# fir_out_requant_fifo

fir_out_requant_fifo, cell classes on the final placement:
(4 px per um) Fill, decap, tap and diode cells in gray.
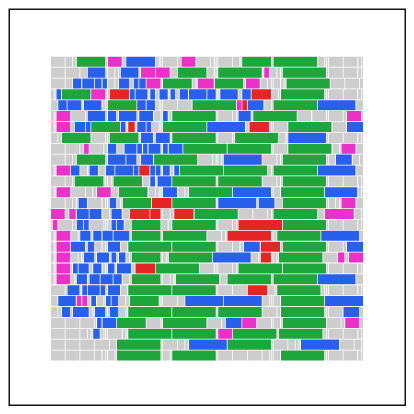

### src/rtl/fir_out_requant_fifo.sv
// Requantizes the FIR output stream (round-half-up, saturate) and buffers it in a
// first-word-fall-through FIFO with a valid/ready consumer side and sticky overflow flag.
module fir_out_requant_fifo #(
    parameter int IN_INTE_WL  = 4,
    parameter int IN_FRAC_WL  = 8,
    parameter int OUT_INTE_WL = 4,
    parameter int OUT_FRAC_WL = 4,
    parameter int DEPTH       = 8
) (
    input  logic                               clk,
    input  logic                               rst,
    input  logic [IN_INTE_WL+IN_FRAC_WL-1:0]   data_in,
    input  logic                               in_valid,
    output logic [OUT_INTE_WL+OUT_FRAC_WL-1:0] data_out,
    output logic                               out_valid,
    input  logic                               out_ready,
    output logic [$clog2(DEPTH):0]             count,
    output logic                               overflow,
    output logic                               sat
);
    localparam int IN_W  = IN_INTE_WL + IN_FRAC_WL;
    localparam int OUT_W = OUT_INTE_WL + OUT_FRAC_WL;
    localparam int D     = IN_FRAC_WL - OUT_FRAC_WL;
    localparam int SW    = IN_W + 1 - D;
    localparam int DH    = (D > 0) ? D - 1 : 0;
    localparam int AW    = $clog2(DEPTH);
    localparam int CW    = AW + 1;
    localparam logic [IN_W:0]    HALF    = (IN_W+1)'((D > 0) ? (1 << DH) : 0);
    localparam logic [OUT_W-1:0] SAT_MAX = {1'b0, {(OUT_W-1){1'b1}}};
    localparam logic [OUT_W-1:0] SAT_MIN = {1'b1, {(OUT_W-1){1'b0}}};

    logic [IN_W:0]     ext;
    logic [IN_W:0]     rounded;
    logic [SW-1:0]     shifted;
    logic [SW-OUT_W:0] top_bits;
    logic              requant_sat;
    logic [OUT_W-1:0]  requant_val;

    logic [OUT_W-1:0]  pipe_data_q, pipe_data_d;
    logic              pipe_valid_q, pipe_valid_d;
    logic              sat_q, sat_d;

    logic [OUT_W-1:0]  mem_q [DEPTH];
    logic [AW-1:0]     wr_ptr_q, wr_ptr_d;
    logic [AW-1:0]     rd_ptr_q, rd_ptr_d;
    logic [CW-1:0]     count_q, count_d;
    logic              overflow_q, overflow_d;
    logic              full;
    logic              pop;
    logic              wr_en;

    // The extra sign bit keeps the rounding add from wrapping near +full-scale.
    always_comb begin
        ext         = {data_in[IN_W-1], data_in};
        rounded     = ext + HALF;
        shifted     = SW'(rounded >> D);
        top_bits    = shifted[SW-1:OUT_W-1];
        requant_sat = !((&top_bits) || !(|top_bits));
        requant_val = shifted[OUT_W-1:0];
        if (requant_sat) begin
            requant_val = shifted[SW-1] ? SAT_MIN : SAT_MAX;
        end
    end

    always_comb begin
        pipe_data_d  = requant_val;
        pipe_valid_d = in_valid;
        sat_d        = in_valid & requant_sat;

        full       = (count_q == CW'(DEPTH));
        pop        = (count_q != '0) & out_ready;
        // A full FIFO still accepts the push when the consumer frees a slot this cycle.
        wr_en      = pipe_valid_q & (!full | pop);
        wr_ptr_d   = wr_ptr_q + AW'(wr_en);
        rd_ptr_d   = rd_ptr_q + AW'(pop);
        count_d    = count_q + CW'(wr_en) - CW'(pop);
        overflow_d = overflow_q | (pipe_valid_q & full & !pop);
    end

    always_ff @(posedge clk) begin
        if (!rst) begin
            pipe_valid_q <= 1'b0;
            sat_q        <= 1'b0;
            wr_ptr_q     <= '0;
            rd_ptr_q     <= '0;
            count_q      <= '0;
            overflow_q   <= 1'b0;
        end else begin
            pipe_valid_q <= pipe_valid_d;
            sat_q        <= sat_d;
            wr_ptr_q     <= wr_ptr_d;
            rd_ptr_q     <= rd_ptr_d;
            count_q      <= count_d;
            overflow_q   <= overflow_d;
        end
    end

    // Datapath storage carries no reset; validity is tracked by the pointers and count.
    always_ff @(posedge clk) begin
        pipe_data_q <= pipe_data_d;
        if (wr_en && rst) begin
            mem_q[wr_ptr_q] <= pipe_data_q;
        end
    end

    assign data_out  = mem_q[rd_ptr_q];
    assign out_valid = (count_q != '0);
    assign count     = count_q;
    assign overflow  = overflow_q;
    assign sat       = sat_q;

endmodule

### config.mk
export PLATFORM = sky130hd
export DESIGN_NAME = fir_out_requant_fifo
export DESIGN_NICKNAME = d
export VERILOG_FILES = /design/src/rtl/fir_out_requant_fifo.sv
export SDC_FILE = /design/constraint.sdc
export NUM_CORES = 1
export LEC_CHECK = 0
export CORE_MARGIN = 10
export CORE_UTILIZATION = 59
export DETAILED_ROUTE_END_ITERATION = 12
export GPL_TIMING_DRIVEN = 0
export PLACE_DENSITY = 0.81
export SLEW_MARGIN = 30
export SYNTH_ARGS = -nofsm -noshare
export SYNTH_HDL_FRONTEND = slang
export SYNTH_SLANG_ARGS = --single-unit
### constraint.sdc
create_clock -name clk -period 5.9 [get_ports clk]
set_input_delay 1.475 -clock clk [delete_from_list [all_inputs] [get_ports clk]]
set_output_delay 1.475 -clock clk [all_outputs]
set_load 0.005 [all_outputs]
# btb_update_writer

$ cat src/rtl/btb_update_writer_pkg.sv
// -----------------------------------------------------------------------------
// btb_update_writer_pkg
//   Shared definitions for the BTB update writer: word/field widths, the BTB
//   invalid-target marker and the packed BTB write-entry layout that travels
//   through the write queue.
// -----------------------------------------------------------------------------
package btb_update_writer_pkg;

  localparam int WORD_SIZE   = 16;
  localparam int BTB_INDEX_W = 8;
  localparam int BTB_TAG_W   = 8;
  localparam int BTB_ENTRY_W = BTB_TAG_W + WORD_SIZE;  // data field: {tag, target}

  // A target of all-ones marks a BTB slot as holding no valid prediction.
  localparam logic [WORD_SIZE-1:0] BTB_INVALID = 16'hFFFF;

  typedef struct packed {
    logic [BTB_INDEX_W-1:0] index;
    logic [BTB_TAG_W-1:0]   tag;
    logic [WORD_SIZE-1:0]   target;
  } btb_wr_entry_t;

  localparam int BTB_WR_ENTRY_BITS = $bits(btb_wr_entry_t);

  // Split a branch PC into BTB index (low byte) and tag (high byte).
  function automatic btb_wr_entry_t make_entry(input logic [WORD_SIZE-1:0] pc,
                                               input logic [WORD_SIZE-1:0] target);
    btb_wr_entry_t e;
    e.index  = pc[BTB_INDEX_W-1:0];
    e.tag    = pc[WORD_SIZE-1:BTB_INDEX_W];
    e.target = target;
    return e;
  endfunction

endpackage

$ cat src/rtl/btb_update_writer_fifo.sv
// -----------------------------------------------------------------------------
// btb_wr_fifo
//   Synchronous FIFO holding pending BTB writes. A push into a full FIFO is
//   accepted only when a pop happens in the same cycle. The newest stored
//   entry is exposed so the writer can suppress back-to-back duplicates.
//
// Parameters
//   DEPTH  number of entries, power of two, >= 2
//   WIDTH  entry width in bits
//
// Ports
//   clk, reset     clock, asynchronous active-high reset (empties the FIFO)
//   push, push_data  write request and entry
//   push_accepted  the push is taken this cycle
//   pop            consume the head entry (ignored when empty)
//   head           oldest entry (meaningful while !empty)
//   newest         most recently written entry (meaningful while !empty)
//   full, empty    occupancy flags
// -----------------------------------------------------------------------------
module btb_wr_fifo #(
  parameter int DEPTH = 4,
  parameter int WIDTH = 32
) (
  input  logic             clk,
  input  logic             reset,
  input  logic             push,
  input  logic [WIDTH-1:0] push_data,
  output logic             push_accepted,
  input  logic             pop,
  output logic [WIDTH-1:0] head,
  output logic [WIDTH-1:0] newest,
  output logic             full,
  output logic             empty
);

  localparam int PTR_W = $clog2(DEPTH);

  logic [WIDTH-1:0] mem [DEPTH];
  logic [PTR_W-1:0] wr_ptr;
  logic [PTR_W-1:0] rd_ptr;
  logic [PTR_W-1:0] newest_ptr;
  logic [PTR_W:0]   count;
  logic             do_push;
  logic             do_pop;

  assign empty         = (count == '0);
  assign full          = (count == (PTR_W+1)'(DEPTH));
  assign do_pop        = pop && !empty;
  assign do_push       = push && (!full || do_pop);
  assign push_accepted = do_push;

  // DEPTH is a power of two, so pointer arithmetic wraps on its own.
  assign newest_ptr = wr_ptr - PTR_W'(1);
  assign head       = mem[rd_ptr];
  assign newest     = mem[newest_ptr];

  // NOTE: storage is not reset; emptiness is tracked by the pointers and
  // count alone, and stale words are never observed while empty.
  always_ff @(posedge clk) begin
    if (do_push) mem[wr_ptr] <= push_data;
  end

  // NOTE: state registers use non-blocking assignments so every flop samples
  // the pre-edge values regardless of statement order.
  always_ff @(posedge clk or posedge reset) begin
    if (reset) begin
      wr_ptr <= '0;
      rd_ptr <= '0;
      count  <= '0;
    end else begin
      if (do_push) wr_ptr <= wr_ptr + PTR_W'(1);
      if (do_pop)  rd_ptr <= rd_ptr + PTR_W'(1);
      case ({do_push, do_pop})
        2'b10:   count <= count + (PTR_W+1)'(1);
        2'b01:   count <= count - (PTR_W+1)'(1);
        default: count <= count;
      endcase
    end
  end

endmodule

$ cat src/rtl/btb_update_writer.sv
// -----------------------------------------------------------------------------
// btb_update_writer
//   Write side of the branch predictor. For every resolved conditional branch
//   it registers a mispredict flush/redirect, pulses the 2-bit counter update,
//   and queues a BTB write that drains one per cycle over a valid/ready port.
//
// Configuration macro
//   BTB_INVALIDATE_EN  when defined, a not-taken branch that fetch followed
//                      as taken queues an invalidation entry (target 16'hFFFF).
//
// Parameters
//   QDEPTH  BTB write queue depth (power of two, >= 2)
//   CNT_W   width of the saturating statistics counters
//
// Ports
//   clk, reset                  clock, asynchronous active-high reset
//   resolve_*                   resolved instruction from branch-resolve stage
//   predicted_pc                next PC fetch used after the branch
//   mispredict, redirect_pc     registered flush pulse and correct next PC
//   ctr_update_valid/_taken     registered 2-bit counter update pulse
//   btb_wr_valid/_ready/_index/_data  BTB write port (queue head)
//   branch_count, mispredict_count, drop_count  saturating statistics
// -----------------------------------------------------------------------------
module btb_update_writer
  import btb_update_writer_pkg::*;
#(
  parameter int QDEPTH = 4,
  parameter int CNT_W  = 16
) (
  input  logic                   clk,
  input  logic                   reset,
  input  logic                   resolve_valid,
  input  logic                   resolve_is_branch,
  input  logic                   resolve_taken,
  input  logic [WORD_SIZE-1:0]   resolve_pc,
  input  logic [WORD_SIZE-1:0]   resolve_target,
  input  logic [WORD_SIZE-1:0]   predicted_pc,
  output logic                   mispredict,
  output logic [WORD_SIZE-1:0]   redirect_pc,
  output logic                   ctr_update_valid,
  output logic                   ctr_update_taken,
  output logic                   btb_wr_valid,
  input  logic                   btb_wr_ready,
  output logic [BTB_INDEX_W-1:0] btb_wr_index,
  output logic [BTB_ENTRY_W-1:0] btb_wr_data,
  output logic [CNT_W-1:0]       branch_count,
  output logic [CNT_W-1:0]       mispredict_count,
  output logic [CNT_W-1:0]       drop_count
);

  logic                 branch_event;
  logic [WORD_SIZE-1:0] correct_pc;
  logic                 is_mispredict;
  logic                 wants_write;
  logic                 is_dup;
  logic                 push_req;
  logic                 push_accepted;
  logic                 drop;
  logic                 q_full;
  logic                 q_empty;
  logic                 q_pop;
  btb_wr_entry_t        cand;
  btb_wr_entry_t        q_head;
  btb_wr_entry_t        q_newest;

  function automatic logic [CNT_W-1:0] sat_inc(input logic [CNT_W-1:0] v);
    return (v == '1) ? v : v + CNT_W'(1);
  endfunction

  assign branch_event  = resolve_valid && resolve_is_branch;
  // 16-bit add wraps, so a fall-through from 16'hFFFF lands on 16'h0000.
  assign correct_pc    = resolve_taken ? resolve_target : resolve_pc + WORD_SIZE'(1);
  assign is_mispredict = (predicted_pc != correct_pc);

  // NOTE: every signal driven here gets a default first so no path leaves a
  // value unassigned, which would otherwise infer a latch.
  always_comb begin
    wants_write = 1'b0;
    cand        = make_entry(resolve_pc, resolve_target);
    if (branch_event) begin
      if (resolve_taken) begin
        // The invalid marker is never installed as a real target.
        wants_write = (resolve_target != BTB_INVALID);
      end else begin
`ifdef BTB_INVALIDATE_EN
        // Not taken and fetch did not fall through: the BTB steered fetch
        // wrongly, so knock the entry out.
        wants_write = is_mispredict;
        cand        = make_entry(resolve_pc, BTB_INVALID);
`else
        wants_write = 1'b0;
`endif
      end
    end
  end

  // Re-queuing the exact entry just queued would only repeat the same write.
  assign is_dup   = !q_empty && (q_newest == cand);
  assign push_req = wants_write && !is_dup;
  assign drop     = push_req && !push_accepted;
  assign q_pop    = btb_wr_valid && btb_wr_ready;

  btb_wr_fifo #(
    .DEPTH (QDEPTH),
    .WIDTH (BTB_WR_ENTRY_BITS)
  ) u_fifo (
    .clk           (clk),
    .reset         (reset),
    .push          (push_req),
    .push_data     (cand),
    .push_accepted (push_accepted),
    .pop           (q_pop),
    .head          (q_head),
    .newest        (q_newest),
    .full          (q_full),
    .empty         (q_empty)
  );

  // Head fields are forced to zero while empty so the port never shows stale
  // storage (and reads all-zero straight out of reset).
  assign btb_wr_valid = !q_empty;
  assign btb_wr_index = q_empty ? '0 : q_head.index;
  assign btb_wr_data  = q_empty ? '0 : {q_head.tag, q_head.target};

  always_ff @(posedge clk or posedge reset) begin
    if (reset) begin
      mispredict       <= 1'b0;
      redirect_pc      <= '0;
      ctr_update_valid <= 1'b0;
      ctr_update_taken <= 1'b0;
    end else begin
      mispredict       <= branch_event && is_mispredict;
      ctr_update_valid <= branch_event;
      ctr_update_taken <= branch_event && resolve_taken;
      // redirect_pc holds between branches; consumers qualify it with mispredict.
      if (branch_event) redirect_pc <= correct_pc;
    end
  end

  always_ff @(posedge clk or posedge reset) begin
    if (reset) begin
      branch_count     <= '0;
      mispredict_count <= '0;
      drop_count       <= '0;
    end else begin
      if (branch_event)                  branch_count     <= sat_inc(branch_count);
      if (branch_event && is_mispredict) mispredict_count <= sat_inc(mispredict_count);
      if (drop)                          drop_count       <= sat_inc(drop_count);
    end
  end

endmodule

$ cat config.mk
export PLATFORM = sky130hd
export DESIGN_NAME = btb_update_writer
export DESIGN_NICKNAME = d
export VERILOG_FILES = /design/src/rtl/btb_update_writer_pkg.sv /design/src/rtl/btb_update_writer_fifo.sv /design/src/rtl/btb_update_writer.sv
export SDC_FILE = /design/constraint.sdc
export NUM_CORES = 1
export LEC_CHECK = 0
export CELL_PAD_IN_SITES_DETAIL_PLACEMENT = 0
export CELL_PAD_IN_SITES_GLOBAL_PLACEMENT = 1
export CORE_UTILIZATION = 48
export DETAILED_ROUTE_END_ITERATION = 10
export HOLD_SLACK_MARGIN = 0.1
export PLACE_DENSITY_LB_ADDON = 0.25
export SYNTH_ARGS = -nofsm -noshare
export SYNTH_HDL_FRONTEND = slang
export SYNTH_SLANG_ARGS = --single-unit
$ cat constraint.sdc
create_clock -name clk -period 6.79 [get_ports clk]
set_clock_uncertainty 0.15 [all_clocks]
set_input_delay 1.358 -clock clk [delete_from_list [all_inputs] [get_ports clk]]
set_output_delay 1.358 -clock clk [all_outputs]
set_load 0.01 [all_outputs]

==> gallery <==
Clock distribution.
shot_01.png
(6 px per um)
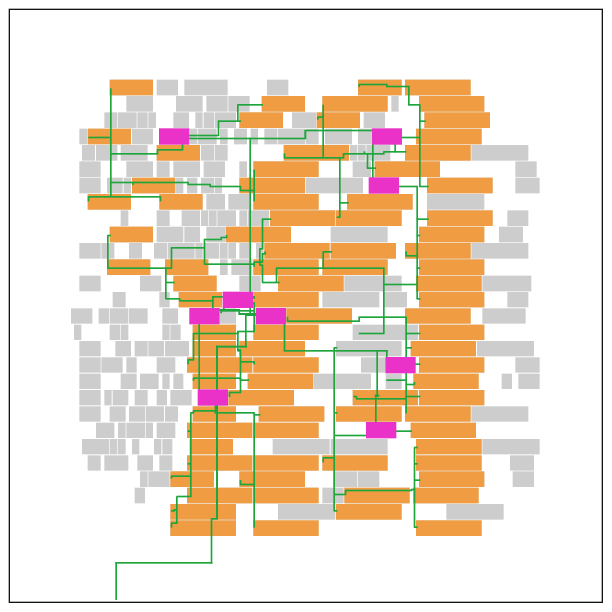
shot_02.png
(4 px per um)
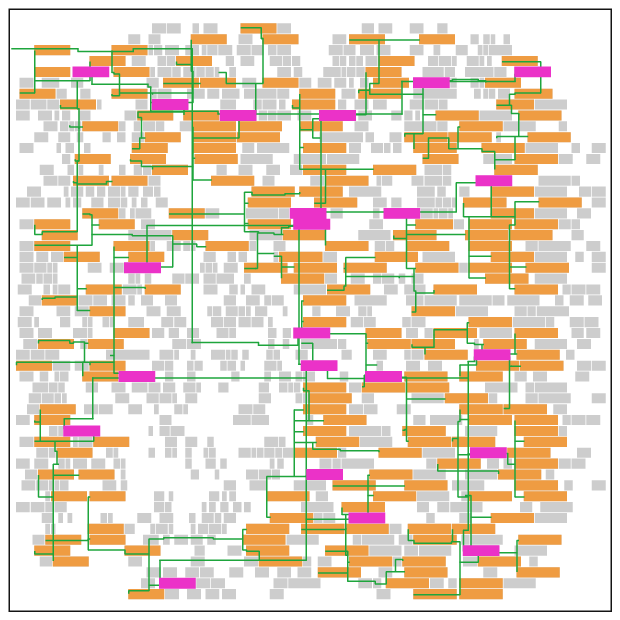
Of these, largest die: shot_02.png
shot_02.png -> btb_update_writer
shot_01.png -> fir_out_requant_fifo

fir_out_requant_fifo, register map, names as in the netlist:
(4 px per um) Other sequential cells in the stronger gray, the rest of the logic in the fainter gray.
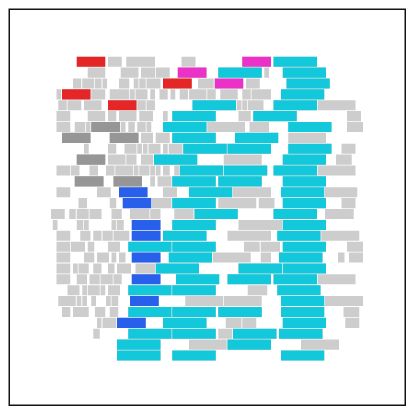
legend:
  blue:
    name_in_the_netlist: pipe_data_q
    sequential_cells: 8
  cyan:
    name_in_the_netlist: mem_q
    sequential_cells: 64
  red:
    name_in_the_netlist: count
    sequential_cells: 4
    where: upper left
  magenta:
    name_in_the_netlist: rd_ptr_q
    sequential_cells: 3
not colored: 6

fir_out_requant_fifo, congestion heat map:
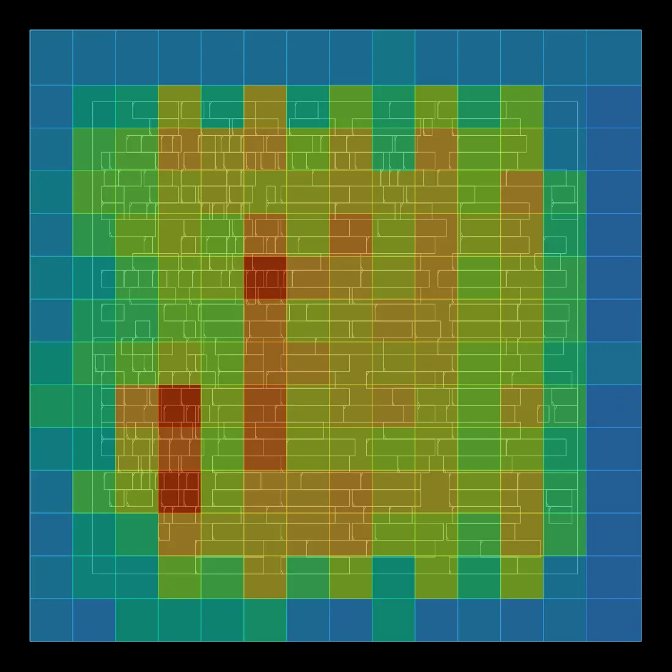
GRT Overall Usage: 0.130
global-route met3 utilization: 0.0356
detailed-route wire length per cell: 18.7 um

## Picture notes: 'cell classes on the final placement' of fir_out_requant_fifo
legend:
  blue:
    class: all other logic
    cells: 130
    share_of_their_area: 30%
  red:
    class: clock drivers and dummy loads
    cells: 16
    share_of_their_area: 5.2%
  green:
    class: flops
    cells: 85
    share_of_their_area: 57%
  magenta:
    class: other buffers and delay cells
    cells: 35
    share_of_their_area: 7.6%
Final Util: 0.709
number of rows in the core area: 28
area of all placed cells without fillers: 0.00423 mm2
share of the final layout cell area in sequential cells: 0.554

==> flow report, fir_out_requant_fifo <==
CLOCKING
--------------------------------------------------------------------------------------
Hold buffers post-CTS                                                                0
Clock slew at the register clock pins of the worst setup and hold paths        0.08 ns

FINISH
--------------------------------------------------------------------------------------
Dominant class by area                                                    flip-flops and latches
Number of nets in the layout                                                       288
Storage element area                                                       0.00234 mm2
Area added between synthesis and finish                                          15.9%

POWER
--------------------------------------------------------------------------------------
Total net switching power                                                     0.363 mW

PLACEMENT
--------------------------------------------------------------------------------------
Sum of net half-perimeters after detailed placement                            4420 um
IO buf count                                                                        25

LOGIC SYNTHESIS
--------------------------------------------------------------------------------------
Synth Area in Adders                                                            0.0398
Post-Synth XOR/XNOR Area                                                       0.00961
Mapped Cells                                                                       225
Tally of yosys warning messages                                                      0

STA
--------------------------------------------------------------------------------------
Actual slew at the worst max-slew pin                                         0.900 ns

OUTCOME
--------------------------------------------------------------------------------------
Result of the run                                                         finished clean

btb_update_writer, cell classes on the final placement:
(3 px per um) Fill, decap, tap and diode cells in gray.
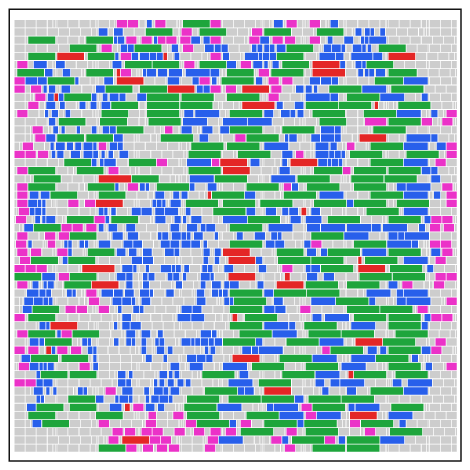
legend:
  red:
    class: clock drivers and dummy loads
    cells: 39
    share_of_their_area: 5.9%
  blue:
    class: all other logic
    cells: 540
    share_of_their_area: 36%
  magenta:
    class: other buffers and delay cells
    cells: 165
    share_of_their_area: 13%
  green:
    class: flops
    cells: 202
    share_of_their_area: 45%

btb_update_writer, congestion heat map:
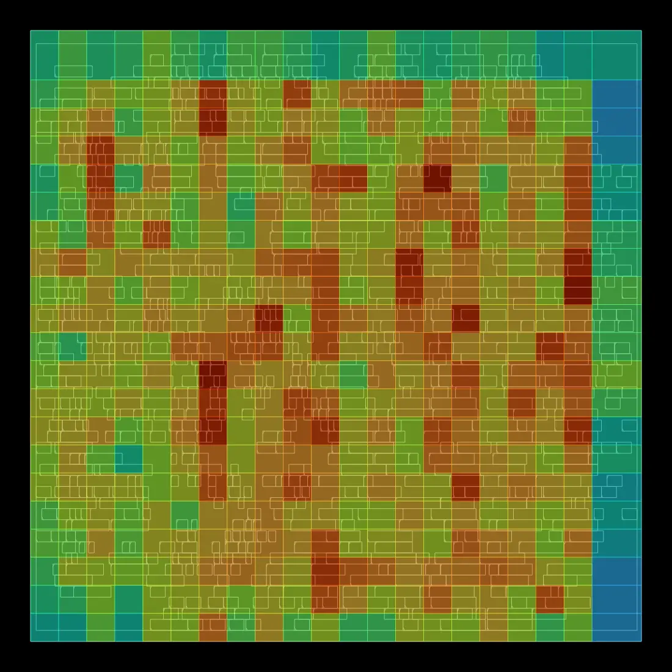
GRT Overall Usage: 0.251
met1 Track Usage GR: 0.350

==> flow report, btb_update_writer <==
OUTCOME
----------------------------------------------------------------------
Result of the run                                         finished clean

FINISH
----------------------------------------------------------------------
Multi-input combinational gate total                               527
Non-filler instance count after layout                            1222
Storage element area                                       0.00570 mm2
Share of the final layout cell area in sequential cells          0.437
Clock buffer count in the final layout                              24

STA
----------------------------------------------------------------------
Total Negative Setup Slacks                                       0 ns
Final period util                                                0.718
Slew Limit Fails                                                     0

POWER
----------------------------------------------------------------------
Power consumed by sequential cells                             1.61 mW
Fraction of power spent switching nets                           0.321

WORST SETUP PATH
----------------------------------------------------------------------
Capture point of the worst path                           mispredict_count[1]
Max Fanout on Critical Path                                         16
Class of the most critical setup path                        in -> reg
Worst path most repeated cell                                   and3_1

GLOBAL ROUTE
----------------------------------------------------------------------
Aggregate global routing overflow                                    0
Largest net degree at the start of global routing                   75

HOLD PATH
----------------------------------------------------------------------
Number of cells on the worst hold path                               1

LOGIC SYNTHESIS
----------------------------------------------------------------------
Main logic family after synthesis                         multiplexers
Cell area leaders                                         edfxtp_1 (36%), dfrtp_1 (18%), mux4_2 (12%)

DETAILED ROUTING
----------------------------------------------------------------------
DR DRC count                                                         0
Total routed wire length on the met1 layer                    11900 um

FLOORPLANNING
----------------------------------------------------------------------
Die area                                                    0.0225 mm2

CLOCKING
----------------------------------------------------------------------
Clock tree buffer depth                                              3
CTS tree                                                          done

FLOW RUN
----------------------------------------------------------------------
Max-cap violations                                                   0


# hazard_flush_ctrl_flat

hazard_flush_ctrl_flat, cell classes on the final placement:
(6 px per um) Fill, decap, tap and diode cells in gray.
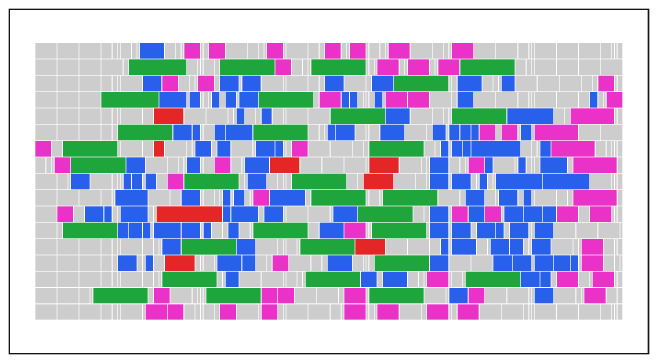

$ cat config.mk
export PLATFORM = sky130hd
export DESIGN_NAME = hazard_flush_ctrl_flat
export DESIGN_NICKNAME = d
export VERILOG_FILES = /design/src/rtl/hazard_flush_ctrl_if.sv /design/src/rtl/hazard_flush_ctrl.sv /design/src/flat_wrapper.sv
export SDC_FILE = /design/constraint.sdc
export NUM_CORES = 1
export LEC_CHECK = 0
export ABC_AREA = 0
export CORE_ASPECT_RATIO = 0.5
export CORE_MARGIN = 4
export CORE_UTILIZATION = 35
export DETAILED_ROUTE_END_ITERATION = 16
export HOLD_SLACK_MARGIN = 0.15
export SLEW_MARGIN = 10
export SYNTH_ARGS = -nofsm -noshare
export SYNTH_HDL_FRONTEND = slang
export SYNTH_SLANG_ARGS = --single-unit
$ cat constraint.sdc
create_clock -name clk -period 2.6 [get_ports clk]
set_input_delay 0.39 -clock clk [delete_from_list [all_inputs] [get_ports clk]]
set_output_delay 0.39 -clock clk [all_outputs]
set_load 0.1 [all_outputs]
$ cat src/rtl/hazard_flush_ctrl_if.sv
// Decode/EX hazard bus between the pipeline datapath and the hazard/flush controller.
// Pure wiring, no latency.
// No backpressure of its own; stall_decode is the hold signal carried back to the pipeline.
interface hazard_flush_ctrl_if;
    logic        decode_output_valid;
    logic [4:0]  rs1_id;
    logic [4:0]  rs2_id;
    logic [4:0]  reg_rd_id;
    logic        reg_write;
    logic        is_load;
    logic        squash_after_J;
    logic        squash_after_JALR;
    logic        resolve;
    logic        select_target_pc;
    logic        stall_decode;
    logic        flush_fetch;
    logic        flush_decode;
    logic [1:0]  fwd_rs1_sel;
    logic [1:0]  fwd_rs2_sel;
    logic [15:0] stall_count;

    // Pipeline side: drives decode/EX status, receives hazard controls.
    modport master (
        output decode_output_valid, rs1_id, rs2_id, reg_rd_id, reg_write, is_load,
               squash_after_J, squash_after_JALR, resolve, select_target_pc,
        input  stall_decode, flush_fetch, flush_decode, fwd_rs1_sel, fwd_rs2_sel, stall_count
    );

    // Controller side.
    modport slave (
        input  decode_output_valid, rs1_id, rs2_id, reg_rd_id, reg_write, is_load,
               squash_after_J, squash_after_JALR, resolve, select_target_pc,
        output stall_decode, flush_fetch, flush_decode, fwd_rs1_sel, fwd_rs2_sel, stall_count
    );
endinterface

$ cat src/rtl/hazard_flush_ctrl.sv
// Load-use stall, operand forwarding select and fetch/decode flush window generator.
// Stall/forward are combinational from decode; flush outputs are registered (one cycle after the trigger).
// Asserts stall_decode to hold fetch/decode on a load-use hazard; a pending flush always overrides the stall.
module hazard_flush_ctrl (
    input  logic                 clk,
    input  logic                 rst_n,
    hazard_flush_ctrl_if.slave   hz
);

    logic        ex_valid;
    logic [4:0]  ex_rd;
    logic        ex_load;
    logic        mem_valid;
    logic [4:0]  mem_rd;
    logic [1:0]  flush_cnt;
    logic [1:0]  flush_cnt_nxt;
    logic [15:0] stall_cnt;
    logic        flush_active;
    logic        stall;
    logic        squash_ok;
    logic [1:0]  rs1_sel;
    logic [1:0]  rs2_sel;

    assign flush_active = (flush_cnt != 2'd0);

    // A load in EX whose result decode needs cannot be forwarded in time; flush takes precedence.
    assign stall = hz.decode_output_valid & ex_valid & ex_load &
                   ((hz.rs1_id == ex_rd) | (hz.rs2_id == ex_rd)) & ~flush_active;

    // Jump squashes only count for a real instruction that is actually leaving decode.
    assign squash_ok = hz.decode_output_valid & ~stall;

    // Forwarding: youngest producer (EX, non-load) first, then MEM; x0 always reads the regfile.
    always_comb begin
        rs1_sel = 2'b00;
        rs2_sel = 2'b00;
        if (hz.rs1_id != 5'd0) begin
            if (ex_valid && (hz.rs1_id == ex_rd) && !ex_load) begin
                rs1_sel = 2'b01;
            end else if (mem_valid && (hz.rs1_id == mem_rd)) begin
                rs1_sel = 2'b10;
            end
        end
        if (hz.rs2_id != 5'd0) begin
            if (ex_valid && (hz.rs2_id == ex_rd) && !ex_load) begin
                rs2_sel = 2'b01;
            end else if (mem_valid && (hz.rs2_id == mem_rd)) begin
                rs2_sel = 2'b10;
            end
        end
    end

    // Flush window length: redirect and JALR squash open two cycles, JAL one; otherwise count down.
    always_comb begin
        flush_cnt_nxt = flush_active ? (flush_cnt - 2'd1) : 2'd0;
        if (hz.resolve && hz.select_target_pc) begin
            flush_cnt_nxt = 2'd2;
        end else if (squash_ok && hz.squash_after_JALR) begin
            flush_cnt_nxt = 2'd2;
        end else if (squash_ok && hz.squash_after_J) begin
            flush_cnt_nxt = 2'd1;
        end
    end

    // Scoreboard advance: decode enters EX unless stalled or flushed (then a bubble), EX moves to MEM.
    always_ff @(posedge clk or negedge rst_n) begin
        if (!rst_n) begin
            ex_valid  <= 1'b0;
            ex_rd     <= 5'd0;
            ex_load   <= 1'b0;
            mem_valid <= 1'b0;
            mem_rd    <= 5'd0;
        end else begin
            mem_valid <= ex_valid;
            mem_rd    <= ex_rd;
            if (!stall && !flush_active) begin
                ex_valid <= hz.decode_output_valid & hz.reg_write & (hz.reg_rd_id != 5'd0);
                ex_rd    <= hz.reg_rd_id;
                ex_load  <= hz.is_load;
            end else begin
                ex_valid <= 1'b0;
            end
        end
    end

    // Flush window counter and saturating stall statistics.
    always_ff @(posedge clk or negedge rst_n) begin
        if (!rst_n) begin
            flush_cnt <= 2'd0;
            stall_cnt <= 16'd0;
        end else begin
            flush_cnt <= flush_cnt_nxt;
            if (stall && (stall_cnt != 16'hFFFF)) begin
                stall_cnt <= stall_cnt + 16'd1;
            end
        end
    end

    assign hz.stall_decode = stall;
    assign hz.flush_fetch  = flush_active;
    assign hz.flush_decode = flush_active;
    assign hz.fwd_rs1_sel  = rs1_sel;
    assign hz.fwd_rs2_sel  = rs2_sel;
    assign hz.stall_count  = stall_cnt;

endmodule

$ cat src/flat_wrapper.sv
// flat-port wrapper written by rule: the top's interface ports become plain ports
module hazard_flush_ctrl_flat 
  (clk, rst_n, hz_decode_output_valid, hz_rs1_id, hz_rs2_id, hz_reg_rd_id, hz_reg_write, hz_is_load, hz_squash_after_J, hz_squash_after_JALR, hz_resolve, hz_select_target_pc, hz_stall_decode, hz_flush_fetch, hz_flush_decode, hz_fwd_rs1_sel, hz_fwd_rs2_sel, hz_stall_count);
  hazard_flush_ctrl_if hz_i ();
  input  logic clk;
  input  logic rst_n;
  input wire logic [$bits(hz_i.decode_output_valid)-1:0] hz_decode_output_valid;
  input wire logic [$bits(hz_i.rs1_id)-1:0] hz_rs1_id;
  input wire logic [$bits(hz_i.rs2_id)-1:0] hz_rs2_id;
  input wire logic [$bits(hz_i.reg_rd_id)-1:0] hz_reg_rd_id;
  input wire logic [$bits(hz_i.reg_write)-1:0] hz_reg_write;
  input wire logic [$bits(hz_i.is_load)-1:0] hz_is_load;
  input wire logic [$bits(hz_i.squash_after_J)-1:0] hz_squash_after_J;
  input wire logic [$bits(hz_i.squash_after_JALR)-1:0] hz_squash_after_JALR;
  input wire logic [$bits(hz_i.resolve)-1:0] hz_resolve;
  input wire logic [$bits(hz_i.select_target_pc)-1:0] hz_select_target_pc;
  output wire logic [$bits(hz_i.stall_decode)-1:0] hz_stall_decode;
  output wire logic [$bits(hz_i.flush_fetch)-1:0] hz_flush_fetch;
  output wire logic [$bits(hz_i.flush_decode)-1:0] hz_flush_decode;
  output wire logic [$bits(hz_i.fwd_rs1_sel)-1:0] hz_fwd_rs1_sel;
  output wire logic [$bits(hz_i.fwd_rs2_sel)-1:0] hz_fwd_rs2_sel;
  output wire logic [$bits(hz_i.stall_count)-1:0] hz_stall_count;
  assign hz_i.decode_output_valid = hz_decode_output_valid;
  assign hz_i.rs1_id = hz_rs1_id;
  assign hz_i.rs2_id = hz_rs2_id;
  assign hz_i.reg_rd_id = hz_reg_rd_id;
  assign hz_i.reg_write = hz_reg_write;
  assign hz_i.is_load = hz_is_load;
  assign hz_i.squash_after_J = hz_squash_after_J;
  assign hz_i.squash_after_JALR = hz_squash_after_JALR;
  assign hz_i.resolve = hz_resolve;
  assign hz_i.select_target_pc = hz_select_target_pc;
  assign hz_stall_decode = hz_i.stall_decode;
  assign hz_flush_fetch = hz_i.flush_fetch;
  assign hz_flush_decode = hz_i.flush_decode;
  assign hz_fwd_rs1_sel = hz_i.fwd_rs1_sel;
  assign hz_fwd_rs2_sel = hz_i.fwd_rs2_sel;
  assign hz_stall_count = hz_i.stall_count;
  hazard_flush_ctrl u_core (.clk(clk), .rst_n(rst_n), .hz(hz_i));
endmodule
# hazard_ctrl

$ cat src/rtl/hazard_ctrl.sv
// ============================================================================
// hazard_ctrl : pipeline hazard control (redirect flush, load-use stall, LM/SM sequencing)
// Revision 1.0
// ============================================================================
`default_nettype none

module hazard_ctrl (
  input  logic        clk,
  input  logic        reset,
  input  logic [15:0] id_ir,
  input  logic        id_rA_used,
  input  logic        id_rB_used,
  input  logic        ex_load,
  input  logic        ex_wr_en,
  input  logic [2:0]  ex_wr_addr,
  input  logic        branch_taken,
  input  logic        r7_wb,
  output logic        stall_pc,
  output logic        hold_ifid,
  output logic        flush_ifid,
  output logic        flush_idrr,
  output logic        flush_rrex,
  output logic        first_multiple,
  output logic        mult_active,
  output logic        mult_last,
  output logic [2:0]  mult_reg
);

  localparam logic [3:0] c_OP_LM = 4'b0110;
  localparam logic [3:0] c_OP_SM = 4'b0111;

  typedef enum logic [0:0] {
    ST_IDLE = 1'b0,
    ST_MULT = 1'b1
  } state_t;

  state_t      r_state, w_state_nxt;
  logic [7:0]  r_mask, w_mask_nxt;
  logic        r_first_pending, w_first_pending_nxt;

  logic        w_redirect;
  logic        w_load_use;
  logic        w_is_mult_op;
  logic [7:0]  w_src_mask;
  logic [7:0]  w_low_bit;
  logic [7:0]  w_rest_mask;
  logic [2:0]  w_low_idx;

  assign w_redirect   = branch_taken | r7_wb;
  assign w_load_use   = ex_load & ex_wr_en &
                        ((id_rA_used & (ex_wr_addr == id_ir[11:9])) |
                         (id_rB_used & (ex_wr_addr == id_ir[8:6])));
  assign w_is_mult_op = (id_ir[15:12] == c_OP_LM) | (id_ir[15:12] == c_OP_SM);

  // In MULT the instruction word is ignored; the remaining mask drives sequencing.
  assign w_src_mask  = (r_state == ST_MULT) ? r_mask : id_ir[7:0];
  assign w_low_bit   = w_src_mask & (~w_src_mask + 8'd1);
  assign w_rest_mask = w_src_mask & ~w_low_bit;

  always_comb begin
    w_low_idx = 3'd0;
    for (int i = 7; i >= 0; i--) begin
      if (w_low_bit[i]) w_low_idx = i[2:0];
    end
  end

  always_comb begin
    stall_pc            = 1'b0;
    hold_ifid           = 1'b0;
    flush_ifid          = 1'b0;
    flush_idrr          = 1'b0;
    flush_rrex          = 1'b0;
    first_multiple      = 1'b0;
    mult_active         = 1'b0;
    mult_last           = 1'b0;
    mult_reg            = 3'd0;
    w_state_nxt         = r_state;
    w_mask_nxt          = r_mask;
    w_first_pending_nxt = r_first_pending;

    // Outputs are gated by reset so they drop immediately, not at the next edge.
    if (!reset) begin
      w_state_nxt         = ST_IDLE;
      w_mask_nxt          = 8'd0;
      w_first_pending_nxt = 1'b0;
    end else if (w_redirect) begin
      flush_ifid          = 1'b1;
      flush_idrr          = 1'b1;
      flush_rrex          = 1'b1;
      w_state_nxt         = ST_IDLE;
      w_mask_nxt          = 8'd0;
      w_first_pending_nxt = 1'b0;
    end else if (w_load_use) begin
      stall_pc   = 1'b1;
      hold_ifid  = 1'b1;
      flush_idrr = 1'b1;
    end else if (r_state == ST_IDLE) begin
      if (w_is_mult_op && (w_src_mask != 8'd0)) begin
        mult_active    = 1'b1;
        first_multiple = 1'b1;
        mult_reg       = w_low_idx;
        if (w_rest_mask == 8'd0) begin
          mult_last = 1'b1;
        end else begin
          stall_pc            = 1'b1;
          hold_ifid           = 1'b1;
          w_state_nxt         = ST_MULT;
          w_mask_nxt          = w_rest_mask;
          w_first_pending_nxt = 1'b0;
        end
      end
    end else begin
      mult_active    = 1'b1;
      first_multiple = r_first_pending;
      mult_reg       = w_low_idx;
      w_mask_nxt     = w_rest_mask;
      if (w_rest_mask == 8'd0) begin
        mult_last           = 1'b1;
        w_state_nxt         = ST_IDLE;
        w_first_pending_nxt = 1'b0;
      end else begin
        stall_pc  = 1'b1;
        hold_ifid = 1'b1;
      end
    end
  end

  always_ff @(posedge clk or negedge reset) begin
    if (!reset) begin
      r_state         <= ST_IDLE;
      r_mask          <= 8'd0;
      r_first_pending <= 1'b0;
    end else begin
      r_state         <= w_state_nxt;
      r_mask          <= w_mask_nxt;
      r_first_pending <= w_first_pending_nxt;
    end
  end

endmodule

`default_nettype wire

$ cat config.mk
export PLATFORM = sky130hd
export DESIGN_NAME = hazard_ctrl
export DESIGN_NICKNAME = d
export VERILOG_FILES = /design/src/rtl/hazard_ctrl.sv
export SDC_FILE = /design/constraint.sdc
export NUM_CORES = 1
export LEC_CHECK = 0
export CAP_MARGIN = 20
export CORE_ASPECT_RATIO = 1.25
export CORE_UTILIZATION = 46
export DETAILED_ROUTE_END_ITERATION = 10
export PLACE_DENSITY = 0.86
export SYNTH_ARGS = -nofsm -noshare
export SYNTH_HDL_FRONTEND = slang
export SYNTH_SLANG_ARGS = --single-unit
$ cat constraint.sdc
create_clock -name clk -period 5.9 [get_ports clk]
set_input_delay 1.18 -clock clk [delete_from_list [all_inputs] [get_ports clk]]
set_output_delay 1.18 -clock clk [all_outputs]
set_load 0.005 [all_outputs]
# wb_port_arbiter

<file path="src/rtl/wb_port_arbiter.sv">
// wb_port_arbiter
//
// Owns the single register-file write port. The in-order pipeline writeback
// always wins the port. Long-latency (mul/div) results are parked in a small
// FIFO and drained in cycles where the pipeline does not write. If the FIFO
// head is blocked for MAX_WAIT consecutive pipeline writes, the block stalls
// the pipeline for one cycle and drains the head.
//
// Ports:
//   clk, reset          clock (rising edge), async active-low reset
//   wb_*                MEM/WB writeback request (reg_write, mem_to_reg, data, rd)
//   ll_valid/ll_ready   long-latency result handshake; ll_rd/ll_data payload
//   rf_we/waddr/wdata   registered register-file write port
//   pipe_stall          registered one-cycle freeze of IF..MEM/WB
//   fifo_count          FIFO occupancy (debug)
//
// state   | meaning
// S_IDLE  | FIFO empty; port serves the pipeline only
// S_PEND  | FIFO non-empty; pipeline wins, head drains in free cycles
// S_FORCE | pipeline frozen this cycle; head drains unconditionally

module wb_port_arbiter #(
    parameter int XLEN     = 64,
    parameter int DEPTH    = 2,
    parameter int MAX_WAIT = 4
) (
    input  logic                   clk,
    input  logic                   reset,
    input  logic                   wb_reg_write,
    input  logic                   wb_mem_to_reg,
    input  logic [XLEN-1:0]        wb_read_data,
    input  logic [XLEN-1:0]        wb_alu_result,
    input  logic [4:0]             wb_rd,
    input  logic                   ll_valid,
    output logic                   ll_ready,
    input  logic [4:0]             ll_rd,
    input  logic [XLEN-1:0]        ll_data,
    output logic                   rf_we,
    output logic [4:0]             rf_waddr,
    output logic [XLEN-1:0]        rf_wdata,
    output logic                   pipe_stall,
    output logic [$clog2(DEPTH):0] fifo_count
);

    localparam int PW = $clog2(DEPTH);
    localparam int CW = PW + 1;
    localparam int WW = $clog2(MAX_WAIT + 1);

    typedef enum logic [1:0] {
        S_IDLE  = 2'd0,
        S_PEND  = 2'd1,
        S_FORCE = 2'd2
    } state_t;

    state_t            state_q, state_d;

    logic [4:0]        fifo_rd_q   [DEPTH];
    logic [XLEN-1:0]   fifo_data_q [DEPTH];
    logic [DEPTH-1:0]  fifo_vld_q, fifo_vld_d;
    logic [PW-1:0]     wr_ptr_q, wr_ptr_d;
    logic [PW-1:0]     rd_ptr_q, rd_ptr_d;
    logic [CW-1:0]     count_q, count_d;
    logic [WW-1:0]     wait_q, wait_d;
    logic [WW-1:0]     wait_inc;

    logic              stall_q, stall_d;
    logic              rf_we_q, rf_we_d;
    logic [4:0]        rf_waddr_q, rf_waddr_d;
    logic [XLEN-1:0]   rf_wdata_q, rf_wdata_d;

    logic              push;
    logic              pop;
    logic              pw;
    logic [XLEN-1:0]   pw_data;
    logic [4:0]        head_rd;
    logic [XLEN-1:0]   head_data;
    logic              head_vld;

    // Ready depends only on registered occupancy, so a pop in the same cycle
    // never opens a slot for a push while full.
    assign ll_ready  = (count_q != CW'(DEPTH));
    // x0 results have no architectural effect and are dropped at the door.
    assign push      = ll_valid && ll_ready && (ll_rd != 5'd0);
    assign pw        = wb_reg_write && (wb_rd != 5'd0) && !stall_q;
    assign pw_data   = wb_mem_to_reg ? wb_read_data : wb_alu_result;

    assign head_rd   = fifo_rd_q[rd_ptr_q];
    assign head_data = fifo_data_q[rd_ptr_q];
    assign head_vld  = fifo_vld_q[rd_ptr_q];

    assign wait_inc  = (wait_q >= WW'(MAX_WAIT)) ? WW'(MAX_WAIT) : wait_q + WW'(1);

    always_comb begin
        state_d    = state_q;
        pop        = 1'b0;
        wait_d     = wait_q;
        stall_d    = 1'b0;
        rf_we_d    = 1'b0;
        rf_waddr_d = rf_waddr_q;
        rf_wdata_d = rf_wdata_q;

        case (state_q)
            S_IDLE: begin
                wait_d = '0;
                if (pw) begin
                    rf_we_d    = 1'b1;
                    rf_waddr_d = wb_rd;
                    rf_wdata_d = pw_data;
                end
            end
            S_PEND: begin
                if (pw) begin
                    rf_we_d    = 1'b1;
                    rf_waddr_d = wb_rd;
                    rf_wdata_d = pw_data;
                    wait_d     = wait_inc;
                    if (wait_inc == WW'(MAX_WAIT)) begin
                        stall_d = 1'b1;
                    end
                end else begin
                    pop    = 1'b1;
                    wait_d = '0;
                    if (head_vld) begin
                        rf_we_d    = 1'b1;
                        rf_waddr_d = head_rd;
                        rf_wdata_d = head_data;
                    end
                end
            end
            S_FORCE: begin
                // pw is already gated off by the registered stall.
                pop    = 1'b1;
                wait_d = '0;
                if (head_vld) begin
                    rf_we_d    = 1'b1;
                    rf_waddr_d = head_rd;
                    rf_wdata_d = head_data;
                end
            end
            default: begin
                state_d = S_IDLE;
            end
        endcase

        count_d  = count_q + CW'(push) - CW'(pop);
        wr_ptr_d = push ? wr_ptr_q + PW'(1) : wr_ptr_q;
        rd_ptr_d = pop  ? rd_ptr_q + PW'(1) : rd_ptr_q;

        if (stall_d) begin
            state_d = S_FORCE;
        end else if (count_d != '0) begin
            state_d = S_PEND;
        end else begin
            state_d = S_IDLE;
        end
    end

    // WAW squash: a pipeline write makes every queued result for the same rd
    // stale. A result arriving in the same cycle also comes from an older
    // instruction, so it is queued already invalid.
    always_comb begin
        for (int i = 0; i < DEPTH; i++) begin
            fifo_vld_d[i] = fifo_vld_q[i] && !(pw && (fifo_rd_q[i] == wb_rd));
        end
        if (push) begin
            fifo_vld_d[wr_ptr_q] = !(pw && (ll_rd == wb_rd));
        end
    end

    always_ff @(posedge clk or negedge reset) begin
        if (!reset) begin
            state_q    <= S_IDLE;
            fifo_vld_q <= '0;
            wr_ptr_q   <= '0;
            rd_ptr_q   <= '0;
            count_q    <= '0;
            wait_q     <= '0;
            stall_q    <= 1'b0;
            rf_we_q    <= 1'b0;
            rf_waddr_q <= '0;
            rf_wdata_q <= '0;
        end else begin
            state_q    <= state_d;
            fifo_vld_q <= fifo_vld_d;
            wr_ptr_q   <= wr_ptr_d;
            rd_ptr_q   <= rd_ptr_d;
            count_q    <= count_d;
            wait_q     <= wait_d;
            stall_q    <= stall_d;
            rf_we_q    <= rf_we_d;
            rf_waddr_q <= rf_waddr_d;
            rf_wdata_q <= rf_wdata_d;
        end
    end

    // Payload storage needs no reset; the valid bits and count qualify it.
    always_ff @(posedge clk) begin
        if (push) begin
            fifo_rd_q[wr_ptr_q]   <= ll_rd;
            fifo_data_q[wr_ptr_q] <= ll_data;
        end
    end

    assign rf_we      = rf_we_q;
    assign rf_waddr   = rf_waddr_q;
    assign rf_wdata   = rf_wdata_q;
    assign pipe_stall = stall_q;
    assign fifo_count = count_q;

endmodule

</file>
<file path="config.mk">
export PLATFORM = sky130hd
export DESIGN_NAME = wb_port_arbiter
export DESIGN_NICKNAME = d
export VERILOG_FILES = /design/src/rtl/wb_port_arbiter.sv
export SDC_FILE = /design/constraint.sdc
export NUM_CORES = 1
export LEC_CHECK = 0
export CAP_MARGIN = 10
export CELL_PAD_IN_SITES_DETAIL_PLACEMENT = 2
export CELL_PAD_IN_SITES_GLOBAL_PLACEMENT = 2
export CORE_UTILIZATION = 25
export DETAILED_ROUTE_END_ITERATION = 7
export GPL_ROUTABILITY_DRIVEN = 0
export HOLD_SLACK_MARGIN = 0.1
export PLACE_DENSITY = 0.73
export SLEW_MARGIN = 15
export SYNTH_ARGS = -nofsm -noshare
export SYNTH_HDL_FRONTEND = slang
export SYNTH_SLANG_ARGS = --single-unit
</file>
<file path="constraint.sdc">
create_clock -name clk -period 4 [get_ports clk]
set_clock_uncertainty 0.05 [all_clocks]
set_input_delay 0.4 -clock clk [delete_from_list [all_inputs] [get_ports clk]]
set_output_delay 0.4 -clock clk [all_outputs]
set_load 0.02 [all_outputs]
</file>
# pipe_stage_skid

File: config.mk
export PLATFORM = sky130hd
export DESIGN_NAME = pipe_stage_skid
export DESIGN_NICKNAME = d
export VERILOG_FILES = /design/src/rtl/pipe_stage_skid.sv
export SDC_FILE = /design/constraint.sdc
export NUM_CORES = 1
export LEC_CHECK = 0
export CORE_MARGIN = 1
export CORE_UTILIZATION = 40
export CTS_CLUSTER_SIZE = 30
export DETAILED_ROUTE_END_ITERATION = 8
export PLACE_DENSITY = 0.69
export SYNTH_ARGS = -nofsm -noshare
export SYNTH_HDL_FRONTEND = slang
export SYNTH_SLANG_ARGS = --single-unit
File: constraint.sdc
create_clock -name clk -period 3.7 [get_ports clk]
set_input_delay 0.37 -clock clk [delete_from_list [all_inputs] [get_ports clk]]
set_output_delay 0.37 -clock clk [all_outputs]
set_load 0.005 [all_outputs]
File: src/rtl/pipe_stage_skid.sv
// -----------------------------------------------------------------------------
// pipe_stage_skid
//
// Parametrised inter-stage pipeline register with a valid/ready handshake and a
// two-entry buffer (output register + one skid entry). Backpressure never drops
// a beat, and in_ready is registered so it has no combinational path from
// out_ready. Also provides a whole-stage flush, a masked control squash, an
// occupancy count and a saturating stall counter.
//
// Ports:
//   clk        rising-edge clock
//   rst        asynchronous, active-high reset
//   in_valid   upstream beat present
//   in_ready   stage can accept a beat (registered, == !skid_valid)
//   in_data    upstream data bundle   [DATA_W]
//   in_ctrl    upstream control bundle [CTRL_W]
//   out_valid  output register holds a beat
//   out_ready  downstream accepts
//   out_data   registered data bundle [DATA_W]
//   out_ctrl   registered control bundle [CTRL_W]
//   flush      discard every held beat and the incoming beat at the next edge
//   squash     clear CTRL_KILL_MASK bits of every entry valid after the edge
//   occupancy  number of held beats (0..2)
//   stall_cnt  saturating count of cycles with out_valid && !out_ready
// -----------------------------------------------------------------------------
module pipe_stage_skid #(
  parameter int                DATA_W         = 32,
  parameter int                CTRL_W         = 8,
  parameter logic [CTRL_W-1:0] CTRL_KILL_MASK = CTRL_W'(8'h07),
  parameter int                CNT_W          = 16
) (
  input  logic              clk,
  input  logic              rst,
  input  logic              in_valid,
  output logic              in_ready,
  input  logic [DATA_W-1:0] in_data,
  input  logic [CTRL_W-1:0] in_ctrl,
  output logic              out_valid,
  input  logic              out_ready,
  output logic [DATA_W-1:0] out_data,
  output logic [CTRL_W-1:0] out_ctrl,
  input  logic              flush,
  input  logic              squash,
  output logic [1:0]        occupancy,
  output logic [CNT_W-1:0]  stall_cnt
);

  // Architectural state
  logic              r_out_valid;
  logic [DATA_W-1:0] r_out_data;
  logic [CTRL_W-1:0] r_out_ctrl;
  logic              r_skid_valid;
  logic [DATA_W-1:0] r_skid_data;
  logic [CTRL_W-1:0] r_skid_ctrl;
  logic              r_in_ready;
  logic [CNT_W-1:0]  r_stall_cnt;

  // Next-state values (before flush, which overrides everything)
  logic              w_out_valid_next;
  logic [DATA_W-1:0] w_out_data_next;
  logic [CTRL_W-1:0] w_out_ctrl_next;
  logic              w_skid_valid_next;
  logic [DATA_W-1:0] w_skid_data_next;
  logic [CTRL_W-1:0] w_skid_ctrl_next;

  logic w_accept;
  logic w_out_free;
  logic w_stall;

  assign w_accept   = in_valid && r_in_ready;
  // Output register can take a new beat if it is empty or being popped.
  assign w_out_free = !r_out_valid || out_ready;
  assign w_stall    = r_out_valid && !out_ready;

  always_comb begin
    w_out_valid_next  = r_out_valid;
    w_out_data_next   = r_out_data;
    w_out_ctrl_next   = r_out_ctrl;
    w_skid_valid_next = r_skid_valid;
    w_skid_data_next  = r_skid_data;
    w_skid_ctrl_next  = r_skid_ctrl;

    if (w_out_free) begin
      if (r_skid_valid) begin
        // Older skid beat drains first; in_ready is low so no accept here.
        w_out_valid_next  = 1'b1;
        w_out_data_next   = r_skid_data;
        w_out_ctrl_next   = r_skid_ctrl;
        w_skid_valid_next = 1'b0;
      end else if (w_accept) begin
        w_out_valid_next = 1'b1;
        w_out_data_next  = in_data;
        w_out_ctrl_next  = in_ctrl;
      end else begin
        w_out_valid_next = 1'b0;
      end
    end else if (w_accept) begin
      // Output stalled: park the incoming beat in the skid entry.
      w_skid_valid_next = 1'b1;
      w_skid_data_next  = in_data;
      w_skid_ctrl_next  = in_ctrl;
    end

    // Squash acts on whatever is valid after this edge, including a beat that
    // was just written or moved; data bits are untouched.
    if (squash) begin
      if (w_out_valid_next) begin
        w_out_ctrl_next = w_out_ctrl_next & ~CTRL_KILL_MASK;
      end
      if (w_skid_valid_next) begin
        w_skid_ctrl_next = w_skid_ctrl_next & ~CTRL_KILL_MASK;
      end
    end
  end

  always_ff @(posedge clk or posedge rst) begin
    if (rst) begin
      r_out_valid  <= 1'b0;
      r_out_data   <= '0;
      r_out_ctrl   <= '0;
      r_skid_valid <= 1'b0;
      r_skid_data  <= '0;
      r_skid_ctrl  <= '0;
      r_in_ready   <= 1'b1;
    end else if (flush) begin
      r_out_valid  <= 1'b0;
      r_out_data   <= '0;
      r_out_ctrl   <= '0;
      r_skid_valid <= 1'b0;
      r_skid_data  <= '0;
      r_skid_ctrl  <= '0;
      r_in_ready   <= 1'b1;
    end else begin
      r_out_valid  <= w_out_valid_next;
      r_out_data   <= w_out_data_next;
      r_out_ctrl   <= w_out_ctrl_next;
      r_skid_valid <= w_skid_valid_next;
      r_skid_data  <= w_skid_data_next;
      r_skid_ctrl  <= w_skid_ctrl_next;
      // Ready reflects the skid state after this edge, never out_ready directly.
      r_in_ready   <= !w_skid_valid_next;
    end
  end

  // Stall counter survives flush; only reset clears it.
  always_ff @(posedge clk or posedge rst) begin
    if (rst) begin
      r_stall_cnt <= '0;
    end else if (w_stall && (r_stall_cnt != {CNT_W{1'b1}})) begin
      r_stall_cnt <= r_stall_cnt + CNT_W'(1);
    end
  end

  assign in_ready  = r_in_ready;
  assign out_valid = r_out_valid;
  assign out_data  = r_out_data;
  assign out_ctrl  = r_out_ctrl;
  assign occupancy = {1'b0, r_out_valid} + {1'b0, r_skid_valid};
  assign stall_cnt = r_stall_cnt;

endmodule


==> layout pictures side by side <==
Floorplan with the power grid.
picture 1
(4 px per um) Pins as bars on the die edge.
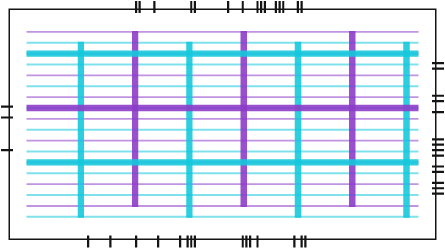
picture 2
(2 px per um) Pins as bars on the die edge.
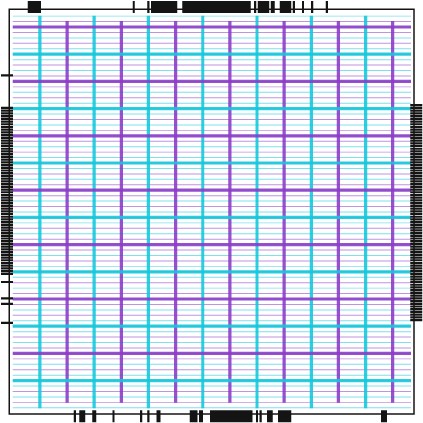
picture 3
(3 px per um) Pins as bars on the die edge.
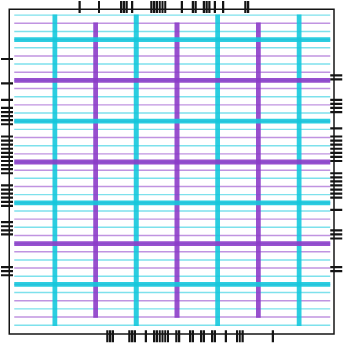
picture 4
(8 px per um) Pins as bars on the die edge.
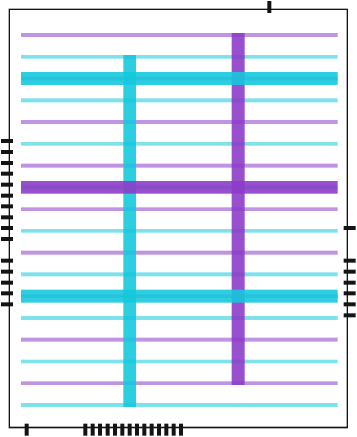
Picture 1 is hazard_flush_ctrl_flat.
Picture 2 is wb_port_arbiter.
Picture 3 is pipe_stage_skid.
Picture 4 is hazard_ctrl.

Key to picture 1:
legend:
  purple:
    net: VDD
  cyan:
    net: VSS
met5 straps: 3
signal pins: 47
rows: 17

pipe_stage_skid, congestion heat map:
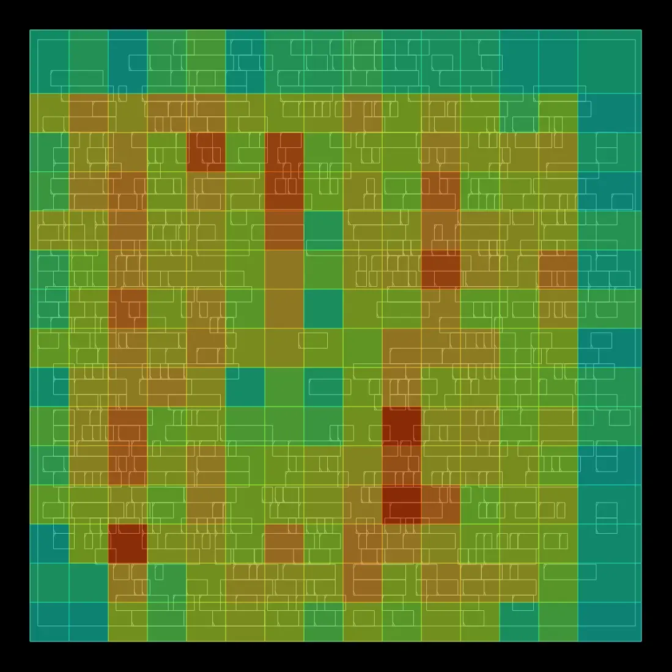
GR Util met2: 0.298
Final Util: 0.533
met1 Track Usage GR: 0.254
global-route met3 utilization: 0.0309

pipe_stage_skid, clock distribution:
(6 px per um)
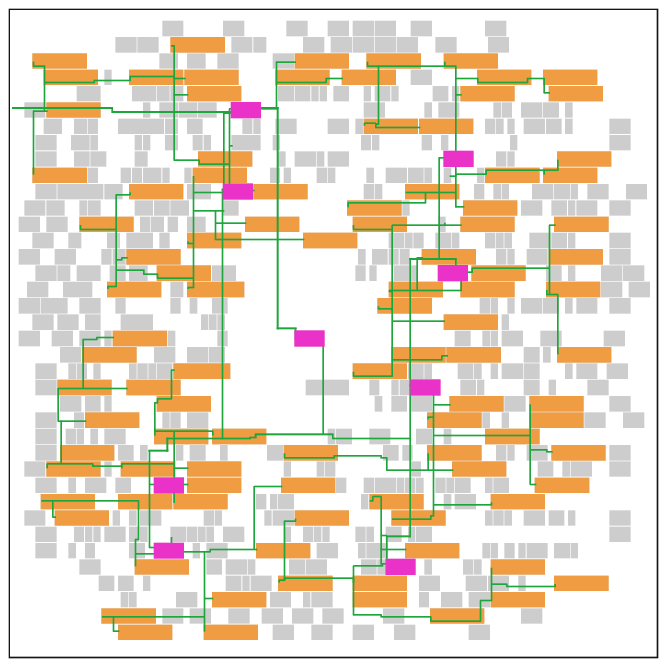
legend:
  magenta:
    item: cells driving clock nets
    count: 9
  orange:
    item: flip-flops
    count: 99
  green:
    item: clock wires
    length: 1230 um
routed clock nets: 10
flops lie: widely spread
Clock Power: 0.635 mW
clock network latency to the later pin of the worst-skew pair: 0.37 ns
portion of total power attributed to the clock network: 0.277
Worst Clk Skew: 0.00753 ns

==> flow report, pipe_stage_skid <==
GLOBAL ROUTE
-----------------------------------------------------------------------
Aggregate global routing overflow                                     0
GRT Overall Usage                                                 0.188

DETAILED ROUTING
-----------------------------------------------------------------------
Met3 wirelength from detailed routing                            444 um
Top sig layer                                                      met4

WORST SETUP PATH
-----------------------------------------------------------------------
Worst setup startpoint                                        out_valid
Reg2reg setup slack                                             1.62 ns

FINISH
-----------------------------------------------------------------------
Area added between synthesis and finish                           29.7%
Nonclk buf count                                                    109
Dominant class by area                                     flip-flops and latches
Filler instances                                                   1033

FLOW RUN
-----------------------------------------------------------------------
Max-cap violations                                                    0

FLOORPLANNING
-----------------------------------------------------------------------
Initial standard-cell utilization of the core                     0.411

OUTCOME
-----------------------------------------------------------------------
Result of the run                                          finished clean

STA
-----------------------------------------------------------------------
Unrepaired setup endpoints after global routing                      no
Total Negative Setup Slacks                                        0 ns
Peak Freq                                                     0.481 GHz

LOGIC SYNTHESIS
-----------------------------------------------------------------------
Leading cell type by number of instances after synthesis        dfrtp_1
Distinct cell type count after synthesis                             39
Cell area after technology mapping                          0.00448 mm2
Synth Area in Adders                                            0.00559

CLOCKING
-----------------------------------------------------------------------
Setup repair bufs after CTS                                           0

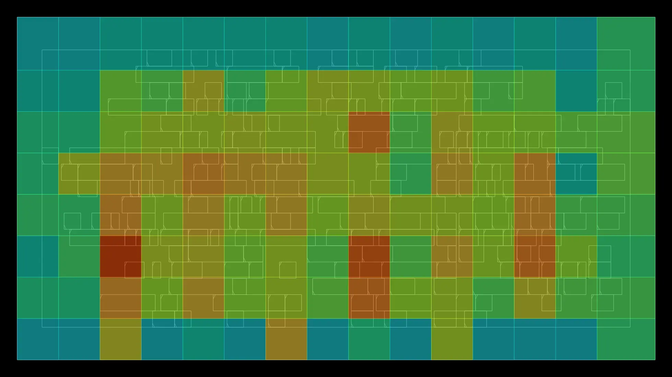
hazard_flush_ctrl_flat: congestion heat map
GRT Overall Usage: 0.136
busiest metal layer after global routing: met2
met1 Track Usage GR: 0.174

Notes on 'cell classes on the final placement' of hazard_flush_ctrl_flat above:
legend:
  magenta:
    class: other buffers and delay cells
    cells: 58
    share_of_their_area: 23%
  red:
    class: clock drivers and dummy loads
    cells: 8
    share_of_their_area: 4.9%
  blue:
    class: all other logic
    cells: 119
    share_of_their_area: 39%
  green:
    class: flops
    cells: 31
    share_of_their_area: 32%
share of the final layout cell area in sequential cells: 0.314
Final Util: 0.547
Core Box Area: 0.00453 mm2
number of rows in the core area: 17
area of all placed cells without fillers: 0.00248 mm2

==> flow report, hazard_flush_ctrl_flat <==
CLOCKING
------------------------------------------------------------------------------------
Clock tree buffer depth                                                            2
Total clock buffers created by CTS                                                 5
Clock root buffer                                                           clkbuf_8

PLACEMENT
------------------------------------------------------------------------------------
Global placer's final weighted congestion                                      0.814
Minimum setup slack after placement                                       -0.0506 ns

GLOBAL ROUTE
------------------------------------------------------------------------------------
Global-route met3 utilization                                                 0.0373
Largest net degree at the start of global routing                                 32

WORST SETUP PATH
------------------------------------------------------------------------------------
Kind of launch point of the worst setup path                               input pin
Max Fanout on Critical Path                                                        3
Reg2reg setup slack                                                          0.29 ns
Ordered list of cells on the worst path                                 clkdlybuf4s50_1 -> xor2_1 -> or3_4 -> buf_4 -> nor3_1 -> nor4_4 -> buf_12
Worst setup startpoint                                                  hz_rs1_id[4]

HOLD PATH
------------------------------------------------------------------------------------
Capture endpoint of the worst hold path                                 u_core.mem_valid

LOGIC SYNTHESIS
------------------------------------------------------------------------------------
Flops after synth                                                                 31
Share of flip-flops with an asynchronous set or reset after synthesis           1.00
Distinct cell type count after synthesis                                          35
Cell area leaders                                                       dfrtp_1 (46%), xnor2_1 (9.8%), xor2_1 (7.8%)
And+or+nand+nor area frac                                                      0.227
Top cell type's share of synthesized area                                      0.459

FINISH
------------------------------------------------------------------------------------
Comb/total area                                                                0.376
Most common cell after layout, fill and taps aside                             buf_4
Nonclk buf count                                                                  58
Clock buffer count in the final layout                                             6

STA
------------------------------------------------------------------------------------
Final period util                                                              0.974
Actual slew at the worst max-slew pin                                       0.677 ns
Max transition margin                                                          0.549

OUTCOME
------------------------------------------------------------------------------------
Result of the run                                                       finished clean

DETAILED ROUTING
------------------------------------------------------------------------------------
Met3 wirelength from detailed routing                                         164 um

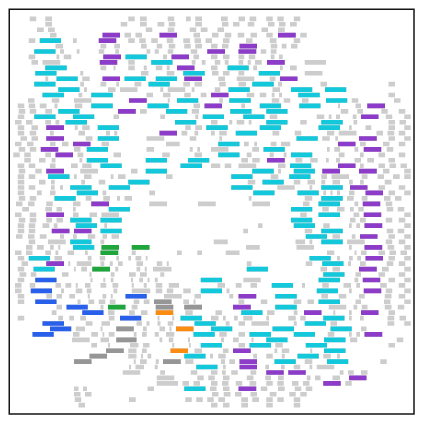
wb_port_arbiter: register map, names as in the netlist
(2 px per um) Other sequential cells in the stronger gray, the rest of the logic in the fainter gray.
legend:
  purple:
    name_in_the_netlist: rf_wdata
    sequential_cells: 64
    where: widely spread
  blue:
    name_in_the_netlist: fifo_rd_q
    sequential_cells: 10
    where: lower left
  orange:
    name_in_the_netlist: wait_q
    sequential_cells: 3
  green:
    name_in_the_netlist: rf_waddr
    sequential_cells: 5
    where: middle left
  cyan:
    name_in_the_netlist: fifo_data_q
    sequential_cells: 128
    where: widely spread
not colored: 9
Final Util: 0.366
power consumed by sequential cells: 3.58 mW
storage element area: 0.00617 mm2
share of the final layout cell area in sequential cells: 0.433

==> flow report, wb_port_arbiter <==
LOGIC SYNTHESIS
----------------------------------------------------------------
Mapped Cells                                                 722

DETAILED ROUTING
----------------------------------------------------------------
Overall routed net length                               33500 um

GLOBAL ROUTE
----------------------------------------------------------------
Largest net degree at the start of global routing             77
GRT Overall Usage                                          0.163
Vias in the first global route                              8087

POWER
----------------------------------------------------------------
Leak                                                     5.40 nW
Combinational power                                      4.19 mW
Cell internal power dissipation                          6.55 mW

STA
----------------------------------------------------------------
Max transition margin                                      0.289
Clock period minus worst slack                           2.99 ns

FLOORPLANNING
----------------------------------------------------------------
I/O Pins                                                     281
Number of rows in the core area                               72
TAP cells                                                    518

PLACEMENT
----------------------------------------------------------------
Minimum setup slack after placement                     0.716 ns

OUTCOME
----------------------------------------------------------------
Result of the run                                   finished clean

WORST SETUP PATH
----------------------------------------------------------------
Req. time, crit path                                     4.41 ns
Max Fanout on Critical Path                                    8
Critical Path Max Stage Delay                            0.47 ns

FINISH
----------------------------------------------------------------
Multi-input gate area                                0.00354 mm2

hazard_ctrl, congestion heat map:
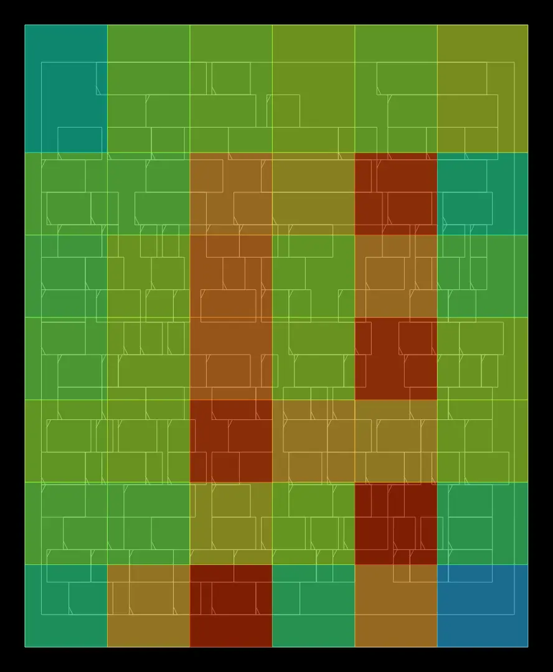
GR Util met2: 0.464
global-route met3 utilization: 0.0625
GRT Overall Usage: 0.238

==> flow report, hazard_ctrl <==
OUTCOME
--------------------------------------------------------------------------------------
Result of the run                                                         finished clean

FINISH
--------------------------------------------------------------------------------------
Largest registers in the final layout                                     r_mask x7, r_state x1
Share of the final layout cell area in sequential cells                          0.157
Number of inserted diodes                                                            0
Nonclk buf count                                                                    36
Non-clock buffer contribution to total cell area                                 0.282
Multi-input gate area                                                          646 um2
Comb/total area                                                                  0.505
Sequential cell count                                                                8
Number of nets in the layout                                                       169

POWER
--------------------------------------------------------------------------------------
Power after layout                                                            0.150 mW
Leak                                                                          0.480 nW
Combinational Power Share                                                        0.352
Worst ir drop on vdd                                                          0.165 mV

LOGIC SYNTHESIS
--------------------------------------------------------------------------------------
Register area share after synthesis                                              0.217
And+or+nand+nor area frac                                                        0.262
Top FF cell, synth                                                             dfrtp_1

PLACEMENT
--------------------------------------------------------------------------------------
Minimum setup slack after placement                                            1.00 ns
Placed cells                                                                       156

GLOBAL ROUTE
--------------------------------------------------------------------------------------
Met1 Track Usage GR                                                              0.263
Aggregate global routing overflow                                                    0
Busiest metal layer after global routing                                          met2
Global-route wire length before repair                                         4040 um

WORST SETUP PATH
--------------------------------------------------------------------------------------
Kind of launch point of the worst setup path                                 input pin
Critical Path Sink Type                                                   primary output
Capture point of the worst path                                            mult_reg[2]
Data arrival time at the worst-slack endpoint                                  3.80 ns

CLOCKING
--------------------------------------------------------------------------------------
Setup repair bufs after CTS                                                          0
CTS tree                                                                          done
Number of levels the H-tree was split into                                           1
Clock slew at the register clock pins of the worst setup and hold paths        0.05 ns
Hold buffers post-CTS                                                                0

STA
--------------------------------------------------------------------------------------
Slew Limit Fails                                                                     0
Worst hold-check slack                                                        0.513 ns
Unrepaired setup endpoints after global routing                                     no

DETAILED ROUTING
--------------------------------------------------------------------------------------
DR DRC count                                                                         0

FLOORPLANNING
--------------------------------------------------------------------------------------
Number of rows in the core area                                                     17



==> screenshots <==
Register map, names as in the netlist.
panel A
(3 px per um) Other sequential cells in the stronger gray, the rest of the logic in the fainter gray.
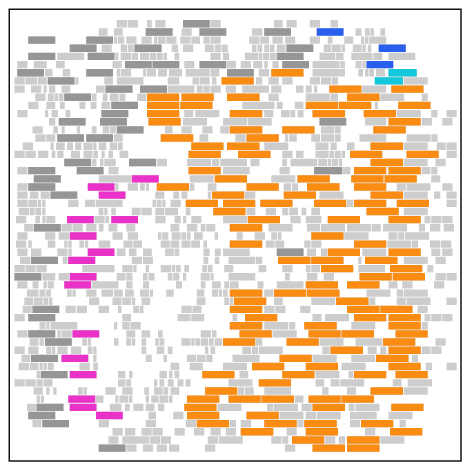
panel B
(4 px per um) Other sequential cells in the stronger gray, the rest of the logic in the fainter gray.
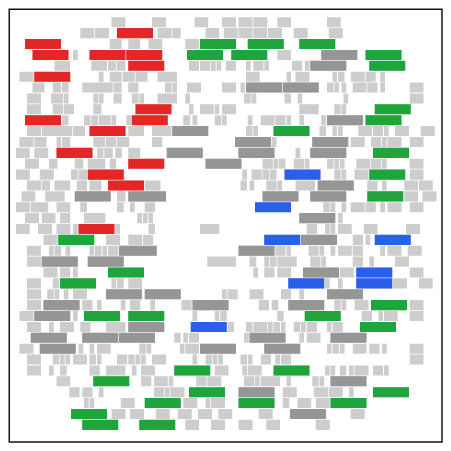
panel C
(6 px per um) Other sequential cells in the stronger gray, the rest of the logic in the fainter gray.
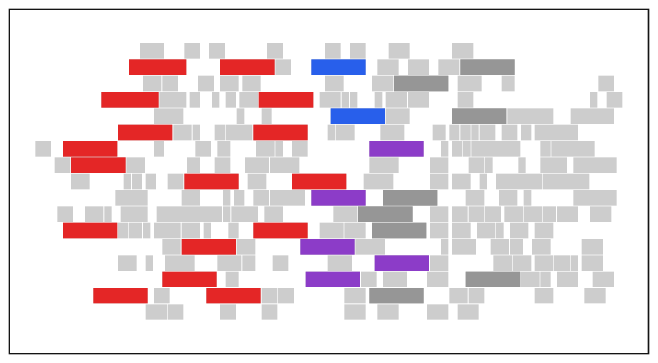
hazard_flush_ctrl_flat is panel C.
btb_update_writer is panel A.
pipe_stage_skid is panel B.


==> screenshots <==
Clock distribution.
image #1
(12 px per um)
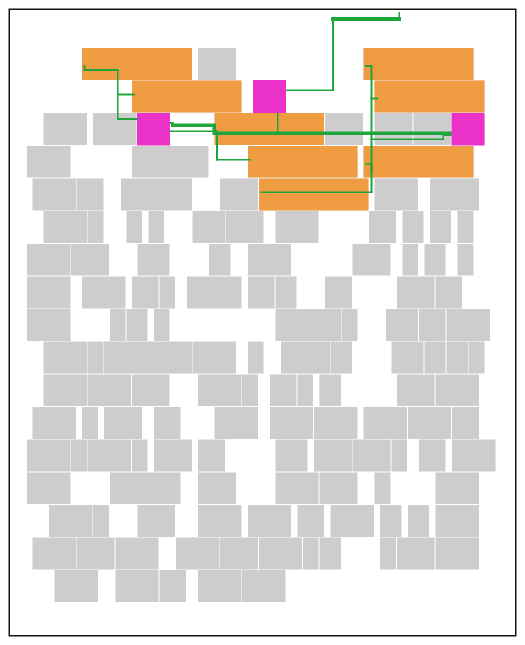
image #2
(8 px per um)
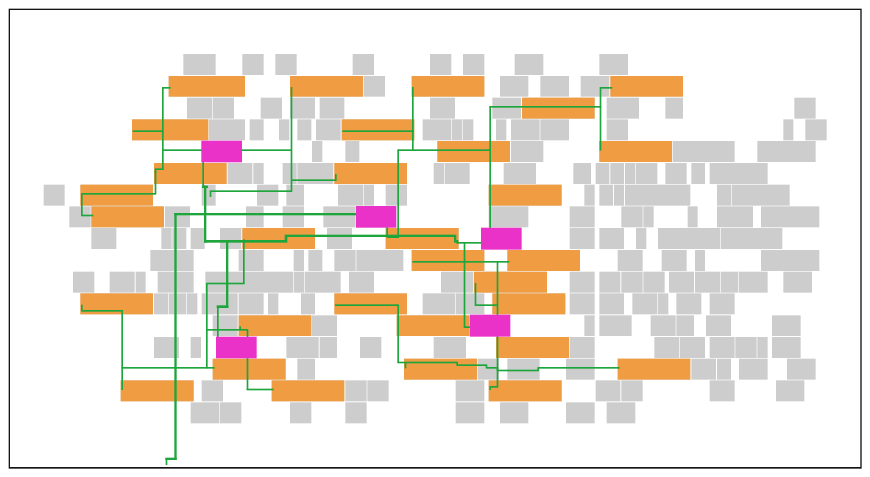
image #3
(3 px per um)
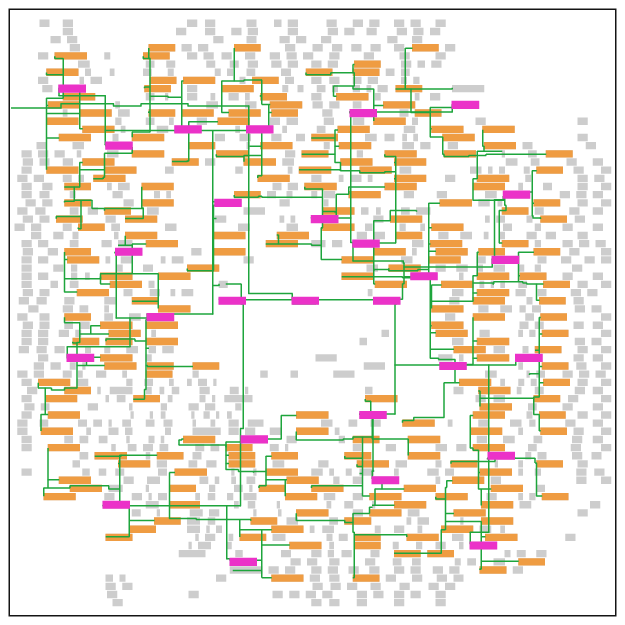
Of these, largest die: image #3
hazard_flush_ctrl_flat -> image #2
wb_port_arbiter -> image #3
hazard_ctrl -> image #1

Key to image #3:
legend:
  green:
    item: clock wires
    length: 3270 um
  orange:
    item: flip-flops
    count: 219
  magenta:
    item: cells driving clock nets
    count: 27
flops lie: widely spread

Power and IR drop assume default switching activity.
